=== block 1 ===
Fig. 1: block 1, floorplan with the power grid
Scale bar: 20 um. Pins as bars on the die edge.
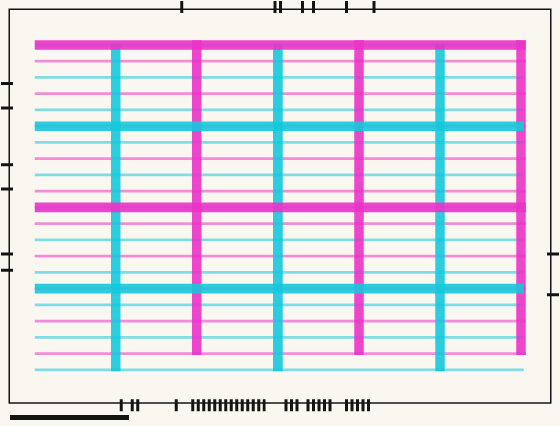

### src/rtl/alarm_controller.sv
// Alarm clock controller: stores a 24 h BCD alarm time, rings on a minute match,
// and handles snooze, stop/disarm and a ringing timeout counted in input ticks.
module alarm_controller #(
   parameter int TICKS_PER_SEC  = 10,
   parameter int RING_SECONDS   = 60,
   parameter int SNOOZE_SECONDS = 300
) (
   input  logic       clk,
   input  logic       reset,
   input  logic       tick,
   input  logic       Set_Alarm,
   input  logic       Alarm_Off,
   input  logic       Snooze,
   input  logic       MIN,
   input  logic       HR,
   input  logic [1:0] time_h_t,
   input  logic [3:0] time_h_u,
   input  logic [2:0] time_m_t,
   input  logic [3:0] time_m_u,
   input  logic [2:0] time_s_t,
   input  logic [3:0] time_s_u,
   output logic [1:0] alarm_h_t,
   output logic [3:0] alarm_h_u,
   output logic [2:0] alarm_m_t,
   output logic [3:0] alarm_m_u,
   output logic       Alarm_Out,
   output logic       armed,
   output logic [2:0] state
);

   localparam int MAX_SECONDS = (RING_SECONDS > SNOOZE_SECONDS) ? RING_SECONDS : SNOOZE_SECONDS;
   localparam int TW = (TICKS_PER_SEC > 2) ? $clog2(TICKS_PER_SEC) : 1;
   localparam int SW = (MAX_SECONDS > 2) ? $clog2(MAX_SECONDS) : 1;
   localparam logic [TW-1:0] TICK_LAST   = TW'(TICKS_PER_SEC - 1);
   localparam logic [TW-1:0] TICK_HALF   = TW'(TICKS_PER_SEC / 2);
   localparam logic [SW-1:0] RING_LAST   = SW'(RING_SECONDS - 1);
   localparam logic [SW-1:0] SNOOZE_LAST = SW'(SNOOZE_SECONDS - 1);

   typedef enum logic [2:0] {
      DISARMED = 3'd0,
      ARMED    = 3'd1,
      SET      = 3'd2,
      RINGING  = 3'd3,
      SNOOZING = 3'd4
   } state_t;

   state_t        state_q;
   logic [TW-1:0] tick_cnt;
   logic [SW-1:0] sec_cnt;
   logic          match_q;
   logic          off_prev;
   logic          snooze_prev;

   logic match;
   logic off_edge;
   logic snooze_edge;
   logic tick_wrap;

   assign match = (time_h_t == alarm_h_t) && (time_h_u == alarm_h_u) &&
                  (time_m_t == alarm_m_t) && (time_m_u == alarm_m_u) &&
                  (time_s_t == 3'd0) && (time_s_u == 4'd0);
   assign off_edge    = Alarm_Off & ~off_prev;
   assign snooze_edge = Snooze & ~snooze_prev;
   assign tick_wrap   = tick && (tick_cnt == TICK_LAST);

   assign state     = state_q;
   assign armed     = (state_q == ARMED) || (state_q == RINGING) || (state_q == SNOOZING);
   assign Alarm_Out = (state_q == RINGING) && (tick_cnt < TICK_HALF);

   always_ff @(posedge clk) begin
      if (reset) begin
         state_q     <= DISARMED;
         alarm_h_t   <= 2'd0;
         alarm_h_u   <= 4'd7;
         alarm_m_t   <= 3'd0;
         alarm_m_u   <= 4'd0;
         tick_cnt    <= '0;
         sec_cnt     <= '0;
         match_q     <= 1'b0;
         off_prev    <= 1'b0;
         snooze_prev <= 1'b0;
      end else begin
         match_q     <= match;
         off_prev    <= Alarm_Off;
         snooze_prev <= Snooze;

         // Set mode wins over everything; digit editing only happens once already in SET.
         if (Set_Alarm) begin
            state_q <= SET;
            if (state_q == SET && tick && MIN) begin
               if (alarm_m_u == 4'd9) begin
                  alarm_m_u <= 4'd0;
                  alarm_m_t <= (alarm_m_t == 3'd5) ? 3'd0 : alarm_m_t + 3'd1;
               end else begin
                  alarm_m_u <= alarm_m_u + 4'd1;
               end
            end
            if (state_q == SET && tick && HR) begin
               if (alarm_h_t == 2'd2 && alarm_h_u == 4'd3) begin
                  alarm_h_t <= 2'd0;
                  alarm_h_u <= 4'd0;
               end else if (alarm_h_u == 4'd9) begin
                  alarm_h_u <= 4'd0;
                  alarm_h_t <= alarm_h_t + 2'd1;
               end else begin
                  alarm_h_u <= alarm_h_u + 4'd1;
               end
            end
         end else begin
            case (state_q)
               SET: state_q <= ARMED;
               ARMED: begin
                  // Only a fresh match fires, so a time already matching on arm stays quiet.
                  if (off_edge) begin
                     state_q <= DISARMED;
                  end else if (match && !match_q) begin
                     state_q  <= RINGING;
                     tick_cnt <= '0;
                     sec_cnt  <= '0;
                  end
               end
               RINGING: begin
                  if (off_edge) begin
                     state_q <= ARMED;
                  end else if (snooze_edge) begin
                     state_q  <= SNOOZING;
                     tick_cnt <= '0;
                     sec_cnt  <= '0;
                  end else if (tick_wrap && sec_cnt == RING_LAST) begin
                     state_q  <= ARMED;
                     tick_cnt <= '0;
                     sec_cnt  <= '0;
                  end else if (tick_wrap) begin
                     tick_cnt <= '0;
                     sec_cnt  <= sec_cnt + 1'b1;
                  end else if (tick) begin
                     tick_cnt <= tick_cnt + 1'b1;
                  end
               end
               SNOOZING: begin
                  if (off_edge) begin
                     state_q <= ARMED;
                  end else if (tick_wrap && sec_cnt == SNOOZE_LAST) begin
                     state_q  <= RINGING;
                     tick_cnt <= '0;
                     sec_cnt  <= '0;
                  end else if (tick_wrap) begin
                     tick_cnt <= '0;
                     sec_cnt  <= sec_cnt + 1'b1;
                  end else if (tick) begin
                     tick_cnt <= tick_cnt + 1'b1;
                  end
               end
               default: state_q <= state_q;
            endcase
         end
      end
   end

endmodule

### config.mk
export PLATFORM = sky130hd
export DESIGN_NAME = alarm_controller
export DESIGN_NICKNAME = d
export VERILOG_FILES = /design/src/rtl/alarm_controller.sv
export SDC_FILE = /design/constraint.sdc
export NUM_CORES = 1
export LEC_CHECK = 0
export CORE_ASPECT_RATIO = 0.7
export CORE_MARGIN = 4
export CORE_UTILIZATION = 40
export DETAILED_ROUTE_END_ITERATION = 8
export PLACE_DENSITY = 0.67
export SLEW_MARGIN = 30
export SYNTH_ARGS = -nofsm -noshare
export SYNTH_HDL_FRONTEND = slang
export SYNTH_SLANG_ARGS = --single-unit
### constraint.sdc
create_clock -name clk -period 6.83 [get_ports clk]
set_input_delay 2.049 -clock clk [delete_from_list [all_inputs] [get_ports clk]]
set_output_delay 2.049 -clock clk [all_outputs]
set_load 0.03 [all_outputs]
=== block 2 ===
<file path="config.mk">
export PLATFORM = sky130hd
export DESIGN_NAME = reg_file_sb
export DESIGN_NICKNAME = d
export VERILOG_FILES = /design/src/rtl/reg_file_sb.sv
export SDC_FILE = /design/constraint.sdc
export NUM_CORES = 2
export LEC_CHECK = 0
export CAP_MARGIN = 20
export CORE_ASPECT_RATIO = 1.75
export CORE_MARGIN = 2
export CORE_UTILIZATION = 53
export CTS_CLUSTER_SIZE = 20
export DETAILED_ROUTE_END_ITERATION = 7
export GPL_TIMING_DRIVEN = 0
export PLACE_DENSITY = 0.7
export RECOVER_POWER = 50
export SETUP_SLACK_MARGIN = 0.05
export SYNTH_ARGS = -nofsm -noshare
export SYNTH_HDL_FRONTEND = slang
export SYNTH_SLANG_ARGS = --single-unit
</file>
<file path="constraint.sdc">
create_clock -name clk -period 6.9 [get_ports clk]
set_input_delay 1.38 -clock clk [delete_from_list [all_inputs] [get_ports clk]]
set_output_delay 1.38 -clock clk [all_outputs]
set_load 0.02 [all_outputs]
</file>
<file path="src/rtl/reg_file_sb.sv">
// Register file with a per-register reservation scoreboard: dispatch reserves a
// destination with a producer tag, and only the matching writeback retires it.
module reg_file_sb #(
  parameter int WIDTH = 32,
  parameter int DEPTH = 32,
  parameter int AW    = 5,
  parameter int TAGW  = 4
) (
  input  logic             clk,
  input  logic             rst,
  input  logic [AW-1:0]    ra0_i,
  input  logic [AW-1:0]    ra1_i,
  output logic [WIDTH-1:0] rd0_o,
  output logic [WIDTH-1:0] rd1_o,
  output logic             rr0_o,
  output logic             rr1_o,
  input  logic             w_reserve_i,
  input  logic [AW-1:0]    w_reserve_addr_i,
  input  logic [TAGW-1:0]  w_reserve_tag_i,
  input  logic             wb_i,
  input  logic [AW-1:0]    wb_addr_i,
  input  logic [TAGW-1:0]  wb_tag_i,
  input  logic [WIDTH-1:0] wb_data_i,
  input  logic             flush_i,
  output logic [AW:0]      busy_cnt_o
);

  logic [WIDTH-1:0] data_q [DEPTH];
  logic [TAGW-1:0]  tag_q  [DEPTH];
  logic [DEPTH-1:0] rsv_q;
  logic [AW:0]      busy_q;

  logic rsv_v;
  logic wb_acc;
  logic cnt_inc;
  logic cnt_dec;

  always_comb begin
    rsv_v   = w_reserve_i && (w_reserve_addr_i != '0) && !flush_i;
    wb_acc  = wb_i && (wb_addr_i != '0) && rsv_q[wb_addr_i]
              && (tag_q[wb_addr_i] == wb_tag_i);
    // A reserve that lands on the register being retired keeps it busy, so
    // neither the increment nor the decrement applies in that case.
    cnt_inc = rsv_v && !rsv_q[w_reserve_addr_i];
    cnt_dec = wb_acc && !(rsv_v && (w_reserve_addr_i == wb_addr_i));
  end

  always_ff @(posedge clk) begin
    if (rst) begin
      for (int unsigned r = 0; r < DEPTH; r++) begin
        data_q[r] <= '0;
        tag_q[r]  <= '0;
      end
      rsv_q  <= '0;
      busy_q <= '0;
    end else begin
      if (wb_acc) data_q[wb_addr_i] <= wb_data_i;
      if (flush_i) begin
        rsv_q  <= '0;
        busy_q <= '0;
      end else begin
        if (wb_acc) rsv_q[wb_addr_i] <= 1'b0;
        // Issued after the writeback clear so a coincident reserve wins.
        if (rsv_v) begin
          rsv_q[w_reserve_addr_i] <= 1'b1;
          tag_q[w_reserve_addr_i] <= w_reserve_tag_i;
        end
        busy_q <= busy_q + {{AW{1'b0}}, cnt_inc} - {{AW{1'b0}}, cnt_dec};
      end
    end
  end

  always_comb begin
    rd0_o = data_q[ra0_i];
    rr0_o = rsv_q[ra0_i];
    if (ra0_i == '0) begin
      rd0_o = '0;
      rr0_o = 1'b0;
    end else if (wb_acc && (wb_addr_i == ra0_i)) begin
      rd0_o = wb_data_i;
      rr0_o = 1'b0;
    end

    rd1_o = data_q[ra1_i];
    rr1_o = rsv_q[ra1_i];
    if (ra1_i == '0) begin
      rd1_o = '0;
      rr1_o = 1'b0;
    end else if (wb_acc && (wb_addr_i == ra1_i)) begin
      rd1_o = wb_data_i;
      rr1_o = 1'b0;
    end
  end

  assign busy_cnt_o = busy_q;

endmodule

</file>
Fig. 2: block 2, metal 2
Scale bar: 100 um.
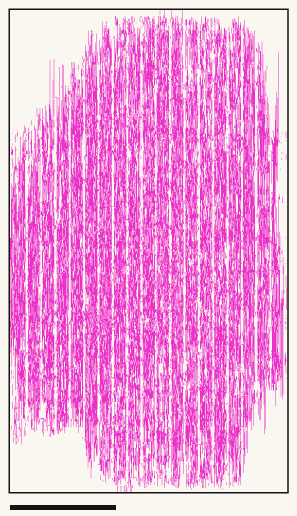
The layer holds 44% of the routed length. The wires run mostly vertical. 4244 nets have wire on it. The layer carries 121 mm of wire. The longest straight run is 158 um.
final wirelength: 273.9 mm
grt met2 use: 68.53%
Vias: 47600

==> results.yml, block 2 <==
# yosys + openroad results
yosys:
  top_cells_by_count: "edfxtp_1 (1152), nor2_1 (1099), mux4_2 (677)"
  synth.top_cells.by_area: "edfxtp_1 (56%), mux4_2 (25%), nor2_1 (6.7%), mux2i_1 (2.1%), dfxtp_1 (1.2%)"
sta:
  slew_violations: 134
  whs_ns: 0.5758
  finalCritPeriodShare_pct: 101.4
  setup_violations: 8
  setup_slack_ns: -0.09316
worst_setup_path:
  critPathLaunch: "ra1_i[1]"
  ff2ff_setup_slack_ns: 1.35
  cp_max_fo: 10
detailed_routing:
  wl_met1_mm: 71.76
  remaining_drc_errors: 36
layout:
  n_clock_buffer: 123
  nets: 4628
run_status:
  violations: "design-rule violations, max-capacitance violations, max-slew violations, negative setup slack"
  outcome: "finished with violations"
global_routing:
  met3_usage_pct: 20.17
run:
  max_cap_viol_count: 8
clocking:
  cts_hold_buf: 0
==> block 2: where the power goes <==
group	internal (uW)	switching, uW
clock network	3490	2930
registers	8110	100
logic	837	1420
==> block 2: critical path, delay by kind of cell <==
kind,cells,cell delay [ns]
AOI/OAI and AO/OA,1,0.18
buffers and inverters,4,2.52
muxes,3,1.51
==> block 2: kinds of logic after synthesis <==
family | synth area share, %
mux | 26.77
flops | 57.14
compound gates | 2.570
xor+xnor | 0.2973
simple gates | 10.32
fa+ha+maj | 0.1537
buf+inv | 2.744
other cells | 0.006061
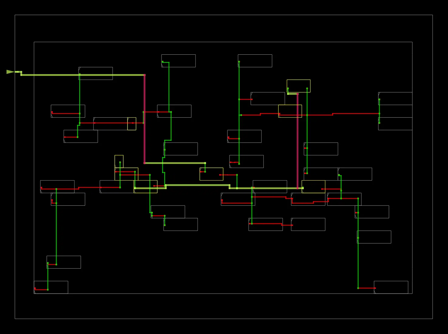
Fig. 3. Clock wiring as the flow saved it (block 1).
clk ins delay skew pair: 0.28 ns
clk sinks: 32
Flops: 32
skew final: 0.004518 ns

Notes on Fig. 1 above:
VSS: drawn in cyan. VDD: drawn in magenta.
The core has 20 rows. 4 straps on met5. 21 met1 rails follow the rows. 46 signal pins sit on the boundary. 6 straps on met4.
Core Region: 4454 sq um
DIE WIDTH: 90.42 um
maximum VDD drop: 135.3 uV
Die H: 65.69 um

==> results.yml, block 1 <==
# yosys + openroad results
layout:
  area_dominant_class: "logic gates"
  nets: 305
  largest_register_ffs: 9
  fillers: 411
run_status:
  outcome: "finished, final reports clean"
global_routing:
  grt_pass1_vias: 1624
  grt_pass1_wl_mm: 7.900
pwr:
  p_leak_uw: 0.0008774
yosys:
  synth_chip_area_sq_um: 1902
  netlist_instances: 229
sta:
  max_freq_mhz: 231.9
  whs_ns: 0.4989
detailed_routing:
  wl_met2_mm: 2.003
  wl_met3_um: 186
worst_setup_path:
  crit_end: "tick_cnt[3]"
  setup.worst_path.start_class: "primary input"
min_path:
  worstHoldStart: "sec_cnt[8]"
placed_design:
  placed_cell_area_sq_um: 2390
## block 1: power breakdown
part	total [uW]	internal, uW	leakage (uW)	switching (uW)
clock	152	80.4	0.0000510	71.6
sequential	192	188	0.000259	3.06
combinational	45.9	24.2	0.000568	21.7
total	389	293	0.000877	96.3
## block 1: critical path, delay by kind of cell
kind / cells / cell delay, ns
compound gates: 2 / 0.50
buf+inv: 1 / 0.39
simple gates: 5 / 1.58

=== block 3 ===
===== config.mk =====
export PLATFORM = sky130hd
export DESIGN_NAME = sram_arbiter
export DESIGN_NICKNAME = d
export VERILOG_FILES = /design/src/rtl/sram_arbiter.sv
export SDC_FILE = /design/constraint.sdc
export NUM_CORES = 1
export LEC_CHECK = 0
export CELL_PAD_IN_SITES_DETAIL_PLACEMENT = 0
export CELL_PAD_IN_SITES_GLOBAL_PLACEMENT = 2
export CORE_ASPECT_RATIO = 1.5
export CORE_MARGIN = 3
export CORE_UTILIZATION = 25
export CTS_CLUSTER_DIAMETER = 40
export DETAILED_ROUTE_END_ITERATION = 6
export PLACE_DENSITY_LB_ADDON = 0.3
export SLEW_MARGIN = 0
export SYNTH_ARGS = -nofsm -noshare
export SYNTH_HDL_FRONTEND = slang
export SYNTH_SLANG_ARGS = --single-unit

===== constraint.sdc =====
create_clock -name clk -period 3.6 [get_ports clk]
set_input_delay 0.72 -clock clk [delete_from_list [all_inputs] [get_ports clk]]
set_output_delay 0.72 -clock clk [all_outputs]
set_load 0.03 [all_outputs]

===== src/rtl/sram_arbiter.sv =====
// -----------------------------------------------------------------------------
// sram_arbiter
//
// Purpose:
//   Shares one external asynchronous SRAM between the SNES cartridge bus
//   (read-only, real-time) and the AVR (upload/readback, read/write). Each
//   access runs through IDLE -> GRANT -> ACCESS -> RECOVER. ACCESS lasts
//   RD_WAIT or WR_WAIT clocks and RECOVER is a single dead cycle. The
//   granted requester sees a one-cycle ack in RECOVER.
//
// Configuration macro:
//   SRAM_ARB_ROUND_ROBIN_EN - when defined, a SNES access that completes
//   while the AVR is waiting hands the next arbitration to the AVR, so the
//   AVR never waits longer than one SNES access. When undefined, the SNES
//   always has priority and the AVR can starve.
//
// Ports:
//   clk, reset_n         system clock (rising edge), async active-low reset
//   snes_req/addr        SNES read request (level) and address
//   snes_rdata/ack       SNES read data (held) and one-cycle completion pulse
//   avr_req/wr/addr      AVR request (level), write flag, address
//   avr_wdata            AVR write data
//   avr_rdata/ack        AVR read data (held) and one-cycle completion pulse
//   sram_addr            SRAM address (changes only on entry to GRANT)
//   sram_dout/dout_en    SRAM write data and tristate enable
//   sram_din             SRAM read data from the pins
//   sram_ce_n/oe_n/we_n  SRAM strobes, active-low
//   owner_avr            1 while the current/last grant belongs to the AVR
// -----------------------------------------------------------------------------
module sram_arbiter #(
    parameter int ADDR_W  = 21,
    parameter int DATA_W  = 8,
    parameter int RD_WAIT = 2,
    parameter int WR_WAIT = 2
) (
    input  logic              clk,
    input  logic              reset_n,
    input  logic              snes_req,
    input  logic [ADDR_W-1:0] snes_addr,
    output logic [DATA_W-1:0] snes_rdata,
    output logic              snes_ack,
    input  logic              avr_req,
    input  logic              avr_wr,
    input  logic [ADDR_W-1:0] avr_addr,
    input  logic [DATA_W-1:0] avr_wdata,
    output logic [DATA_W-1:0] avr_rdata,
    output logic              avr_ack,
    output logic [ADDR_W-1:0] sram_addr,
    output logic [DATA_W-1:0] sram_dout,
    output logic              sram_dout_en,
    input  logic [DATA_W-1:0] sram_din,
    output logic              sram_ce_n,
    output logic              sram_oe_n,
    output logic              sram_we_n,
    output logic              owner_avr
);

    localparam int MAX_WAIT = (RD_WAIT > WR_WAIT) ? RD_WAIT : WR_WAIT;
    localparam int CNT_W    = (MAX_WAIT < 2) ? 1 : $clog2(MAX_WAIT);

    typedef enum logic [1:0] {
        IDLE    = 2'd0,
        GRANT   = 2'd1,
        ACCESS  = 2'd2,
        RECOVER = 2'd3
    } state_t;

    state_t             r_state;
    state_t             w_nextState;
    logic               r_ownerAvr;
    logic               r_isWrite;
    logic [ADDR_W-1:0]  r_addr;
    logic [DATA_W-1:0]  r_dout;
    logic [DATA_W-1:0]  r_snesRdata;
    logic [DATA_W-1:0]  r_avrRdata;
    logic [CNT_W-1:0]   r_waitCnt;
    logic [CNT_W-1:0]   w_waitLast;
    logic               w_grantAny;
    logic               w_grantAvr;
    logic               w_accessDone;

`ifdef SRAM_ARB_ROUND_ROBIN_EN
    logic               r_avrTurn;
`endif

    // Arbitration. SNES wins by default; with round robin the AVR wins once
    // after a SNES access that completed while the AVR was waiting.
    always_comb begin
        w_grantAny = snes_req | avr_req;
`ifdef SRAM_ARB_ROUND_ROBIN_EN
        w_grantAvr = avr_req & (~snes_req | r_avrTurn);
`else
        w_grantAvr = avr_req & ~snes_req;
`endif
    end

    // The access window length depends on the direction latched at grant.
    always_comb begin
        w_waitLast   = r_isWrite ? CNT_W'(WR_WAIT - 1) : CNT_W'(RD_WAIT - 1);
        w_accessDone = (r_state == ACCESS) && (r_waitCnt == w_waitLast);
    end

    // State register.
    always_ff @(posedge clk or negedge reset_n) begin
        if (!reset_n) begin
            r_state <= IDLE;
        end else begin
            r_state <= w_nextState;
        end
    end

    // Next-state and strobe decode. Strobes are decoded from the state
    // register so an asynchronous reset releases the SRAM immediately.
    always_comb begin
        w_nextState  = r_state;
        sram_ce_n    = 1'b1;
        sram_oe_n    = 1'b1;
        sram_we_n    = 1'b1;
        sram_dout_en = 1'b0;
        snes_ack     = 1'b0;
        avr_ack      = 1'b0;
        unique case (r_state)
            IDLE: begin
                if (w_grantAny) begin
                    w_nextState = GRANT;
                end
            end
            GRANT: begin
                sram_ce_n    = 1'b0;
                sram_dout_en = r_isWrite;
                w_nextState  = ACCESS;
            end
            ACCESS: begin
                sram_ce_n    = 1'b0;
                sram_oe_n    = r_isWrite;
                sram_we_n    = ~r_isWrite;
                sram_dout_en = r_isWrite;
                if (w_accessDone) begin
                    w_nextState = RECOVER;
                end
            end
            RECOVER: begin
                // Write data is held one extra cycle after we_n rises.
                sram_dout_en = r_isWrite;
                snes_ack     = ~r_ownerAvr;
                avr_ack      = r_ownerAvr;
                w_nextState  = IDLE;
            end
            default: begin
                w_nextState = IDLE;
            end
        endcase
    end

    // Grant latch. Address, direction and write data are captured only on
    // the IDLE->GRANT edge so they are stable across the strobe window.
    always_ff @(posedge clk or negedge reset_n) begin
        if (!reset_n) begin
            r_ownerAvr <= 1'b0;
            r_isWrite  <= 1'b0;
            r_addr     <= '0;
            r_dout     <= '0;
        end else if (r_state == IDLE && w_grantAny) begin
            r_ownerAvr <= w_grantAvr;
            r_isWrite  <= w_grantAvr & avr_wr;
            r_addr     <= w_grantAvr ? avr_addr : snes_addr;
            if (w_grantAvr && avr_wr) begin
                r_dout <= avr_wdata;
            end
        end
    end

    // Wait-state counter, cleared in GRANT and stepped through ACCESS.
    always_ff @(posedge clk or negedge reset_n) begin
        if (!reset_n) begin
            r_waitCnt <= '0;
        end else if (r_state == GRANT) begin
            r_waitCnt <= '0;
        end else if (r_state == ACCESS) begin
            r_waitCnt <= r_waitCnt + CNT_W'(1);
        end
    end

    // Read data is captured on the last ACCESS edge while oe_n is still low,
    // and each requester's copy is held until its next read completes.
    always_ff @(posedge clk or negedge reset_n) begin
        if (!reset_n) begin
            r_snesRdata <= '0;
            r_avrRdata  <= '0;
        end else if (w_accessDone && !r_isWrite) begin
            if (r_ownerAvr) begin
                r_avrRdata <= sram_din;
            end else begin
                r_snesRdata <= sram_din;
            end
        end
    end

`ifdef SRAM_ARB_ROUND_ROBIN_EN
    // AVR turn flag: set when a SNES access finishes with the AVR waiting,
    // cleared as soon as the AVR is granted.
    always_ff @(posedge clk or negedge reset_n) begin
        if (!reset_n) begin
            r_avrTurn <= 1'b0;
        end else if (r_state == RECOVER && !r_ownerAvr && avr_req) begin
            r_avrTurn <= 1'b1;
        end else if (r_state == IDLE && w_grantAvr) begin
            r_avrTurn <= 1'b0;
        end
    end
`endif

    assign sram_addr  = r_addr;
    assign sram_dout  = r_dout;
    assign snes_rdata = r_snesRdata;
    assign avr_rdata  = r_avrRdata;
    assign owner_avr  = r_ownerAvr;

endmodule


=== block 4 ===
## src/rtl/fb_pkg.sv

```systemverilog
// Shared framebuffer definitions. The fill engine and the VGA reader both use them.
// Holds the fill FSM state type and the default framebuffer geometry.
package fb_pkg;

  // Default framebuffer geometry: 160x120 pixels, 16-bit words, row-major.
  localparam int unsigned FbWidth    = 160;
  localparam int unsigned FbHeight   = 120;
  localparam logic [15:0] FbBaseAddr = 16'h0000;

  typedef enum logic [1:0] {
    StIdle,
    StSetup,
    StWrite,
    StDone
  } fb_state_e;

endpackage

```

## src/rtl/fb_fill.sv

```systemverilog
// Rectangle fill engine. It writes one colour word to every pixel of a rectangle
// in a row-major framebuffer RAM. The rectangle is clipped to the framebuffer edges.
//
// Ports:
//   clock, reset        single clock, asynchronous active-high reset
//   start               request a fill (accepted only when idle)
//   x0, y0, w, h        rectangle origin and size in pixels
//   color               word written to each pixel
//   address, data, wren RAM write port, one word per cycle with wren high
//   busy                high from the accepted start until done
//   done                one-cycle completion pulse
//   written             count of words written by the last or current fill
module fb_fill
  import fb_pkg::*;
#(
  parameter int unsigned FB_WIDTH  = FbWidth,
  parameter int unsigned FB_HEIGHT = FbHeight,
  parameter logic [15:0] BASE_ADDR = FbBaseAddr
) (
  input  logic        clock,
  input  logic        reset,
  input  logic        start,
  input  logic [7:0]  x0,
  input  logic [7:0]  y0,
  input  logic [7:0]  w,
  input  logic [7:0]  h,
  input  logic [15:0] color,
  output logic [15:0] address,
  output logic [15:0] data,
  output logic        wren,
  output logic        busy,
  output logic        done,
  output logic [15:0] written
);

  localparam logic [15:0] FbW16 = 16'(FB_WIDTH);
  localparam logic [15:0] FbH16 = 16'(FB_HEIGHT);

  fb_state_e   state_q, state_d;
  logic [7:0]  x0_q, x0_d, y0_q, y0_d, w_q, w_d, h_q, h_d;
  logic [15:0] color_q, color_d;
  logic [7:0]  ew_q, ew_d, eh_q, eh_d;
  logic [7:0]  col_q, col_d, row_q, row_d;
  logic [15:0] row_base_q, row_base_d;
  logic [15:0] addr_q, addr_d, data_q, data_d;
  logic [15:0] written_q, written_d;

  // Clipping on the latched request. The remaining room is at most w here,
  // so it always fits in 8 bits when it is the chosen value.
  logic        off_screen;
  logic [15:0] room_x, room_y, row_base_c;
  logic [7:0]  ew_c, eh_c;

  always_comb begin
    off_screen = ({8'h00, x0_q} >= FbW16) || ({8'h00, y0_q} >= FbH16);
    room_x     = FbW16 - {8'h00, x0_q};
    room_y     = FbH16 - {8'h00, y0_q};
    ew_c       = 8'h00;
    eh_c       = 8'h00;
    if (!off_screen) begin
      ew_c = ({8'h00, w_q} < room_x) ? w_q : room_x[7:0];
      eh_c = ({8'h00, h_q} < room_y) ? h_q : room_y[7:0];
    end
    // The only multiply. It is evaluated once per fill, in SETUP.
    row_base_c = BASE_ADDR + 16'({8'h00, y0_q} * FbW16);
  end

  always_comb begin
    state_d    = state_q;
    x0_d       = x0_q;
    y0_d       = y0_q;
    w_d        = w_q;
    h_d        = h_q;
    color_d    = color_q;
    ew_d       = ew_q;
    eh_d       = eh_q;
    col_d      = col_q;
    row_d      = row_q;
    row_base_d = row_base_q;
    addr_d     = addr_q;
    data_d     = data_q;
    written_d  = written_q;

    unique case (state_q)
      StIdle: begin
        if (start) begin
          x0_d      = x0;
          y0_d      = y0;
          w_d       = w;
          h_d       = h;
          color_d   = color;
          written_d = 16'h0000;
          state_d   = StSetup;
        end
      end
      StSetup: begin
        ew_d       = ew_c;
        eh_d       = eh_c;
        col_d      = 8'h00;
        row_d      = 8'h00;
        row_base_d = row_base_c;
        if (ew_c == 8'h00 || eh_c == 8'h00) begin
          state_d = StDone;
        end else begin
          // Address and data are loaded only when a write follows, so they
          // hold their previous values through an empty fill.
          addr_d  = row_base_c + {8'h00, x0_q};
          data_d  = color_q;
          state_d = StWrite;
        end
      end
      StWrite: begin
        written_d = written_q + 16'h0001;
        if (col_q == ew_q - 8'h01) begin
          if (row_q == eh_q - 8'h01) begin
            state_d = StDone;
          end else begin
            col_d      = 8'h00;
            row_d      = row_q + 8'h01;
            row_base_d = row_base_q + FbW16;
            addr_d     = row_base_q + FbW16 + {8'h00, x0_q};
          end
        end else begin
          col_d  = col_q + 8'h01;
          addr_d = addr_q + 16'h0001;
        end
      end
      StDone: begin
        state_d = StIdle;
      end
      default: begin
        state_d = StIdle;
      end
    endcase
  end

  always_ff @(posedge clock or posedge reset) begin
    if (reset) begin
      state_q    <= StIdle;
      x0_q       <= 8'h00;
      y0_q       <= 8'h00;
      w_q        <= 8'h00;
      h_q        <= 8'h00;
      color_q    <= 16'h0000;
      ew_q       <= 8'h00;
      eh_q       <= 8'h00;
      col_q      <= 8'h00;
      row_q      <= 8'h00;
      row_base_q <= 16'h0000;
      addr_q     <= 16'h0000;
      data_q     <= 16'h0000;
      written_q  <= 16'h0000;
    end else begin
      state_q    <= state_d;
      x0_q       <= x0_d;
      y0_q       <= y0_d;
      w_q        <= w_d;
      h_q        <= h_d;
      color_q    <= color_d;
      ew_q       <= ew_d;
      eh_q       <= eh_d;
      col_q      <= col_d;
      row_q      <= row_d;
      row_base_q <= row_base_d;
      addr_q     <= addr_d;
      data_q     <= data_d;
      written_q  <= written_d;
    end
  end

  // Decoded from the state register, so an asynchronous reset clears them at once.
  always_comb begin
    wren    = (state_q == StWrite);
    busy    = (state_q == StSetup) || (state_q == StWrite);
    done    = (state_q == StDone);
    address = addr_q;
    data    = data_q;
    written = written_q;
  end

endmodule

```

## config.mk

```make
export PLATFORM = sky130hd
export DESIGN_NAME = fb_fill
export DESIGN_NICKNAME = d
export VERILOG_FILES = /design/src/rtl/fb_pkg.sv /design/src/rtl/fb_fill.sv
export SDC_FILE = /design/constraint.sdc
export NUM_CORES = 1
export LEC_CHECK = 0
export CAP_MARGIN = 0
export CORE_MARGIN = 2
export CORE_UTILIZATION = 40
export DETAILED_ROUTE_END_ITERATION = 6
export GPL_TIMING_DRIVEN = 0
export PLACE_DENSITY_LB_ADDON = 0.1
export SYNTH_ARGS = -nofsm -noshare
export SYNTH_HDL_FRONTEND = slang
export SYNTH_SLANG_ARGS = --single-unit
```

## constraint.sdc

```tcl
create_clock -name clock -period 5.9 [get_ports clock]
set_input_delay 1.77 -clock clock [delete_from_list [all_inputs] [get_ports clock]]
set_output_delay 1.77 -clock clock [all_outputs]
set_load 0.03 [all_outputs]
```


==> screenshots <==
M3 wires.
image #1
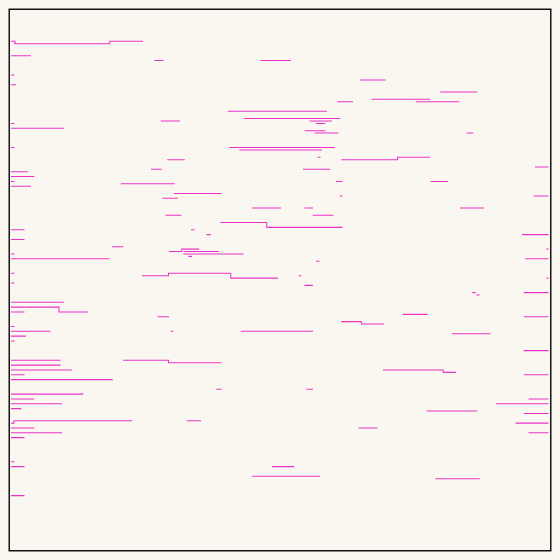
image #2
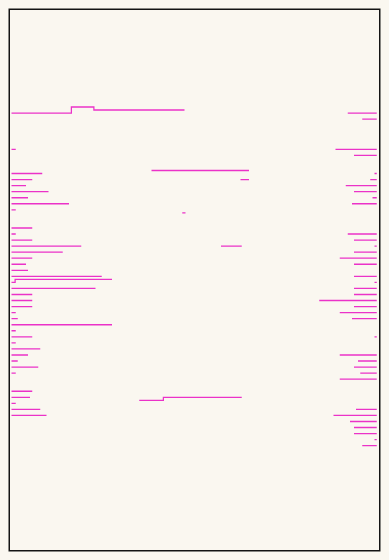
image #2: block 3
image #1: block 4

Key to image #2:
77 nets have wire on it. The wires run mostly horizontal. The layer carries 500 um of wire.

Fig. 4: block 3, clock wiring as the flow saved it
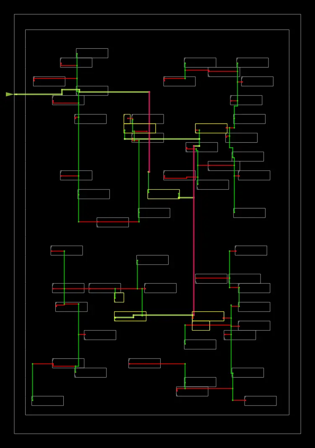
CTS Buf Count: 5
Flops: 50
skew final: 0.006084 ns
Power Clock: 475 uW
clk ins delay skew pair: 0.29 ns

==> results.yml, block 3 <==
# yosys + openroad results
global_routing:
  gr-total-overflow: 0
  grt_util_met2_pct: 20.28
  grt_pass1_vias: 1945
floorplanning:
  die_area_sq_um: 10070
  core_area_sq_um: 8516
detailed_routing:
  wl_met3_um: 500
  avgRoutedWirePerCell_um: 14.33
  ant_nets: 0
layout:
  sh_comb_area_pct: 24.66
  sh_seq_area_pct: 34.59
  fillers: 869
  buf_share_pct: 32.45
  drive_gt1_share_pct: 13.50
worst_setup_path:
  cp.arrival_ns: 1.89
  max_stage_delay_ns: 0.70
  required_ns: 2.88
  crit_family: "buffers and inverters"
sta:
  hold_viol: 0
  setup_slack_ns: 0.9881
  whs_ns: 0.4769
  period_needed_ns: 2.612
yosys:
  synthesis.nets: 264
  synth_cell_types: 26
  ys_seq_share_pct: 56.34
  ys_async_sr_fraction_pct: 100.0
  synthFlopType: "dfrtp_1"
pwr:
  p_clk_share_pct: 14.1
  p_seq_share_pct: 29.9
  p_seq_uw: 1010
min_path:
  hold_end: "sram_addr[14]"
  worstHoldStart: "sram_addr[14]"
clocking:
  clockBufferDepth: 2
run_status:
  outcome: "finished, final reports clean"
placed_design:
  dpl.hpwl_mm: 4.525
-- block 3: logic make-up (layout without fill, tap and decap cells) --
| logic type | count (synthesis) | after routing | share of synthesized area [%] |
|---|---|---|---|
| AOI/OAI and AO/OA | 11 | 11 | 3.831 |
| buffers and inverters | 16 | 131 | 3.493 |
| adders and majority gates | 5 | 5 | 2.817 |
| muxes | 25 | 25 | 12.62 |
| DFF | 50 | 50 | 56.34 |
| and+or+nand+nor | 89 | 89 | 20.90 |
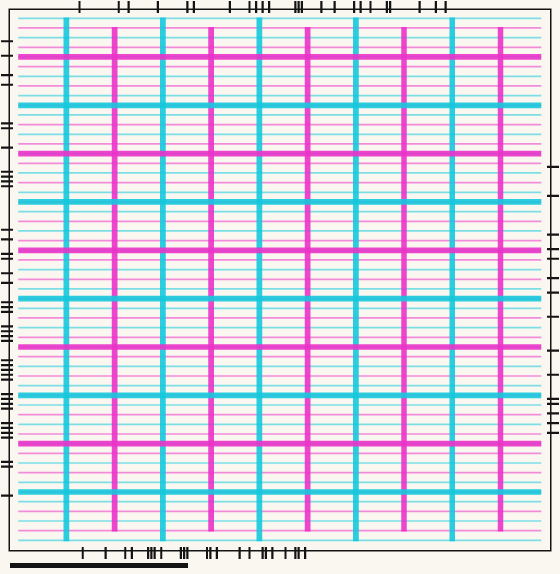
Fig. 5. Floorplan with the power grid (block 4).
Scale bar: 50 um. Pins as bars on the die edge.
VSS: drawn in cyan. VDD: drawn in magenta.
The core has 54 rows. 10 straps on met5. 102 signal pins sit on the boundary. 10 straps on met4.

==> results.yml, block 4 <==
# yosys + openroad results
run_status:
  outcome: "finished, final reports clean"
pwr:
  netSwitchingFraction_pct: 24.15
worst_setup_path:
  ff2ff_setup_slack_ns: 1.16
  cpMaxStageDelayCell: "nor4b_4"
  crit_end: "data[1]"
  crit_family: "simple AND/OR/NAND/NOR gates"
  crit_top_cell: "ha_1"
min_path:
  worstHoldStart: "data[0]"
sta:
  worst_pin_slew_ns: 0.8380
  skew_ns: 0.01251
yosys:
  yosysTopAreaCell: "dfrtp_1"
layout:
  fin_util_pct: 49.73
  layout.cells.non_filler: 1315
global_routing:
  grt_pass1_vias: 7270
detailed_routing:
  wl_met3_mm: 1.026
-- block 4: worst register-to-register path: cells and delay by family, from the launching register on --
family	cells	cell delay, ns
AND/OR/NAND/NOR	4	1.47
XOR/XNOR	1	0.18
AND-OR/OR-AND	4	0.81
buffers and inverters	3	0.79
multiplexers	1	0.35
adder cells (fa/ha/maj)	2	0.56
flip-flops	1	0.47
-- block 4: cell type report --
cell class	count	area share [%]
plain buffers	37	1.652
repair buffers	102	9.658
flip-flops and latches	141	32.81
multi-input cells	682	45.51
inverters	41	1.478
well taps	280	3.258
clock inverters	14	1.548
clock buffers	18	4.084

=== block 5 ===
Fig. 6: block 5, metal 2
Scale bar: 20 um.
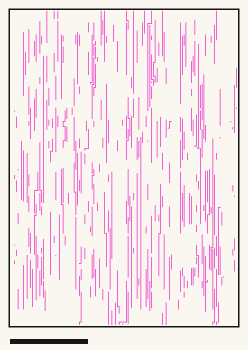

`src/rtl/rsa_rfid_pkg.sv`:
```
// ============================================================================
// rsa_rfid_pkg - shared constants and packer state encoding for the RSA RFID datapath
// Rev 1.0
// ============================================================================
`default_nettype none

package rsa_rfid_pkg;

  localparam int FIFO_DATA_W        = 8;
  localparam int DEF_WORD_BYTES     = 4;
  localparam int DEF_TIMEOUT_CYCLES = 1024;

  typedef enum logic [0:0] {
    ST_COLLECT = 1'b0,
    ST_HOLD    = 1'b1
  } pack_state_t;

endpackage

`default_nettype wire

```
`src/rtl/pack_idle_timer.sv`:
```
// ============================================================================
// pack_idle_timer - counts idle cycles of a partial word; expire at TIMEOUT_CYCLES-1
// Rev 1.0
// ============================================================================
`default_nettype none

module pack_idle_timer
  import rsa_rfid_pkg::*;
#(
  parameter int TIMEOUT_CYCLES = DEF_TIMEOUT_CYCLES
) (
  input  logic clk,
  input  logic rst,
  input  logic clear,
  input  logic tick,
  output logic expire
);

  localparam int CW = (TIMEOUT_CYCLES > 2) ? $clog2(TIMEOUT_CYCLES) : 1;
  localparam logic [CW-1:0] C_LAST = CW'(TIMEOUT_CYCLES - 1);

  logic [CW-1:0] count;

  // Saturates at the terminal value so expire stays asserted until cleared.
  always_ff @(posedge clk or negedge rst) begin
    if (!rst) begin
      count <= '0;
    end else if (clear) begin
      count <= '0;
    end else if (tick && (count != C_LAST)) begin
      count <= count + 1'b1;
    end
  end

  assign expire = (count == C_LAST);

endmodule

`default_nettype wire

```
`src/rtl/fifo_byte_packer.sv`:
```
// ============================================================================
// fifo_byte_packer - drains a show-ahead byte FIFO into MSB-first operand words.
// Optional partial-word flush on idle timeout: define PACK_FLUSH_EN.  Rev 1.0
// ============================================================================
`default_nettype none

module fifo_byte_packer
  import rsa_rfid_pkg::*;
#(
  parameter int WORD_BYTES     = DEF_WORD_BYTES,
  parameter int TIMEOUT_CYCLES = DEF_TIMEOUT_CYCLES
) (
  input  logic                                      clk,
  input  logic                                      rst,
  input  logic [FIFO_DATA_W-1:0]                    fifo_data,
  input  logic                                      fifo_empty,
  output logic                                      fifo_rd_en,
  output logic [FIFO_DATA_W*WORD_BYTES-1:0]         word_out,
  output logic                                      word_valid,
  input  logic                                      word_ready,
  output logic [$clog2(WORD_BYTES+1)-1:0]           valid_bytes,
  output logic                                      busy
);

  localparam int WORD_W = FIFO_DATA_W * WORD_BYTES;
  localparam int CNT_W  = $clog2(WORD_BYTES + 1);
  localparam logic [CNT_W-1:0] C_LAST_IDX = CNT_W'(WORD_BYTES - 1);
  localparam logic [CNT_W-1:0] C_FULL     = CNT_W'(WORD_BYTES);

  if ((WORD_BYTES < 2) || (WORD_BYTES > 16) || (TIMEOUT_CYCLES < 2)) begin : g_param_check
    $error("fifo_byte_packer: WORD_BYTES must be 2..16 and TIMEOUT_CYCLES >= 2");
  end

  pack_state_t       state;
  logic [WORD_W-1:0] shift;
  logic [CNT_W-1:0]  byte_cnt;
  logic [WORD_W-1:0] shift_next;
  logic              last_byte;

  assign fifo_rd_en = (state == ST_COLLECT) && !fifo_empty;
  assign shift_next = {shift[WORD_W-FIFO_DATA_W-1:0], fifo_data};
  assign last_byte  = fifo_rd_en && (byte_cnt == C_LAST_IDX);
  assign busy       = (byte_cnt != '0) || word_valid;

`ifdef PACK_FLUSH_EN
  logic              idle_tick;
  logic              idle_expire;
  logic              flush;
  logic [WORD_W-1:0] flush_word;

  // A pop clears the timer, so a byte arriving at expiry always wins.
  assign idle_tick  = (state == ST_COLLECT) && fifo_empty && (byte_cnt != '0);
  assign flush      = idle_tick && idle_expire;
  assign flush_word = shift << (FIFO_DATA_W * (WORD_BYTES - int'(byte_cnt)));

  pack_idle_timer #(
    .TIMEOUT_CYCLES (TIMEOUT_CYCLES)
  ) u_idle_timer (
    .clk    (clk),
    .rst    (rst),
    .clear  (!idle_tick),
    .tick   (idle_tick),
    .expire (idle_expire)
  );
`endif

  always_ff @(posedge clk or negedge rst) begin
    if (!rst) begin
      state       <= ST_COLLECT;
      shift       <= '0;
      byte_cnt    <= '0;
      word_out    <= '0;
      valid_bytes <= '0;
      word_valid  <= 1'b0;
    end else begin
      case (state)
        ST_COLLECT: begin
          if (fifo_rd_en) begin
            shift <= shift_next;
            if (last_byte) begin
              word_out    <= shift_next;
              valid_bytes <= C_FULL;
              word_valid  <= 1'b1;
              byte_cnt    <= '0;
              state       <= ST_HOLD;
            end else begin
              byte_cnt <= byte_cnt + 1'b1;
            end
          end
`ifdef PACK_FLUSH_EN
          else if (flush) begin
            word_out    <= flush_word;
            valid_bytes <= byte_cnt;
            word_valid  <= 1'b1;
            byte_cnt    <= '0;
            state       <= ST_HOLD;
          end
`endif
        end
        ST_HOLD: begin
          if (word_ready) begin
            word_valid <= 1'b0;
            state      <= ST_COLLECT;
          end
        end
        default: state <= ST_COLLECT;
      endcase
    end
  end

endmodule

`default_nettype wire

```
`config.mk`:
```
export PLATFORM = sky130hd
export DESIGN_NAME = fifo_byte_packer
export DESIGN_NICKNAME = d
export VERILOG_FILES = /design/src/rtl/rsa_rfid_pkg.sv /design/src/rtl/pack_idle_timer.sv /design/src/rtl/fifo_byte_packer.sv
export SDC_FILE = /design/constraint.sdc
export NUM_CORES = 1
export LEC_CHECK = 0
export CORE_ASPECT_RATIO = 1.4
export CORE_UTILIZATION = 54
export CTS_CLUSTER_DIAMETER = 100
export DETAILED_ROUTE_END_ITERATION = 16
export PLACE_DENSITY_LB_ADDON = 0.05
export SYNTH_ARGS = -nofsm -noshare
export SYNTH_HDL_FRONTEND = slang
export SYNTH_HIERARCHICAL = 1
export SYNTH_SLANG_ARGS = --single-unit
```
`constraint.sdc`:
```
create_clock -name clk -period 3.2 [get_ports clk]
set_input_delay 0.64 -clock clk [delete_from_list [all_inputs] [get_ports clk]]
set_output_delay 0.64 -clock clk [all_outputs]
set_load 0.02 [all_outputs]
```
=== block 6 ===
$ cat src/rtl/conv_pkg.sv
// Shared widths, FIFO entry layout and saturation helpers for the conv output stage.
`timescale 1ns/1ps
package conv_pkg;

  localparam int unsigned DEFAULT_ACC_SIZE  = 18;
  localparam int unsigned DEFAULT_OUT_WIDTH = 8;

  // Largest value representable in a w-bit signed number.
  function automatic int sat_hi(input int unsigned w);
    return (1 << (w - 1)) - 1;
  endfunction

  // Smallest value representable in a w-bit signed number.
  function automatic int sat_lo(input int unsigned w);
    return -(1 << (w - 1));
  endfunction

  localparam int SAT_MAX = sat_hi(DEFAULT_OUT_WIDTH);
  localparam int SAT_MIN = sat_lo(DEFAULT_OUT_WIDTH);

  // One buffered output sample at the default output width.
  typedef struct packed {
    logic signed [DEFAULT_OUT_WIDTH-1:0] data;
    logic                                last;
  } fifo_entry_t;

endpackage

$ cat src/rtl/sync_fifo.sv
// Single-clock circular-buffer FIFO with valid/ready on both sides.
// Ready and valid are derived from the registered occupancy count only.
`timescale 1ns/1ps
module sync_fifo #(
  parameter int unsigned WIDTH = 9,
  parameter int unsigned DEPTH = 4
) (
  input  logic             clk,
  input  logic             reset,
  input  logic             wr_valid,
  output logic             wr_ready,
  input  logic [WIDTH-1:0] wr_data,
  output logic             rd_valid,
  input  logic             rd_ready,
  output logic [WIDTH-1:0] rd_data
);

  localparam int unsigned AW = (DEPTH > 1) ? $clog2(DEPTH) : 1;
  localparam int unsigned CW = $clog2(DEPTH + 1);

  logic [WIDTH-1:0] mem [DEPTH];
  logic [AW-1:0]    wr_ptr;
  logic [AW-1:0]    rd_ptr;
  logic [CW-1:0]    count;
  logic             push;
  logic             pop;

  assign wr_ready = (count < CW'(DEPTH));
  assign rd_valid = (count != '0);
  assign rd_data  = mem[rd_ptr];

  // Handshakes gated by registered status, so overflow/underflow cannot occur.
  assign push = wr_valid & wr_ready;
  assign pop  = rd_valid & rd_ready;

  // Pointer and occupancy tracking; pointers wrap naturally at a power-of-two depth.
  always_ff @(posedge clk) begin
    if (reset) begin
      wr_ptr <= '0;
      rd_ptr <= '0;
      count  <= '0;
    end else begin
      if (push) wr_ptr <= wr_ptr + AW'(1);
      if (pop)  rd_ptr <= rd_ptr + AW'(1);
      case ({push, pop})
        2'b10:   count <= count + CW'(1);
        2'b01:   count <= count - CW'(1);
        default: count <= count;
      endcase
    end
  end

  // Storage write; contents are left untouched by reset.
  always_ff @(posedge clk) begin
    if (push) mem[wr_ptr] <= wr_data;
  end

endmodule

$ cat src/rtl/conv_out_requant.sv
// Convolution output requantizer: round-half-up arithmetic shift, optional
// ReLU clamp, signed saturation, frame-end tagging and a small output FIFO.
// Optional feature: define CONV_OUT_RELU_EN to clamp negative results to 0.
`timescale 1ns/1ps
module conv_out_requant #(
  parameter int unsigned ACC_SIZE       = conv_pkg::DEFAULT_ACC_SIZE,
  parameter int unsigned OUT_WIDTH      = conv_pkg::DEFAULT_OUT_WIDTH,
  parameter int unsigned SHIFT          = 4,
  parameter int unsigned FIFO_DEPTH     = 4,
  parameter int unsigned OUTS_PER_FRAME = 5
) (
  input  logic                        clk,
  input  logic                        reset,
  input  logic                        s_valid_y,
  output logic                        s_ready_y,
  input  logic signed [ACC_SIZE-1:0]  s_data_in_y,
  output logic                        m_valid_z,
  input  logic                        m_ready_z,
  output logic signed [OUT_WIDTH-1:0] m_data_out_z,
  output logic                        m_last_z,
  output logic                        sat_flag
);

  import conv_pkg::*;

  // One guard bit so the rounding add can never overflow.
  localparam int unsigned RW   = ACC_SIZE + 1;
  localparam int unsigned FC_W = (OUTS_PER_FRAME > 1) ? $clog2(OUTS_PER_FRAME) : 1;

  localparam logic [FC_W-1:0]      FC_LAST = FC_W'(OUTS_PER_FRAME - 1);
  localparam logic signed [RW-1:0] SAT_HI  = RW'(sat_hi(OUT_WIDTH));
  localparam logic signed [RW-1:0] SAT_LO  = RW'(sat_lo(OUT_WIDTH));

  // Same layout as conv_pkg::fifo_entry_t, sized by this instance's OUT_WIDTH.
  typedef struct packed {
    logic signed [OUT_WIDTH-1:0] data;
    logic                        last;
  } entry_t;

  logic signed [RW-1:0]        ext_c;
  logic signed [RW-1:0]        rounded_c;
  logic signed [RW-1:0]        clamped_c;
  logic signed [OUT_WIDTH-1:0] q_c;
  logic                        sat_c;
  logic                        accept;
  logic [FC_W-1:0]             frame_cnt;
  entry_t                      wr_entry;
  entry_t                      rd_entry;

  assign ext_c  = RW'(s_data_in_y);
  assign accept = s_valid_y & s_ready_y;

  // Round half up by adding half an LSB of the result before the arithmetic shift.
  if (SHIFT > 0) begin : g_round
    localparam logic signed [RW-1:0] HALF = RW'(1 << (SHIFT - 1));
    assign rounded_c = (ext_c + HALF) >>> SHIFT;
  end else begin : g_pass
    assign rounded_c = ext_c;
  end

  // Optional rectification ahead of saturation.
  always_comb begin
`ifdef CONV_OUT_RELU_EN
    clamped_c = rounded_c[RW-1] ? '0 : rounded_c;
`else
    clamped_c = rounded_c;
`endif
  end

  // Clip into the signed output range and report whether clipping happened.
  always_comb begin
    q_c   = clamped_c[OUT_WIDTH-1:0];
    sat_c = 1'b0;
    if (clamped_c > SAT_HI) begin
      q_c   = SAT_HI[OUT_WIDTH-1:0];
      sat_c = 1'b1;
    end else if (clamped_c < SAT_LO) begin
      q_c   = SAT_LO[OUT_WIDTH-1:0];
      sat_c = 1'b1;
    end
  end

  // Entry written on the accepting edge; last marks the final output of a frame.
  always_comb begin
    wr_entry      = '0;
    wr_entry.data = q_c;
    wr_entry.last = (frame_cnt == FC_LAST);
  end

  // Position of the next accepted sample within its frame.
  always_ff @(posedge clk) begin
    if (reset) begin
      frame_cnt <= '0;
    end else if (accept) begin
      frame_cnt <= (frame_cnt == FC_LAST) ? '0 : frame_cnt + FC_W'(1);
    end
  end

  // Sticky record of any clipped sample since reset.
  always_ff @(posedge clk) begin
    if (reset) begin
      sat_flag <= 1'b0;
    end else if (accept && sat_c) begin
      sat_flag <= 1'b1;
    end
  end

  sync_fifo #(
    .WIDTH ($bits(entry_t)),
    .DEPTH (FIFO_DEPTH)
  ) u_fifo (
    .clk      (clk),
    .reset    (reset),
    .wr_valid (s_valid_y),
    .wr_ready (s_ready_y),
    .wr_data  (wr_entry),
    .rd_valid (m_valid_z),
    .rd_ready (m_ready_z),
    .rd_data  (rd_entry)
  );

  assign m_data_out_z = rd_entry.data;
  assign m_last_z     = rd_entry.last;

endmodule

$ cat config.mk
export PLATFORM = sky130hd
export DESIGN_NAME = conv_out_requant
export DESIGN_NICKNAME = d
export VERILOG_FILES = /design/src/rtl/conv_pkg.sv /design/src/rtl/sync_fifo.sv /design/src/rtl/conv_out_requant.sv
export SDC_FILE = /design/constraint.sdc
export NUM_CORES = 1
export LEC_CHECK = 0
export ABC_CLOCK_PERIOD_IN_PS = 7460
export CAP_MARGIN = 20
export CORE_UTILIZATION = 58
export DETAILED_ROUTE_END_ITERATION = 6
export PLACE_DENSITY = 0.86
export SYNTH_ARGS = -nofsm -noshare
export SYNTH_HDL_FRONTEND = slang
export SYNTH_SLANG_ARGS = --single-unit
$ cat constraint.sdc
create_clock -name clk -period 7.46 [get_ports clk]
set_clock_uncertainty 0.15 [all_clocks]
set_input_delay 1.865 -clock clk [delete_from_list [all_inputs] [get_ports clk]]
set_output_delay 1.865 -clock clk [all_outputs]
set_load 0.02 [all_outputs]
=== block 7 ===
File: src/rtl/i2c_pkg.sv
// i2c_pkg: shared I2C state encoding and bit-count constants.
package i2c_pkg;
  typedef enum logic [3:0] {
    IDLE, ADDR, ADDR_ACK, PTR, PTR_ACK, WDATA, WDATA_ACK, RDATA, RDATA_ACK
  } i2c_state_e;
  localparam logic [3:0] BYTE_BITS = 4'd8;
  // Marks the first read byte of a transfer: its MSB is driven as soon as the data is loaded.
  localparam logic [3:0] FIRST_RD  = 4'd9;
endpackage

File: src/rtl/i2c_bus_sync.sv
// i2c_bus_sync: synchronizes SCL/SDA and detects SCL edges plus START/STOP.
//   clk, reset          : system clock, synchronous active-high reset
//   scl_i, sda_i        : raw asynchronous pin levels
//   sda_o               : synchronized SDA level
//   scl_rise_o/fall_o   : one-clk pulses on synchronized SCL edges
//   start_o/stop_o      : one-clk pulses on START / STOP conditions
module i2c_bus_sync (
  input  logic clk,
  input  logic reset,
  input  logic scl_i,
  input  logic sda_i,
  output logic sda_o,
  output logic scl_rise_o,
  output logic scl_fall_o,
  output logic start_o,
  output logic stop_o
);
  // [1:0] is the 2-FF synchronizer, [2] the delay stage used for edge detection.
  logic [2:0] scl_q, sda_q;
  always_ff @(posedge clk) begin
    if (reset) begin
      scl_q <= '1;
      sda_q <= '1;
    end else begin
      scl_q <= {scl_q[1:0], scl_i};
      sda_q <= {sda_q[1:0], sda_i};
    end
  end
  assign sda_o      = sda_q[1];
  assign scl_rise_o = scl_q[1] & ~scl_q[2];
  assign scl_fall_o = ~scl_q[1] & scl_q[2];
  assign start_o    = scl_q[1] & sda_q[2] & ~sda_q[1];
  assign stop_o     = scl_q[1] & ~sda_q[2] & sda_q[1];
endmodule

File: src/rtl/i2c_slave.sv
// i2c_slave: I2C target with an 8-bit register pointer and auto-increment.
//   clk, reset            : system clock, synchronous active-high reset
//   scl_in, sda_in        : raw bus levels; sda_oe pulls SDA low
//   reg_addr/wdata/we     : register write port, reg_we pulses per data byte
//   reg_rdata/reg_re      : register read port, data sampled the clk after reg_re
//   busy, nack_rx         : addressed-transfer flag, master-NACK pulse
module i2c_slave
  import i2c_pkg::*;
#(
  parameter logic [6:0] DEV_ADDR = 7'h50
) (
  input  logic       clk,
  input  logic       reset,
  input  logic       scl_in,
  input  logic       sda_in,
  output logic       sda_oe,
  output logic [7:0] reg_addr,
  output logic [7:0] reg_wdata,
  output logic       reg_we,
  input  logic [7:0] reg_rdata,
  output logic       reg_re,
  output logic       busy,
  output logic       nack_rx
);
  logic sda, rise, fall, start, stop;
  i2c_bus_sync u_sync (
    .clk(clk), .reset(reset), .scl_i(scl_in), .sda_i(sda_in), .sda_o(sda),
    .scl_rise_o(rise), .scl_fall_o(fall), .start_o(start), .stop_o(stop)
  );
  i2c_state_e state_q;
  logic [3:0] cnt_q;
  logic [7:0] sh_q, reg_addr_q, reg_wdata_q;
  logic       rw_q, sda_oe_q, reg_we_q, reg_re_q, busy_q, nack_q;
  always_ff @(posedge clk) begin
    if (reset) begin
      state_q     <= IDLE;
      cnt_q       <= BYTE_BITS;
      sh_q        <= 8'h00;
      rw_q        <= 1'b0;
      sda_oe_q    <= 1'b0;
      reg_addr_q  <= 8'h00;
      reg_wdata_q <= 8'h00;
      reg_we_q    <= 1'b0;
      reg_re_q    <= 1'b0;
      busy_q      <= 1'b0;
      nack_q      <= 1'b0;
    end else begin
      reg_we_q <= 1'b0;
      reg_re_q <= 1'b0;
      nack_q   <= 1'b0;
      if (stop) begin
        state_q  <= IDLE;
        sda_oe_q <= 1'b0;
        busy_q   <= 1'b0;
      end else if (start) begin
        state_q  <= ADDR;
        cnt_q    <= BYTE_BITS;
        sda_oe_q <= 1'b0;
      end else begin
        case (state_q)
          ADDR, PTR, WDATA: begin
            if (rise) begin
              sh_q  <= {sh_q[6:0], sda};
              cnt_q <= cnt_q - 4'd1;
            end else if (fall && cnt_q == 4'd0) begin
              if (state_q == ADDR) begin
                if (sh_q[7:1] == DEV_ADDR) begin
                  state_q  <= ADDR_ACK;
                  sda_oe_q <= 1'b1;
                  busy_q   <= 1'b1;
                  rw_q     <= sh_q[0];
                end else begin
                  state_q <= IDLE;
                  busy_q  <= 1'b0;
                end
              end else begin
                sda_oe_q <= 1'b1;
                if (state_q == PTR) begin
                  reg_addr_q <= sh_q;
                  state_q    <= PTR_ACK;
                end else begin
                  reg_wdata_q <= sh_q;
                  reg_we_q    <= 1'b1;
                  state_q     <= WDATA_ACK;
                end
              end
            end
          end
          ADDR_ACK: begin
            if (fall) begin
              if (rw_q) begin
                reg_re_q <= 1'b1;
                cnt_q    <= FIRST_RD;
                state_q  <= RDATA;
              end else begin
                sda_oe_q <= 1'b0;
                cnt_q    <= BYTE_BITS;
                state_q  <= PTR;
              end
            end
          end
          PTR_ACK, WDATA_ACK: begin
            if (fall) begin
              sda_oe_q <= 1'b0;
              cnt_q    <= BYTE_BITS;
              state_q  <= WDATA;
              if (state_q == WDATA_ACK) reg_addr_q <= reg_addr_q + 8'd1;
            end
          end
          RDATA: begin
            // The first byte's MSB replaces the address ACK directly; later bytes wait for SCL fall.
            if (reg_re_q) begin
              sh_q <= cnt_q == FIRST_RD ? {reg_rdata[6:0], 1'b0} : reg_rdata;
              if (cnt_q == FIRST_RD) begin
                sda_oe_q <= ~reg_rdata[7];
                cnt_q    <= 4'd7;
              end
            end else if (fall) begin
              if (cnt_q == 4'd0) begin
                sda_oe_q <= 1'b0;
                state_q  <= RDATA_ACK;
              end else begin
                sda_oe_q <= ~sh_q[7];
                sh_q     <= {sh_q[6:0], 1'b0};
                cnt_q    <= cnt_q - 4'd1;
              end
            end
          end
          RDATA_ACK: begin
            if (rise) begin
              if (!sda) begin
                reg_addr_q <= reg_addr_q + 8'd1;
                reg_re_q   <= 1'b1;
                cnt_q      <= BYTE_BITS;
                state_q    <= RDATA;
              end else begin
                nack_q  <= 1'b1;
                state_q <= IDLE;
              end
            end
          end
          default: ;
        endcase
      end
    end
  end
  assign sda_oe    = sda_oe_q;
  assign reg_addr  = reg_addr_q;
  assign reg_wdata = reg_wdata_q;
  assign reg_we    = reg_we_q;
  assign reg_re    = reg_re_q;
  assign busy      = busy_q;
  assign nack_rx   = nack_q;
endmodule

File: config.mk
export PLATFORM = sky130hd
export DESIGN_NAME = i2c_slave
export DESIGN_NICKNAME = d
export VERILOG_FILES = /design/src/rtl/i2c_pkg.sv /design/src/rtl/i2c_bus_sync.sv /design/src/rtl/i2c_slave.sv
export SDC_FILE = /design/constraint.sdc
export NUM_CORES = 1
export LEC_CHECK = 0
export ABC_CLOCK_PERIOD_IN_PS = 3790
export CORE_MARGIN = 2
export CORE_UTILIZATION = 55
export CTS_CLUSTER_DIAMETER = 30
export DETAILED_ROUTE_END_ITERATION = 7
export HOLD_SLACK_MARGIN = 0.05
export PLACE_DENSITY = 0.79
export SYNTH_ARGS = -nofsm -noshare
export SYNTH_HDL_FRONTEND = slang
export SYNTH_SLANG_ARGS = --single-unit
File: constraint.sdc
create_clock -name clk -period 3.79 [get_ports clk]
set_input_delay 0.758 -clock clk [delete_from_list [all_inputs] [get_ports clk]]
set_output_delay 0.758 -clock clk [all_outputs]
set_load 0.02 [all_outputs]
=== block 8 ===
--- config.mk ---
export PLATFORM = sky130hd
export DESIGN_NAME = pkt_store
export DESIGN_NICKNAME = d
export VERILOG_FILES = /design/src/rtl/pkt_store.sv
export SDC_FILE = /design/constraint.sdc
export NUM_CORES = 1
export LEC_CHECK = 0
export ABC_AREA = 1
export CAP_MARGIN = 25
export CORE_MARGIN = 2
export CORE_UTILIZATION = 45
export CTS_BUF_LIST = sky130_fd_sc_hd__clkbuf_2 sky130_fd_sc_hd__clkbuf_4 sky130_fd_sc_hd__clkbuf_8
export CTS_CLUSTER_SIZE = 25
export DETAILED_ROUTE_END_ITERATION = 6
export HOLD_SLACK_MARGIN = 0.06
export MAX_ROUTING_LAYER = met4
export PLACE_DENSITY = 0.66
export SLEW_MARGIN = 10
export SYNTH_ARGS = -nofsm -noshare
export SYNTH_HDL_FRONTEND = slang
export SYNTH_SLANG_ARGS = --single-unit
--- constraint.sdc ---
create_clock -name clk -period 3.1 [get_ports clk]
set_input_delay 0.62 -clock clk [delete_from_list [all_inputs] [get_ports clk]]
set_output_delay 0.62 -clock clk [all_outputs]
set_load 0.01 [all_outputs]
--- src/rtl/pkt_store.sv ---
// Pointer-managed payload buffer: writes take handles from an external free-address FIFO, reads return
// payload through a registered stage and queue the freed handle. Optional checker: define PKT_STORE_CHECK_EN.
`timescale 1ns/1ps

module pkt_store #(
  parameter int DATA_WIDTH = 64,
  parameter int DEPTH      = 16,
  localparam int ADDR_WIDTH = $clog2(DEPTH)
) (
  input  logic                  clk,
  input  logic                  reset,
  input  logic                  i__free_valid,
  input  logic [ADDR_WIDTH-1:0] i__free_addr,
  output logic                  o__free_ready,
  input  logic                  i__wr_valid,
  input  logic [DATA_WIDTH-1:0] i__wr_data,
  output logic                  o__wr_ready,
  output logic [ADDR_WIDTH-1:0] o__wr_addr,
  input  logic                  i__rd_valid,
  input  logic [ADDR_WIDTH-1:0] i__rd_addr,
  output logic                  o__rd_ready,
  output logic                  o__rd_data_valid,
  output logic [DATA_WIDTH-1:0] o__rd_data,
  input  logic                  i__rd_data_ready,
  output logic                  o__ret_valid,
  output logic [ADDR_WIDTH-1:0] o__ret_addr,
  input  logic                  i__ret_ready,
  output logic [ADDR_WIDTH:0]   o__count,
  output logic                  o__err
);

  localparam logic [ADDR_WIDTH:0] CNT_MAX = (ADDR_WIDTH+1)'(DEPTH);

  logic [DATA_WIDTH-1:0] mem_q [DEPTH];

  logic                  rd_valid_q, rd_valid_d;
  logic [DATA_WIDTH-1:0] rd_data_q, rd_data_d;

  logic [ADDR_WIDTH-1:0] ret_q [2];
  logic [ADDR_WIDTH-1:0] ret_d [2];
  logic [1:0]            ret_cnt_q, ret_cnt_d;

  logic [ADDR_WIDTH:0]   count_q, count_d;

  logic wr_fire, rd_fire, ret_pop, ret_full;

  // Write handshake is purely combinational: the handle is whatever the free list presents.
  assign o__wr_ready   = i__free_valid;
  assign o__free_ready = i__wr_valid;
  assign o__wr_addr    = i__free_addr;
  assign wr_fire       = i__wr_valid & i__free_valid;

  assign ret_full      = (ret_cnt_q == 2'd2);
  assign o__rd_ready   = (~rd_valid_q | i__rd_data_ready) & ~ret_full;
  assign rd_fire       = i__rd_valid & o__rd_ready;

  assign o__ret_valid  = (ret_cnt_q != 2'd0);
  assign o__ret_addr   = ret_q[0];
  assign ret_pop       = o__ret_valid & i__ret_ready;

  assign o__rd_data_valid = rd_valid_q;
  assign o__rd_data       = rd_data_q;
  assign o__count         = count_q;

  // NOTE: payload storage has no reset; the reset state is defined by the control registers alone.
  always_ff @(posedge clk) begin
    if (wr_fire) begin
      mem_q[i__free_addr] <= i__wr_data;
    end
  end

  // NOTE: every signal driven here gets a default first so no latch can be inferred.
  always_comb begin
    rd_valid_d = rd_valid_q;
    rd_data_d  = rd_data_q;
    ret_d      = ret_q;
    ret_cnt_d  = ret_cnt_q;
    count_d    = count_q;

    // Old content is returned on a same-edge write since mem_q updates after this sample.
    if (rd_fire) begin
      rd_valid_d = 1'b1;
      rd_data_d  = mem_q[i__rd_addr];
    end else if (i__rd_data_ready) begin
      rd_valid_d = 1'b0;
    end

    if (ret_pop) begin
      ret_d[0]  = ret_q[1];
      ret_cnt_d = ret_cnt_d - 2'd1;
    end
    if (rd_fire) begin
      ret_d[ret_cnt_d[0]] = i__rd_addr;
      ret_cnt_d           = ret_cnt_d + 2'd1;
    end

    if (wr_fire && !rd_fire && count_q != CNT_MAX) begin
      count_d = count_q + 1'b1;
    end else if (rd_fire && !wr_fire && count_q != '0) begin
      count_d = count_q - 1'b1;
    end
  end

  // NOTE: state registers use non-blocking assignments so all of them see pre-edge values.
  always_ff @(posedge clk or negedge reset) begin
    if (!reset) begin
      rd_valid_q <= 1'b0;
      rd_data_q  <= '0;
      ret_q[0]   <= '0;
      ret_q[1]   <= '0;
      ret_cnt_q  <= 2'd0;
      count_q    <= '0;
    end else begin
      rd_valid_q <= rd_valid_d;
      rd_data_q  <= rd_data_d;
      ret_q      <= ret_d;
      ret_cnt_q  <= ret_cnt_d;
      count_q    <= count_d;
    end
  end

`ifdef PKT_STORE_CHECK_EN
  logic [DEPTH-1:0] alloc_q, alloc_d;
  logic             err_q, err_d;

  always_comb begin
    alloc_d = alloc_q;
    err_d   = err_q;
    if (rd_fire && (!alloc_q[i__rd_addr] || count_q == '0)) begin
      err_d = 1'b1;
    end
    if (wr_fire && alloc_q[i__free_addr]) begin
      err_d = 1'b1;
    end
    // Set after clear so a same-cycle write and read of one handle leaves it allocated.
    if (rd_fire) begin
      alloc_d[i__rd_addr] = 1'b0;
    end
    if (wr_fire) begin
      alloc_d[i__free_addr] = 1'b1;
    end
  end

  always_ff @(posedge clk or negedge reset) begin
    if (!reset) begin
      alloc_q <= '0;
      err_q   <= 1'b0;
    end else begin
      alloc_q <= alloc_d;
      err_q   <= err_d;
    end
  end

  assign o__err = err_q;
`else
  assign o__err = 1'b0;
`endif

endmodule
Fig. 7: block 7, metal layers overlaid
Scale bar: 20 um. Only two layers are drawn.
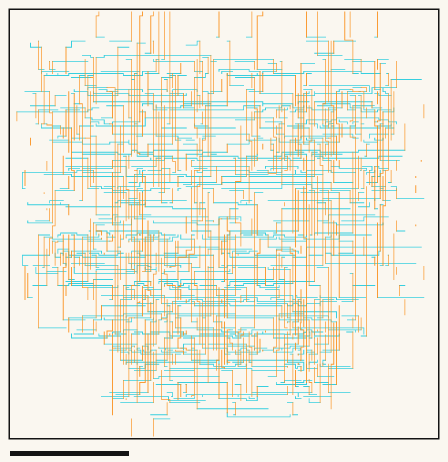
met1: drawn in cyan, wire length 2880 um. met2: drawn in orange, wire length 2950 um.
Total Routing Usage GR: 25.10%
final wirelength: 6.306 mm

==> results.yml, block 7 <==
# yosys + openroad results
placed_design:
  place_ws_ns: 1.303
  io_buffers: 32
layout:
  n_all_inverters: 9
  sh_comb_area_pct: 51.87
  fin_util_pct: 67.60
  seq_area_sq_um: 880.8
  nNonClkBuffers: 34
global_routing:
  grt_util_met2_pct: 40.64
  grt-busiest-layer: "met2"
  grt_max_degree: 34
sta:
  finalCritPeriodShare_pct: 65.69
  period_needed_ns: 2.489
  setup_violations: 0
detailed_routing:
  viasPerCell: 6.145
  drtIter0Drc: 213
  vias: 2415
  firstDrtPassIters: 5
  remaining_drc_errors: 0
yosys:
  ys_sh_xor_pct: 0.6876
  synth_chip_area_sq_um: 2547
  ys_ff: 44
  synth_warnings: 0
clocking:
  clk_pin_slew_worst_paths_ns: 0.09
  numCtsBuffers: 5
  cts_tree: "done"
worst_setup_path:
  cpMaxStageDelayCell: "dfxtp_1"
  cp.arrival_ns: 2.72
  crit_family: "simple AND/OR/NAND/NOR gates"
run_status:
  outcome: "finished, final reports clean"
run:
  warnings: 27
floorplanning:
  die-height_um: 72.06
pwr:
  comb_power_share_pct: 36.4
-- block 7: layer usage --
metal,up-vias,routed length [um]
met2,97,2949
li1,1192,-
met1,1118,2878
met3,8,396
met4,0,81
met5,-,0
-- block 7: registers in the layout (all words and copies together) (netlist names) --
signal and cells:
sda_oe 1, busy 1, reg_we 1, rw_q 1, u_sync.scl_q 3, nack_rx 1
reg_re 1, u_sync.sda_q 3, reg_wdata 8, state_q 4, sh_q 8, cnt_q 4
reg_addr 8
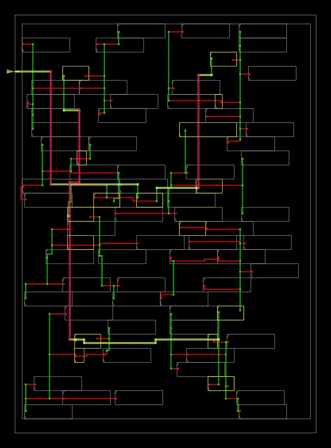
Fig. 8. Clock wiring as the flow saved it (block 5).
Flops: 62
clock buffers: 12

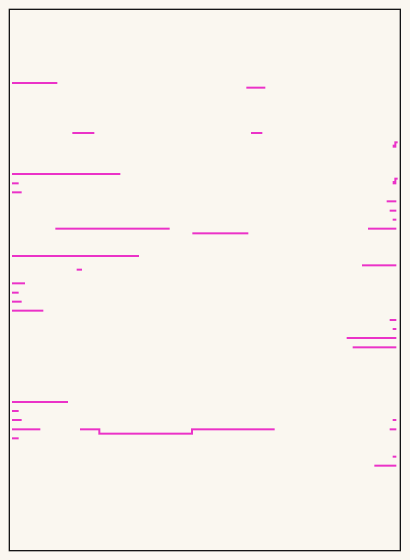
Fig. 9. M3 wires (block 5).
The wires run mostly horizontal. The layer carries 159 um of wire. 31 nets have wire on it. The longest straight run is 18.6 um. The layer holds 4.1% of the routed length.

About Fig. 6:
206 nets have wire on it. The wires run mostly vertical. The layer holds 54% of the routed length.

==> results.yml, block 5 <==
# yosys + openroad results
worst_setup_path:
  setup.worst_path.start_class: "primary input"
  r2r.worst_path.cells: 5
yosys:
  synth_chip_area_sq_um: 2382
  yosysTopAreaCell: "dfrtp_1"
  ys_ff: 62
detailed_routing:
  viasPerCell: 4.989
  firstDrtPassIters: 4
  topRoutingLayerUsed: "met4"
  ant_nets: 0
layout:
  logic_gates: 74
  logic_area_sq_um: 762.0
clocking:
  worstSkewPairLatency_ns: 0.33
  cts_root_buffer: "clkbuf_8"
pwr:
  power.group.top: "sequential cells"
  p_leak_uw: 0.001331
run_status:
  outcome: "finished, final reports clean"
sta:
  rsz0062_at_grt: "no"
  slew_violations: 0
floorplanning:
  die-height_um: 80.59
[block 5: per-stage QoR]
stage / hold WS, ns / instances
after floorplan: 0.3444 / 147
after detailed placement: 0.4593 / 249
after global routing: 0.4107 / 265
after global placement: 0.4513 / 249
after CTS: 0.3450 / 265
final: 0.3352 / 265
[block 5: cell families (layout without fill, tap and decap cells)]
group	after synthesis	after routing	synth area share, %
AND-OR/OR-AND	5	5	1.365
adder cells (fa/ha/maj)	2	2	1.050
buffers and inverters	11	69	3.151
flip-flops	62	62	65.13
multiplexers	56	56	26.47
other	1	2	0.1574
AND/OR/NAND/NOR	9	9	2.679
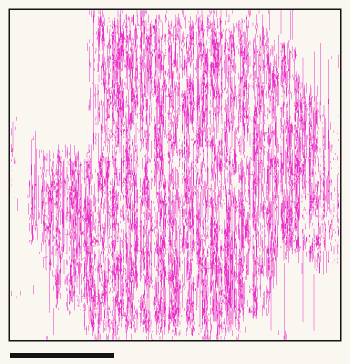
Fig. 10. Metal 2 (block 8).
Scale bar: 100 um.
The longest straight run is 131 um. The layer carries 53.4 mm of wire. The layer holds 48% of the routed length. 2829 nets have wire on it. The wires run mostly vertical.
Vias: 29000
grt met2 use: 35.60%
final wirelength: 111.3 mm

==> results.yml, block 8 <==
# yosys + openroad results
run_status:
  outcome: "finished with violations"
  violations: "design-rule violations"
worst_setup_path:
  ff2ff_setup_slack_ns: 0.85
  r2r.worst_path.cells: 12
  critical_path.cell_chain: "inv_1, ha_1, nor2_1, clkdlybuf4s50_1"
  r2r-start: "ret_cnt_q[0]"
clocking:
  cts_hold_buf: 1
  clk_pin_slew_worst_paths_ns: 0.07
  ctsResizeCount: 0
  htreeDepth: 4
  cts_tree: "done"
pwr:
  vdd_ir_drop_max_uv: 312.8
  intPower_uw: 25480
  powerComb_uw: 4080
detailed_routing:
  avgRoutedWirePerCell_um: 20.69
  ant_nets: 0
  remaining_drc_errors: 1
sta:
  relSlewSlack_pct: 29.14
  worst_pin_slew_ns: 1.063
  rsz0062_at_grt: "no"
layout:
  clk_share_pct: 6.879
  buf_share_pct: 5.688
  lay_top_count: "nand2_1"
  lay_top_cells: "nand2_1 (1568), edfxtp_1 (1024), nand3_1 (773)"
  layout.cells.non_filler: 5380
  nets: 4040
global_routing:
  grt_pass1_vias: 28130
yosys:
  synth_warnings: 0
  ys_sh_mux_pct: 0
  ys_seq_share_pct: 73.63
run:
  max_cap_viol_count: 0
placed_design:
  placed_cells: 5064
floorplanning:
  die-height_um: 318.4
[block 8: how the worst max path moves through the flow]
stage                                 from           to  slack [ns]  depth (start not counted)
after CTS                     ret_cnt_q[0]  o__rd_ready        0.27                          4
final                         ret_cnt_q[0]  o__rd_ready        0.36                          4
after detailed placement  i__rd_data_ready  o__count[4]        0.30                         12
after global placement    i__rd_data_ready  o__count[4]        0.27                         12
after floorplan                i__wr_valid  mem_q[4][0]       -0.99                          4
after global routing          ret_cnt_q[0]  o__rd_ready        0.23                          4
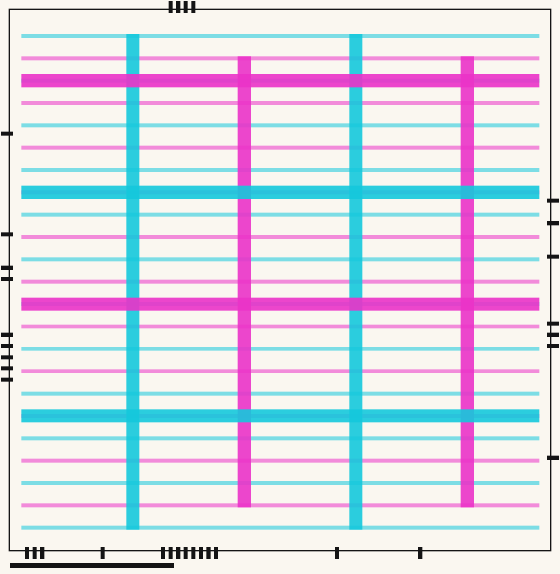
Fig. 11. Floorplan with the power grid (block 6).
Scale bar: 20 um. Pins as bars on the die edge.
VSS: drawn in cyan. VDD: drawn in magenta.
23 met1 rails follow the rows. 4 straps on met4. 34 signal pins sit on the boundary.

==> results.yml, block 6 <==
# yosys + openroad results
run_status:
  outcome: "finished, final reports clean"
pwr:
  netSwitchingFraction_pct: 29.74
  comb_power_share_pct: 31.9
layout:
  num_antenna_cells: 0
  sh_comb_area_pct: 33.39
  lay_top_cells: "edfxtp_1 (36), clkdlybuf4s50_1 (30), nor2_1 (20)"
  drive_gt1_share_pct: 11.21
  layout.cells.non_filler: 271
  areaGrowthSynthToFinish_pct: 19.82
worst_setup_path:
  worstSetupPathType: "in2reg"
  rr_endpoint: "u_fifo.count[2]"
  cpMaxStageDelayCell: "clkdlybuf4s50_1"
  crit_family: "simple AND/OR/NAND/NOR gates"
  r2r.worst_path.cells: 8
  cp_max_fo: 8
clocking:
  clock-sinks: 49
  cts_root_buffer: "clkbuf_8"
  ctsResizeCount: 0
placed_design:
  placed_cells: 263
detailed_routing:
  wirelength_mm: 4.344
  ant_nets: 0
  wl_met3_um: 134
sta:
  relSlewSlack_pct: 44.75
  whs_ns: 0.3450
yosys:
  top_area_share_pct: 45.91
  postSynthAreaPerCell_sq_um: 12.33
  ys_sh_aoi_pct: 6.323
  synthesis.nets: 222
floorplanning:
  die_area_sq_um: 4318
  die-height_um: 65.72
global_routing:
  grt-busiest-layer: "met2"
  met1_usage_pct: 24.44
  grt_max_degree: 17
min_path:
  hold_path_depth: 2
block 6: cell usage after synthesis, types with 2 or more instances:
cell / n
dfxtp_1: 13
o21a_1: 2
a21oi_1: 9
a211oi_1: 2
nand2b_1: 3
nor3_1: 4
clkbuf_1: 2
edfxtp_1: 36
inv_1: 12
xnor2_1: 5
buf_2: 2
nand2_1: 10
ha_1: 8
nand3_1: 5
or2_2: 3
nor4_1: 3
nor2_1: 20
nand4_1: 5
mux4_2: 9
nor4b_1: 2
xor2_1: 7
o21ai_0: 7
and2_1: 6

=== block 9 ===
## config.mk

```make
export PLATFORM = sky130hd
export DESIGN_NAME = ram_line_mover
export DESIGN_NICKNAME = d
export VERILOG_FILES = /design/src/rtl/ram_line_mover.sv
export SDC_FILE = /design/constraint.sdc
export NUM_CORES = 1
export LEC_CHECK = 0
export CAP_MARGIN = 40
export CORE_ASPECT_RATIO = 0.5
export CORE_MARGIN = 8
export CORE_UTILIZATION = 22
export DETAILED_ROUTE_END_ITERATION = 7
export GPL_ROUTABILITY_DRIVEN = 0
export PLACE_DENSITY = 0.88
export SETUP_SLACK_MARGIN = 0.2
export SYNTH_ARGS = -nofsm -noshare
export SYNTH_HDL_FRONTEND = slang
export SYNTH_SLANG_ARGS = --single-unit
```

## constraint.sdc

```tcl
create_clock -name i_clk -period 2 [get_ports i_clk]
set_input_delay 0.5 -clock i_clk [delete_from_list [all_inputs] [get_ports i_clk]]
set_output_delay 0.5 -clock i_clk [all_outputs]
set_load 0.01 [all_outputs]
```

## src/rtl/ram_line_mover.sv

```systemverilog
// ram_line_mover: line-granular sequencer for port 0 (read-write) of a 1rw1r
// cache data RAM. One whole-line request is accepted per handshake. A fill
// streams wdat beats into the RAM. A readout streams a line out onto rdat
// with full backpressure. The read-only RAM port is left to the pipeline.
//
// Ports:
//   i_clk, i_rst_n                      clock, asynchronous active-low reset
//   i_req_valid/o_req_ready             line request handshake
//   i_req_wr, i_req_line                1 = fill, 0 = readout; line index
//   i_wdat_valid/o_wdat_ready, i_wdat   fill beat channel
//   o_rdat_valid/i_rdat_ready, o_rdat   readout beat channel
//   o_rdat_last                         marks the final beat of a line
//   o_done                              one-cycle completion pulse
//   o_ram_addr0, o_ram_re0, o_ram_we0   RAM port 0 control
//   o_ram_wr0, i_ram_rd0                RAM port 0 write / read data
module ram_line_mover #(
  parameter int unsigned DBITS = 64,
  parameter int unsigned ABITS = 9,
  parameter int unsigned LBITS = 2
) (
  input  logic                   i_clk,
  input  logic                   i_rst_n,
  input  logic                   i_req_valid,
  output logic                   o_req_ready,
  input  logic                   i_req_wr,
  input  logic [ABITS-LBITS-1:0] i_req_line,
  input  logic                   i_wdat_valid,
  output logic                   o_wdat_ready,
  input  logic [DBITS-1:0]       i_wdat,
  output logic                   o_rdat_valid,
  input  logic                   i_rdat_ready,
  output logic [DBITS-1:0]       o_rdat,
  output logic                   o_rdat_last,
  output logic                   o_done,
  output logic [ABITS-1:0]       o_ram_addr0,
  output logic                   o_ram_re0,
  output logic                   o_ram_we0,
  output logic [DBITS-1:0]       o_ram_wr0,
  input  logic [DBITS-1:0]       i_ram_rd0
);

  localparam int unsigned LineW = ABITS - LBITS;

  typedef enum logic [1:0] {StIdle, StFill, StRead, StDrain} state_e;

  state_e             r_state, w_state_nxt;
  logic [LineW-1:0]   r_line, w_line_nxt;
  logic [LBITS-1:0]   r_beat, w_beat_nxt;
  logic               r_rdat_valid, w_rdat_valid_nxt;
  logic               r_rdat_last, w_rdat_last_nxt;
  logic               r_done, w_done_nxt;

  logic               w_last_beat;
  logic               w_issue;
  logic               w_write;
  logic               w_rd_hs;

  assign w_last_beat = (r_beat == {LBITS{1'b1}});
  // A read is issued only when the output register is empty or being drained,
  // so ram_rd0 (and rdat) holds steady while the consumer stalls.
  assign w_issue     = (r_state == StRead) && (!r_rdat_valid || i_rdat_ready);
  assign w_write     = (r_state == StFill) && i_wdat_valid;
  assign w_rd_hs     = r_rdat_valid && i_rdat_ready;

  // State register
  always_ff @(posedge i_clk or negedge i_rst_n) begin
    if (!i_rst_n) begin
      r_state      <= StIdle;
      r_line       <= '0;
      r_beat       <= '0;
      r_rdat_valid <= 1'b0;
      r_rdat_last  <= 1'b0;
      r_done       <= 1'b0;
    end else begin
      r_state      <= w_state_nxt;
      r_line       <= w_line_nxt;
      r_beat       <= w_beat_nxt;
      r_rdat_valid <= w_rdat_valid_nxt;
      r_rdat_last  <= w_rdat_last_nxt;
      r_done       <= w_done_nxt;
    end
  end

  // Next-state logic
  always_comb begin
    w_state_nxt      = r_state;
    w_line_nxt       = r_line;
    w_beat_nxt       = r_beat;
    w_rdat_valid_nxt = r_rdat_valid;
    w_rdat_last_nxt  = r_rdat_last;
    w_done_nxt       = 1'b0;

    unique case (r_state)
      StIdle: begin
        if (i_req_valid) begin
          w_line_nxt  = i_req_line;
          w_beat_nxt  = '0;
          w_state_nxt = i_req_wr ? StFill : StRead;
        end
      end
      StFill: begin
        if (w_write) begin
          w_beat_nxt = r_beat + LBITS'(1);
          if (w_last_beat) begin
            w_state_nxt = StIdle;
            w_done_nxt  = 1'b1;
          end
        end
      end
      StRead: begin
        if (w_issue) begin
          w_beat_nxt = r_beat + LBITS'(1);
          if (w_last_beat) w_state_nxt = StDrain;
        end
      end
      StDrain: begin
        if (w_rd_hs && r_rdat_last) begin
          w_state_nxt = StIdle;
          w_done_nxt  = 1'b1;
        end
      end
      default: w_state_nxt = StIdle;
    endcase

    if (w_issue) begin
      w_rdat_valid_nxt = 1'b1;
      w_rdat_last_nxt  = w_last_beat;
    end else if (w_rd_hs) begin
      w_rdat_valid_nxt = 1'b0;
      w_rdat_last_nxt  = 1'b0;
    end
  end

  // Output logic
  always_comb begin
    o_req_ready  = (r_state == StIdle);
    o_wdat_ready = (r_state == StFill);
    o_ram_we0    = w_write;
    o_ram_re0    = w_issue;
    o_ram_addr0  = {r_line, r_beat};
    o_ram_wr0    = i_wdat;
    o_rdat       = i_ram_rd0;
    o_rdat_valid = r_rdat_valid;
    o_rdat_last  = r_rdat_last;
    o_done       = r_done;
  end

endmodule

```

=== block 10 ===
[src/rtl/pmem_burst_adaptor_pkg.sv]
`default_nettype none
// ============================================================================
// Module      : pmem_burst_adaptor_pkg
// Description : Shared cache/memory constants. These are the line and beat
//               geometry and the adaptor state encoding. The cache datapath
//               and the burst adaptor both use them, so their widths match.
// Ports       : (package, none)
// Revision    : 1.0 - initial release
// ============================================================================
package pmem_burst_adaptor_pkg;

  localparam int PMEM_LINE_BITS  = 256;
  localparam int PMEM_BURST_BITS = 64;
  localparam int PMEM_ADDR_WIDTH = 32;
  localparam int PMEM_BEATS      = PMEM_LINE_BITS / PMEM_BURST_BITS;
  localparam int PMEM_OFFSET     = $clog2(PMEM_LINE_BITS / 8);
  localparam int PMEM_BEAT_IDX_W = (PMEM_BEATS > 1) ? $clog2(PMEM_BEATS) : 1;

  // Adaptor state encoding
  typedef logic [1:0] adaptor_state_t;

  localparam logic [1:0] ST_IDLE  = 2'd0;
  localparam logic [1:0] ST_READ  = 2'd1;
  localparam logic [1:0] ST_WRITE = 2'd2;
  localparam logic [1:0] ST_DONE  = 2'd3;

endpackage : pmem_burst_adaptor_pkg
`default_nettype wire

[src/rtl/pmem_burst_adaptor_burst_line_buffer.sv]
`default_nettype none
// ============================================================================
// Module      : burst_line_buffer
// Description : Line-wide storage register. It loads a whole line, or writes a
//               single beat selected by an index. The selected beat is read
//               out through a mux.
// Ports       : clk, rst      - clock, synchronous active-high reset
//               load_i/line_i - whole-line load (takes priority)
//               beat_we_i     - write beat_i into slot beat_idx_i
//               beat_idx_i    - beat select for both write and read
//               beat_o        - beat currently selected by beat_idx_i
//               line_o        - full buffer contents
// Revision    : 1.0 - initial release
// ============================================================================
module burst_line_buffer
  import pmem_burst_adaptor_pkg::*;
#(
  parameter int LINE_BITS  = PMEM_LINE_BITS,
  parameter int BURST_BITS = PMEM_BURST_BITS,
  parameter int BEATS      = LINE_BITS / BURST_BITS,
  parameter int IDX_W      = (BEATS > 1) ? $clog2(BEATS) : 1
) (
  input  logic                  clk,
  input  logic                  rst,
  input  logic                  load_i,
  input  logic [LINE_BITS-1:0]  line_i,
  input  logic                  beat_we_i,
  input  logic [IDX_W-1:0]      beat_idx_i,
  input  logic [BURST_BITS-1:0] beat_i,
  output logic [BURST_BITS-1:0] beat_o,
  output logic [LINE_BITS-1:0]  line_o
);

  // Beat 0 occupies the least-significant bits of the line.
  logic [BEATS-1:0][BURST_BITS-1:0] buf_q;

  always_ff @(posedge clk) begin
    if (rst) begin
      buf_q <= '0;
    end else if (load_i) begin
      buf_q <= line_i;
    end else if (beat_we_i) begin
      buf_q[beat_idx_i] <= beat_i;
    end
  end

  assign beat_o = buf_q[beat_idx_i];
  assign line_o = buf_q;

endmodule : burst_line_buffer
`default_nettype wire

[src/rtl/pmem_burst_adaptor.sv]
`default_nettype none
// ============================================================================
// Module      : pmem_burst_adaptor
// Description : Responder on the cache physical-memory port. Each whole-line
//               fill or writeback becomes a BEATS-long burst on the memory
//               interface. A one-cycle resp_o pulse marks completion.
// Ports       : clk, rst               - clock, synchronous active-high reset
//               read_i, write_i        - line fill / writeback request (held)
//               address_i, line_i      - request address and writeback line
//               line_o, resp_o         - filled line, completion pulse
//               burst_i, burst_o       - memory read beat / write beat
//               address_o              - line-aligned burst address
//               read_o, write_o        - burst read / write request
//               resp_i                 - memory beat accepted / delivered
// Revision    : 1.0 - initial release
// ============================================================================
module pmem_burst_adaptor
  import pmem_burst_adaptor_pkg::*;
#(
  parameter int LINE_BITS  = PMEM_LINE_BITS,
  parameter int BURST_BITS = PMEM_BURST_BITS,
  parameter int ADDR_WIDTH = PMEM_ADDR_WIDTH
) (
  input  logic                  clk,
  input  logic                  rst,
  input  logic                  read_i,
  input  logic                  write_i,
  input  logic [ADDR_WIDTH-1:0] address_i,
  input  logic [LINE_BITS-1:0]  line_i,
  output logic [LINE_BITS-1:0]  line_o,
  output logic                  resp_o,
  input  logic [BURST_BITS-1:0] burst_i,
  output logic [BURST_BITS-1:0] burst_o,
  output logic [ADDR_WIDTH-1:0] address_o,
  output logic                  read_o,
  output logic                  write_o,
  input  logic                  resp_i
);

  localparam int BEATS  = LINE_BITS / BURST_BITS;
  localparam int OFFSET = $clog2(LINE_BITS / 8);
  localparam int CNT_W  = (BEATS > 1) ? $clog2(BEATS) : 1;
  localparam logic [CNT_W-1:0] LAST_BEAT = CNT_W'(BEATS - 1);

  adaptor_state_t          state_q, state_d;
  logic [CNT_W-1:0]        cnt_q, cnt_d;
  logic [ADDR_WIDTH-1:0]   addr_q, addr_d;
  logic                    w_load;
  logic                    w_beat_we;
  logic [BURST_BITS-1:0]   w_beat_rd;
  logic [ADDR_WIDTH-1:0]   w_addr_aligned;

  // The byte-offset bits are dropped on purpose. The burst always starts at
  // the line base.
  logic w_unused_addr_lsbs;
  assign w_unused_addr_lsbs = ^address_i[OFFSET-1:0];
  assign w_addr_aligned     = {address_i[ADDR_WIDTH-1:OFFSET], {OFFSET{1'b0}}};

  burst_line_buffer #(
    .LINE_BITS  (LINE_BITS),
    .BURST_BITS (BURST_BITS),
    .BEATS      (BEATS),
    .IDX_W      (CNT_W)
  ) u_line_buffer (
    .clk        (clk),
    .rst        (rst),
    .load_i     (w_load),
    .line_i     (line_i),
    .beat_we_i  (w_beat_we),
    .beat_idx_i (cnt_q),
    .beat_i     (burst_i),
    .beat_o     (w_beat_rd),
    .line_o     (line_o)
  );

  always_comb begin
    state_d   = state_q;
    cnt_d     = cnt_q;
    addr_d    = addr_q;
    w_load    = 1'b0;
    w_beat_we = 1'b0;
    read_o    = 1'b0;
    write_o   = 1'b0;
    resp_o    = 1'b0;
    burst_o   = '0;
    address_o = '0;

    case (state_q)
      ST_IDLE: begin
        // A writeback wins over a fill when both are requested together.
        if (write_i) begin
          w_load  = 1'b1;
          addr_d  = w_addr_aligned;
          state_d = ST_WRITE;
        end else if (read_i) begin
          addr_d  = w_addr_aligned;
          state_d = ST_READ;
        end
      end

      ST_READ: begin
        read_o    = 1'b1;
        address_o = addr_q;
        if (resp_i) begin
          w_beat_we = 1'b1;
          if (cnt_q == LAST_BEAT) begin
            cnt_d   = '0;
            state_d = ST_DONE;
          end else begin
            cnt_d = cnt_q + 1'b1;
          end
        end
      end

      ST_WRITE: begin
        write_o   = 1'b1;
        address_o = addr_q;
        burst_o   = w_beat_rd;
        if (resp_i) begin
          if (cnt_q == LAST_BEAT) begin
            cnt_d   = '0;
            state_d = ST_DONE;
          end else begin
            cnt_d = cnt_q + 1'b1;
          end
        end
      end

      ST_DONE: begin
        resp_o  = 1'b1;
        state_d = ST_IDLE;
      end

      default: begin
        state_d = ST_IDLE;
      end
    endcase
  end

  always_ff @(posedge clk) begin
    if (rst) begin
      state_q <= ST_IDLE;
      cnt_q   <= '0;
      addr_q  <= '0;
    end else begin
      state_q <= state_d;
      cnt_q   <= cnt_d;
      addr_q  <= addr_d;
    end
  end

endmodule : pmem_burst_adaptor
`default_nettype wire

[config.mk]
export PLATFORM = sky130hd
export DESIGN_NAME = pmem_burst_adaptor
export DESIGN_NICKNAME = d
export VERILOG_FILES = /design/src/rtl/pmem_burst_adaptor_pkg.sv /design/src/rtl/pmem_burst_adaptor_burst_line_buffer.sv /design/src/rtl/pmem_burst_adaptor.sv
export SDC_FILE = /design/constraint.sdc
export NUM_CORES = 1
export LEC_CHECK = 0
export ABC_CLOCK_PERIOD_IN_PS = 2510
export CAP_MARGIN = 20
export CELL_PAD_IN_SITES_DETAIL_PLACEMENT = 2
export CELL_PAD_IN_SITES_GLOBAL_PLACEMENT = 2
export CORE_AREA = 2 2 280 282
export DETAILED_ROUTE_END_ITERATION = 10
export DIE_AREA = 0 0 282 284
export PLACE_DENSITY_LB_ADDON = 0.08
export SETUP_SLACK_MARGIN = 0.02
export SYNTH_ARGS = -nofsm -noshare
export SYNTH_HDL_FRONTEND = slang
export SYNTH_SLANG_ARGS = --single-unit
[constraint.sdc]
create_clock -name clk -period 2.51 [get_ports clk]
set_input_delay 0.502 -clock clk [delete_from_list [all_inputs] [get_ports clk]]
set_output_delay 0.502 -clock clk [all_outputs]
set_load 0.005 [all_outputs]
=== block 11 ===
File: src/rtl/alu_exec_seq_pkg.sv
// Shared definitions for the execute sequencer: opcodes, flag bit positions,
// FSM state encoding and an opcode legality helper.
package cpu_pkg;

  localparam logic [2:0] OP_ADD = 3'b000;
  localparam logic [2:0] OP_AND = 3'b001;
  localparam logic [2:0] OP_NOT = 3'b010;

  // Bit positions inside the 4-bit {carry, zero, overflow, sign} flags word
  localparam int FLAG_C = 3;
  localparam int FLAG_Z = 2;
  localparam int FLAG_V = 1;
  localparam int FLAG_S = 0;

  typedef enum logic [1:0] {
    ST_IDLE = 2'd0,
    ST_READ = 2'd1,
    ST_EXEC = 2'd2,
    ST_WB   = 2'd3
  } state_t;

  // Only the three implemented alu operations retire with a writeback
  function automatic logic op_is_legal(input logic [2:0] op);
    return (op == OP_ADD) || (op == OP_AND) || (op == OP_NOT);
  endfunction

endpackage

File: src/rtl/alu_exec_seq_if.sv
// Instruction handshake plus the alu operand/result bus of the sequencer.
// slave: the sequencer side; master: upstream issuer and alu side.
interface alu_exec_seq_if #(
  parameter int DATA_W = 8,
  parameter int RSEL_W = 2,
  parameter int OP_W   = 3
);

  logic              in_valid;
  logic              in_ready;
  logic [OP_W-1:0]   in_op;
  logic [RSEL_W-1:0] in_rd;
  logic [RSEL_W-1:0] in_rs1;
  logic [RSEL_W-1:0] in_rs2;
  logic              in_imm_en;
  logic [DATA_W-1:0] in_imm;

  logic [OP_W-1:0]   alu_opcode;
  logic [DATA_W-1:0] alu_a;
  logic [DATA_W-1:0] alu_b;
  logic [DATA_W-1:0] alu_res;
  logic              alu_carry;
  logic              alu_zero;
  logic              alu_ovf;
  logic              alu_sign;

  modport slave (
    input  in_valid, in_op, in_rd, in_rs1, in_rs2, in_imm_en, in_imm,
    output in_ready,
    output alu_opcode, alu_a, alu_b,
    input  alu_res, alu_carry, alu_zero, alu_ovf, alu_sign
  );

  modport master (
    output in_valid, in_op, in_rd, in_rs1, in_rs2, in_imm_en, in_imm,
    input  in_ready,
    input  alu_opcode, alu_a, alu_b,
    output alu_res, alu_carry, alu_zero, alu_ovf, alu_sign
  );

endinterface

File: src/rtl/alu_exec_seq_regfile.sv
// Register file: two asynchronous operand read ports, an asynchronous debug
// read port and one synchronous write port, all cleared by reset.
module alu_exec_seq_regfile #(
  parameter int DATA_W   = 8,
  parameter int NUM_REGS = 4,
  parameter int RSEL_W   = 2
) (
  input  logic              clk,
  input  logic              rst,
  input  logic              we_i,
  input  logic [RSEL_W-1:0] waddr_i,
  input  logic [DATA_W-1:0] wdata_i,
  input  logic [RSEL_W-1:0] raddr_a_i,
  output logic [DATA_W-1:0] rdata_a_o,
  input  logic [RSEL_W-1:0] raddr_b_i,
  output logic [DATA_W-1:0] rdata_b_o,
  input  logic [RSEL_W-1:0] dbg_sel_i,
  output logic [DATA_W-1:0] dbg_data_o
);

  logic [DATA_W-1:0] regs_q [NUM_REGS];

  // Synchronous clear on reset, otherwise a single write per cycle
  always_ff @(posedge clk) begin
    if (rst) begin
      for (int i = 0; i < NUM_REGS; i++) begin
        regs_q[i] <= '0;
      end
    end else if (we_i) begin
      regs_q[waddr_i] <= wdata_i;
    end
  end

  assign rdata_a_o  = regs_q[raddr_a_i];
  assign rdata_b_o  = regs_q[raddr_b_i];
  assign dbg_data_o = regs_q[dbg_sel_i];

endmodule

File: src/rtl/alu_exec_seq.sv
// Multi-cycle execute sequencer around an external combinational alu.
// One instruction every four cycles: IDLE (accept) -> READ (drive operands)
// -> EXEC (capture alu outputs) -> WB (write result and flags, pulse done).
module alu_exec_seq
  import cpu_pkg::*;
#(
  parameter int DATA_W   = 8,
  parameter int NUM_REGS = 4,
  parameter int RSEL_W   = 2,
  parameter int OP_W     = 3
) (
  input  logic              clk,
  input  logic              rst,
  alu_exec_seq_if.slave     bus,
  output logic [3:0]        flags,
  output logic              done,
  output logic              illegal_op,
  input  logic [RSEL_W-1:0] dbg_sel,
  output logic [DATA_W-1:0] dbg_data
);

  state_t            state_q;
  logic              in_ready_q;

  // Instruction fields latched at accept
  logic [OP_W-1:0]   op_q;
  logic [RSEL_W-1:0] rd_q;
  logic [RSEL_W-1:0] rs1_q;
  logic [RSEL_W-1:0] rs2_q;
  logic              imm_en_q;
  logic [DATA_W-1:0] imm_q;

  // Operands held towards the alu between READ cycles
  logic [OP_W-1:0]   alu_opcode_q;
  logic [DATA_W-1:0] alu_a_q;
  logic [DATA_W-1:0] alu_b_q;

  // alu outputs captured in EXEC, committed in WB
  logic [DATA_W-1:0] res_q;
  logic [3:0]        cflags_q;

  logic [3:0]        flags_q;
  logic              done_q;
  logic              illegal_q;

  logic [DATA_W-1:0] rdata_a;
  logic [DATA_W-1:0] rdata_b;
  logic              op_legal;
  logic              rf_we;

  assign op_legal = op_is_legal(3'(op_q));
  // Writeback happens on the WB->IDLE edge, so the next accept sees it
  assign rf_we    = (state_q == ST_WB) && op_legal;

  alu_exec_seq_regfile #(
    .DATA_W   (DATA_W),
    .NUM_REGS (NUM_REGS),
    .RSEL_W   (RSEL_W)
  ) u_regfile (
    .clk        (clk),
    .rst        (rst),
    .we_i       (rf_we),
    .waddr_i    (rd_q),
    .wdata_i    (res_q),
    .raddr_a_i  (rs1_q),
    .rdata_a_o  (rdata_a),
    .raddr_b_i  (rs2_q),
    .rdata_b_o  (rdata_b),
    .dbg_sel_i  (dbg_sel),
    .dbg_data_o (dbg_data)
  );

  // Sequencer FSM with all outputs registered; reset discards any in-flight work
  always_ff @(posedge clk) begin
    if (rst) begin
      state_q      <= ST_IDLE;
      in_ready_q   <= 1'b1;
      op_q         <= '0;
      rd_q         <= '0;
      rs1_q        <= '0;
      rs2_q        <= '0;
      imm_en_q     <= 1'b0;
      imm_q        <= '0;
      alu_opcode_q <= '0;
      alu_a_q      <= '0;
      alu_b_q      <= '0;
      res_q        <= '0;
      cflags_q     <= '0;
      flags_q      <= '0;
      done_q       <= 1'b0;
      illegal_q    <= 1'b0;
    end else begin
      done_q    <= 1'b0;
      illegal_q <= 1'b0;
      case (state_q)
        ST_IDLE: begin
          if (bus.in_valid && in_ready_q) begin
            op_q       <= bus.in_op;
            rd_q       <= bus.in_rd;
            rs1_q      <= bus.in_rs1;
            rs2_q      <= bus.in_rs2;
            imm_en_q   <= bus.in_imm_en;
            imm_q      <= bus.in_imm;
            in_ready_q <= 1'b0;
            state_q    <= ST_READ;
          end
        end
        ST_READ: begin
          alu_opcode_q <= op_q;
          alu_a_q      <= rdata_a;
          alu_b_q      <= imm_en_q ? imm_q : rdata_b;
          state_q      <= ST_EXEC;
        end
        ST_EXEC: begin
          res_q            <= bus.alu_res;
          cflags_q[FLAG_C] <= bus.alu_carry;
          cflags_q[FLAG_Z] <= bus.alu_zero;
          cflags_q[FLAG_V] <= bus.alu_ovf;
          cflags_q[FLAG_S] <= bus.alu_sign;
          done_q           <= 1'b1;
          illegal_q        <= ~op_legal;
          state_q          <= ST_WB;
        end
        ST_WB: begin
          if (op_legal) begin
            flags_q <= cflags_q;
          end
          in_ready_q <= 1'b1;
          state_q    <= ST_IDLE;
        end
        default: begin
          in_ready_q <= 1'b1;
          state_q    <= ST_IDLE;
        end
      endcase
    end
  end

  assign bus.in_ready   = in_ready_q;
  assign bus.alu_opcode = alu_opcode_q;
  assign bus.alu_a      = alu_a_q;
  assign bus.alu_b      = alu_b_q;
  assign flags          = flags_q;
  assign done           = done_q;
  assign illegal_op     = illegal_q;

endmodule

File: src/flat_wrapper.sv
// flat-port wrapper written by rule: the top's interface ports become plain ports
module alu_exec_seq_flat import cpu_pkg::*;
#(
  parameter int DATA_W   = 8,
  parameter int NUM_REGS = 4,
  parameter int RSEL_W   = 2,
  parameter int OP_W     = 3
)
  (clk, rst, flags, done, illegal_op, dbg_sel, dbg_data, bus_in_valid, bus_in_op, bus_in_rd, bus_in_rs1, bus_in_rs2, bus_in_imm_en, bus_in_imm, bus_in_ready, bus_alu_opcode, bus_alu_a, bus_alu_b, bus_alu_res, bus_alu_carry, bus_alu_zero, bus_alu_ovf, bus_alu_sign);
  alu_exec_seq_if #(.DATA_W(DATA_W), .RSEL_W(RSEL_W), .OP_W(OP_W)) bus_i ();
  input  logic clk;
  input  logic rst;
  output logic [3:0] flags;
  output logic done;
  output logic illegal_op;
  input  logic [RSEL_W-1:0] dbg_sel;
  output logic [DATA_W-1:0] dbg_data;
  input wire logic [$bits(bus_i.in_valid)-1:0] bus_in_valid;
  input wire logic [$bits(bus_i.in_op)-1:0] bus_in_op;
  input wire logic [$bits(bus_i.in_rd)-1:0] bus_in_rd;
  input wire logic [$bits(bus_i.in_rs1)-1:0] bus_in_rs1;
  input wire logic [$bits(bus_i.in_rs2)-1:0] bus_in_rs2;
  input wire logic [$bits(bus_i.in_imm_en)-1:0] bus_in_imm_en;
  input wire logic [$bits(bus_i.in_imm)-1:0] bus_in_imm;
  output wire logic [$bits(bus_i.in_ready)-1:0] bus_in_ready;
  output wire logic [$bits(bus_i.alu_opcode)-1:0] bus_alu_opcode;
  output wire logic [$bits(bus_i.alu_a)-1:0] bus_alu_a;
  output wire logic [$bits(bus_i.alu_b)-1:0] bus_alu_b;
  input wire logic [$bits(bus_i.alu_res)-1:0] bus_alu_res;
  input wire logic [$bits(bus_i.alu_carry)-1:0] bus_alu_carry;
  input wire logic [$bits(bus_i.alu_zero)-1:0] bus_alu_zero;
  input wire logic [$bits(bus_i.alu_ovf)-1:0] bus_alu_ovf;
  input wire logic [$bits(bus_i.alu_sign)-1:0] bus_alu_sign;
  assign bus_i.in_valid = bus_in_valid;
  assign bus_i.in_op = bus_in_op;
  assign bus_i.in_rd = bus_in_rd;
  assign bus_i.in_rs1 = bus_in_rs1;
  assign bus_i.in_rs2 = bus_in_rs2;
  assign bus_i.in_imm_en = bus_in_imm_en;
  assign bus_i.in_imm = bus_in_imm;
  assign bus_in_ready = bus_i.in_ready;
  assign bus_alu_opcode = bus_i.alu_opcode;
  assign bus_alu_a = bus_i.alu_a;
  assign bus_alu_b = bus_i.alu_b;
  assign bus_i.alu_res = bus_alu_res;
  assign bus_i.alu_carry = bus_alu_carry;
  assign bus_i.alu_zero = bus_alu_zero;
  assign bus_i.alu_ovf = bus_alu_ovf;
  assign bus_i.alu_sign = bus_alu_sign;
  alu_exec_seq #(.DATA_W(DATA_W), .NUM_REGS(NUM_REGS), .RSEL_W(RSEL_W), .OP_W(OP_W)) u_core (.clk(clk), .rst(rst), .bus(bus_i), .flags(flags), .done(done), .illegal_op(illegal_op), .dbg_sel(dbg_sel), .dbg_data(dbg_data));
endmodule
File: config.mk
export PLATFORM = sky130hd
export DESIGN_NAME = alu_exec_seq_flat
export DESIGN_NICKNAME = d
export VERILOG_FILES = /design/src/rtl/alu_exec_seq_pkg.sv /design/src/rtl/alu_exec_seq_if.sv /design/src/rtl/alu_exec_seq_regfile.sv /design/src/rtl/alu_exec_seq.sv /design/src/flat_wrapper.sv
export SDC_FILE = /design/constraint.sdc
export NUM_CORES = 1
export LEC_CHECK = 0
export CORE_MARGIN = 2
export CORE_UTILIZATION = 30
export CTS_CLUSTER_DIAMETER = 60
export DETAILED_ROUTE_END_ITERATION = 10
export PLACE_DENSITY = 0.53
export SLEW_MARGIN = 20
export SYNTH_ARGS = -nofsm -noshare
export SYNTH_HDL_FRONTEND = slang
export SYNTH_SLANG_ARGS = --single-unit
File: constraint.sdc
create_clock -name clk -period 5.4 [get_ports clk]
set_input_delay 1.08 -clock clk [delete_from_list [all_inputs] [get_ports clk]]
set_output_delay 1.08 -clock clk [all_outputs]
set_load 0.005 [all_outputs]
Fig. 12: block 10, metal 2
Scale bar: 100 um.
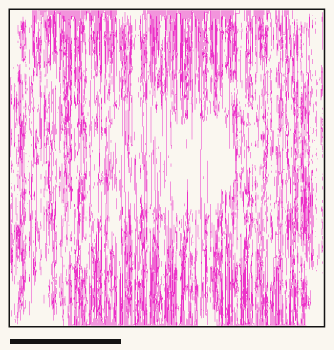
The wires run mostly vertical. The layer carries 49.8 mm of wire.

==> results.yml, block 10 <==
# yosys + openroad results
run_status:
  outcome: "finished with violations"
  violations: "negative setup slack"
clocking:
  cts_hold_buf: 0
  cts_tree: "done"
yosys:
  syn_area_sq_um: 14960
  synth.logic.top_family: "simple AND/OR/NAND/NOR gates"
  synth_cell_types: 26
  synth-adder-area-share_pct: 0.7529
  netlist_instances: 1797
placed_design:
  placed_cells: 3408
  dpl.hpwl_mm: 67.29
  place_ws_ns: 0.008648
  io_buffers: 701
sta:
  setup_violations: 61
  skew_ns: 0.01596
  max_freq_mhz: 372.9
  setup_slack_ns: -0.1717
  hold_viol: 0
worst_setup_path:
  setup.worst_path.start_class: "register"
  rr_endpoint: "u_line_buffer.line_o[174]"
  path_depth: 7
  r2r.worst_path.cells: 9
floorplanning:
  fp_util_pct: 19.43
  die_area_sq_um: 80090
pwr:
  p_clk_share_pct: 20.9
  intPower_uw: 17370
global_routing:
  antenna_found_initial: 30
  met3_usage_pct: 5.936
detailed_routing:
  wl_met3_mm: 6.053
  wirelength_mm: 97.15
  firstDrtPassIters: 4
layout:
  postLayoutCellArea_sq_um: 25890
==> block 10: layout make-up <==
type | count | area [sq um] | area share, %
Timing Repair Buffer | 844 | 9049 | 34.96
Inverter | 4 | 20.02 | 0.07734
Sequential cell | 287 | 5761 | 22.25
Multi-Input combinational cell | 1300 | 8377 | 32.36
Clock inverter | 5 | 50.05 | 0.1933
Antenna cell | 16 | 40.04 | 0.1547
Tap cell | 1040 | 1301 | 5.027
Clock buffer | 67 | 1289 | 4.979
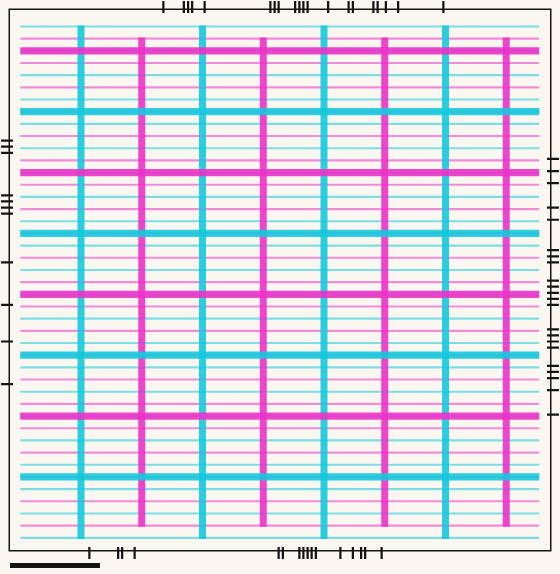
Fig. 13. Floorplan with the power grid (block 11).
Scale bar: 20 um. Pins as bars on the die edge.
VDD: drawn in magenta. VSS: drawn in cyan.
43 met1 rails follow the rows. 8 straps on met4. 69 signal pins sit on the boundary. The core has 42 rows.

==> results.yml, block 11 <==
# yosys + openroad results
sta:
  relSlewSlack_pct: 44.89
detailed_routing:
  ant_nets: 0
  firstDrtPassIters: 7
  drtIter0Drc: 183
floorplanning:
  die_w_um: 120.6
  die_area_sq_um: 14550
run_status:
  outcome: "finished, final reports clean"
clocking:
  clockBufferDepth: 2
  worstSkewPairLatency_ns: 0.34
worst_setup_path:
  cpMaxStageDelayCell: "clkdlybuf4s50_1"
  crit_family: "buffers and inverters"
  crit_top_cell: "clkdlybuf4s50_1"
  path_depth: 3
  critical_path.cell_chain: "clkdlybuf4s50_1, mux4_2, clkdlybuf4s50_1"
  crit_path_end_kind: "primary output"
  ff2ff_setup_slack_ns: 3.27
  crit_end: "dbg_data[3]"
  cp_max_fo: 8
layout:
  logic_area_sq_um: 1782
  n_clock_buffer: 9
  num_antenna_cells: 0
  nNonClkBuffers: 70
  seq_area_sq_um: 2162
  drive_gt1_share_pct: 13.49
global_routing:
  met3_usage_pct: 3.019
  grt-busiest-layer: "met2"
  met1_usage_pct: 17.43
  grtUsageTotal_pct: 13.15
  antenna_found_initial: 0
  gr-total-overflow: 0
yosys:
  synth.logic.top_family: "multiplexers"
  simple_gate_share_pct: 14.99
  ys_seq_share_pct: 52.97
  ys_ff: 92
  synthesis.nets: 393
  edf_count: 32
  synth-adder-area-share_pct: 1.226
  ys_async_sr_fraction_pct: 0
pwr:
  power.group.top: "sequential cells"
  power.density_nw_per_um2: 425.1
run:
  warnings: 29
placed_design:
  gp_congestion: 0.8310
min_path:
  hold_path_class: "reg2reg"
block 11: per-stage QoR:
| step | instance area (sq um) | utilization [%] | total power, uW | instances |
|---|---|---|---|---|
| 4_1_cts | 5218 | 39.40 | 2244 | 591 |
| 6_report | 5218 | 39.40 | 2218 | 591 |
| 2_1_floorplan | 4081 | - | 1310 | 354 |
| 3_3_place_gp | 4865 | 36.73 | 1502 | 575 |
| 5_1_grt | 5218 | 39.40 | 2342 | 591 |
| 3_5_place_dp | 4870 | 36.77 | 1516 | 575 |
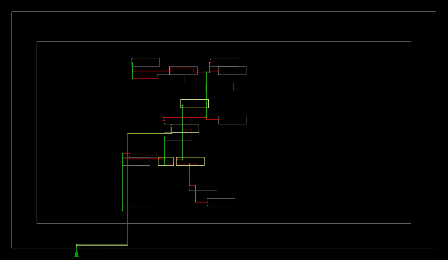
Fig. 14. Clock wiring as the flow saved it (block 9).
Flops: 14
clock buffers: 4
skew final: 0.0005887 ns

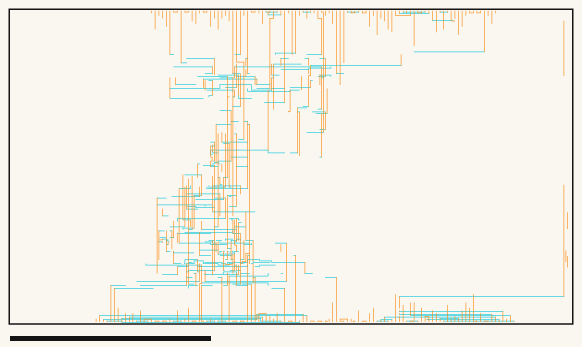
Fig. 15. Metal layers overlaid (block 9).
Scale bar: 50 um. Only two layers are drawn.
met2: drawn in orange, wire length 1500 um. met1: drawn in cyan, wire length 1260 um.
final wirelength: 3.869 mm
Total Routing Usage GR: 6.525%
Vias: 780

==> results.yml, block 9 <==
# yosys + openroad results
run_status:
  outcome: "finished, final reports clean"
clocking:
  worstSkewPairLatency_ns: 0.24
  cts_root_buffer: "clkbuf_16"
  cts_tree: "done"
  ctsResizeCount: 12
yosys:
  synthesis.nets: 339
  synth.logic.top_family: "buffers and inverters"
  postSynthAreaPerCell_sq_um: 8.870
  ys_async_sr_fraction_pct: 100.0
  ys_cells: 190
  synthFlopType: "dfrtp_1"
worst_setup_path:
  worstSetupPathType: "in2out"
  critical_path.cell_chain: "dlygate4sd2_1, or2b_1, and2_1, buf_2"
global_routing:
  grt_pass1_vias: 849
  gr-total-overflow: 0
  grt-busiest-layer: "met3"
detailed_routing:
  drtIter0Drc: 25
  topRoutingLayerUsed: "met5"
  wl_met2_mm: 1.498
  ant_nets: 0
sta:
  slew_violations: 0
  relSlewSlack_pct: 76.25
  finalCritPeriodShare_pct: 89.95
  worst_pin_slew_ns: 0.3563
run:
  max_cap_viol_count: 0
pwr:
  p_leak_uw: 0.0005852
  comb_power_share_pct: 52.7
floorplanning:
  fp_util_pct: 22.85
min_path:
  worstHoldStart: "r_line[3]"
  hold_end: "r_line[3]"
  hold_path_class: "reg2reg"
placed_design:
  io_buffers: 28
layout:
  fillers: 804
  lay_top_count: "clkdlybuf4s50_1"
  num_antenna_cells: 0
## block 9: layout make-up
cell class / instances / area, sq um / area share, %
well taps: 96 / 120.1 / 9.187
repair buffers: 38 / 351.6 / 26.89
flip-flops and latches: 14 / 350.3 / 26.79
inverters: 7 / 26.28 / 2.010
multi-input cells: 41 / 370.4 / 28.33
clock buffers: 4 / 88.84 / 6.794
## block 9: stage by stage
step / cell area, sq um / util [%]
after floorplan: 1685 / -
after CTS: 1274 / 17.27
after global routing: 1308 / 17.72
after global placement: 1192 / 16.16
final: 1308 / 17.72
after detailed placement: 1192 / 16.16


==> notes/layouts.md <==
Pictures saved along the way, in no particular order.

Floorplan with the power grid.
(a)
Scale bar: 20 um. Pins as bars on the die edge.
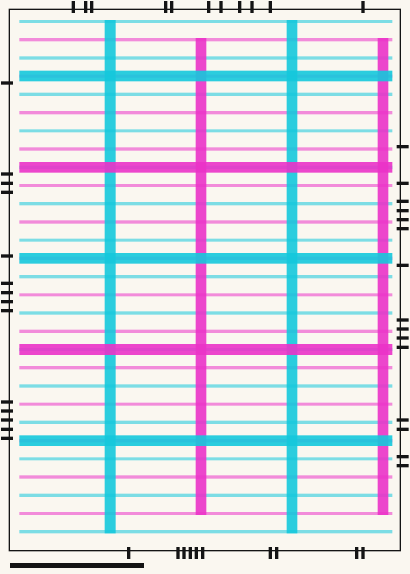
(b)
Scale bar: 100 um. Pins as bars on the die edge.
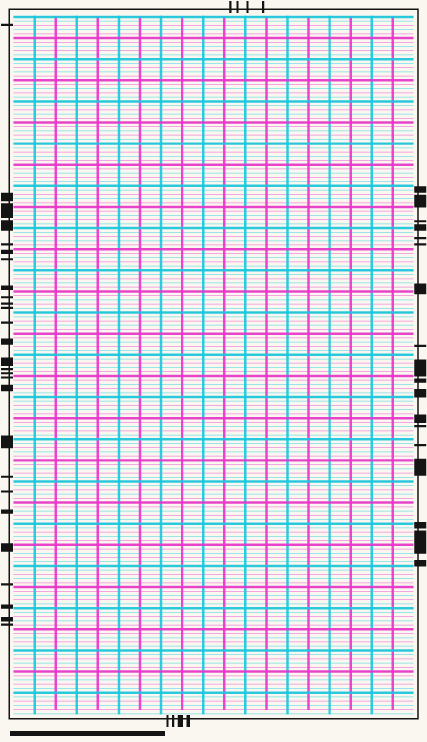
(c)
Scale bar: 100 um. Pins as bars on the die edge.
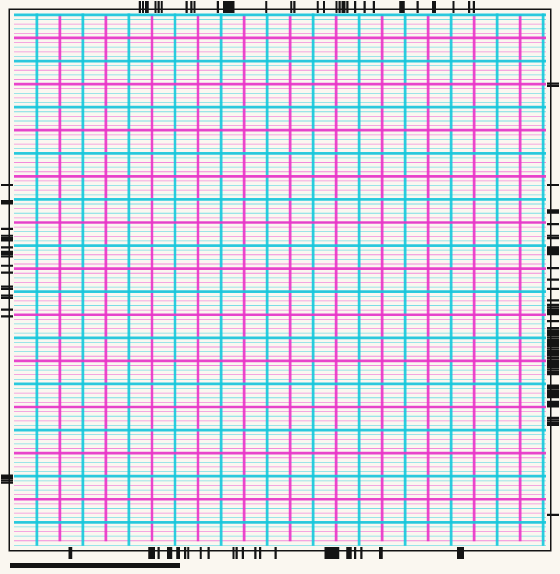
(d)
Scale bar: 100 um. Pins as bars on the die edge.
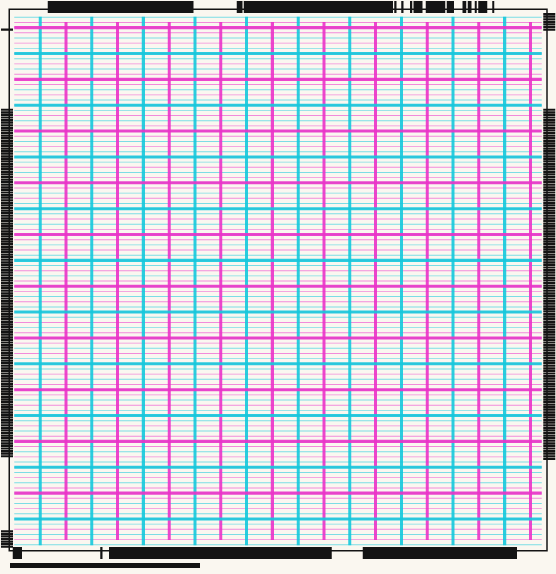
(e)
Scale bar: 20 um. Pins as bars on the die edge.
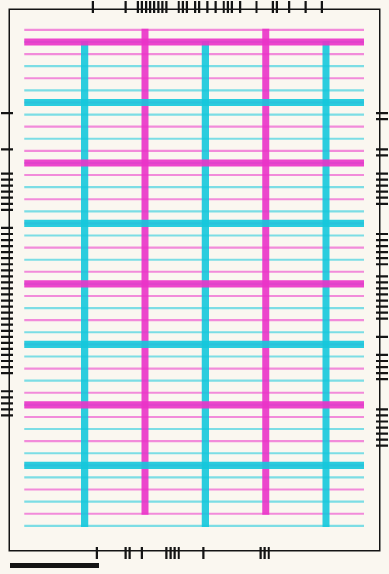
(f)
Scale bar: 50 um. Pins as bars on the die edge.
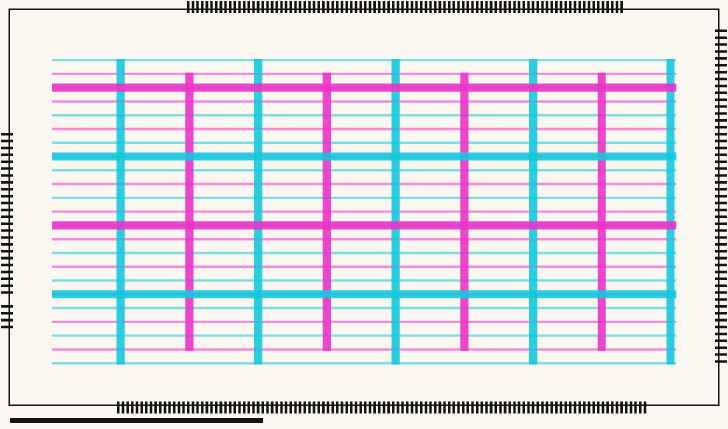
- largest die: (b)
- most pins: (d)
(b) is block 2.
(e) is block 3.
(a) is block 5.
(c) is block 8.
(f) is block 9.
(d) is block 10.

Key to (f):
VDD: drawn in magenta. VSS: drawn in cyan.
4 straps on met5. 9 straps on met4.


==> gallery <==
Clock wiring as the flow saved it.
Plate I
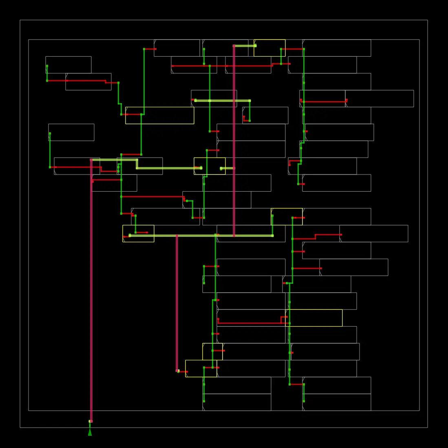
Plate II
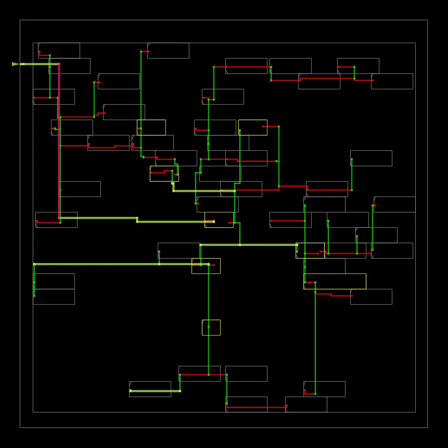
Plate III
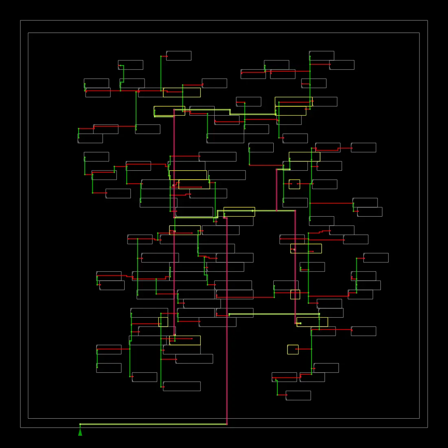
Plate IV
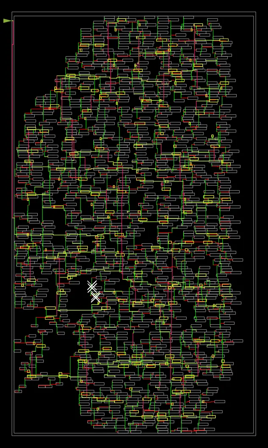
Plate V
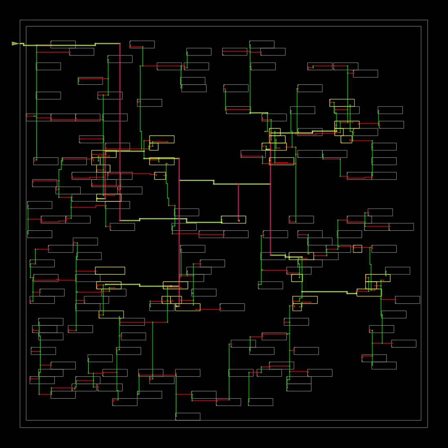
Plate VI
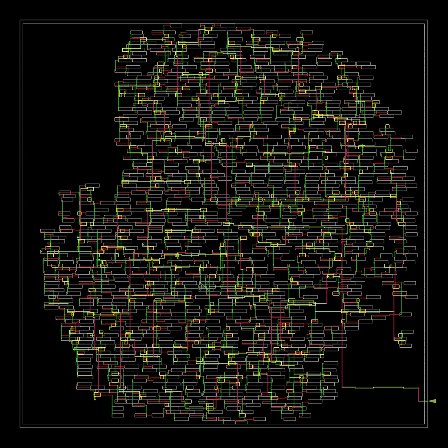
block 4: Plate V
block 6: Plate I
block 11: Plate III
block 8: Plate VI
block 2: Plate IV
block 7: Plate II
Of these, most clock buffers: Plate VI

Power figures rest on the tool's default switching activity, not on a simulated workload.
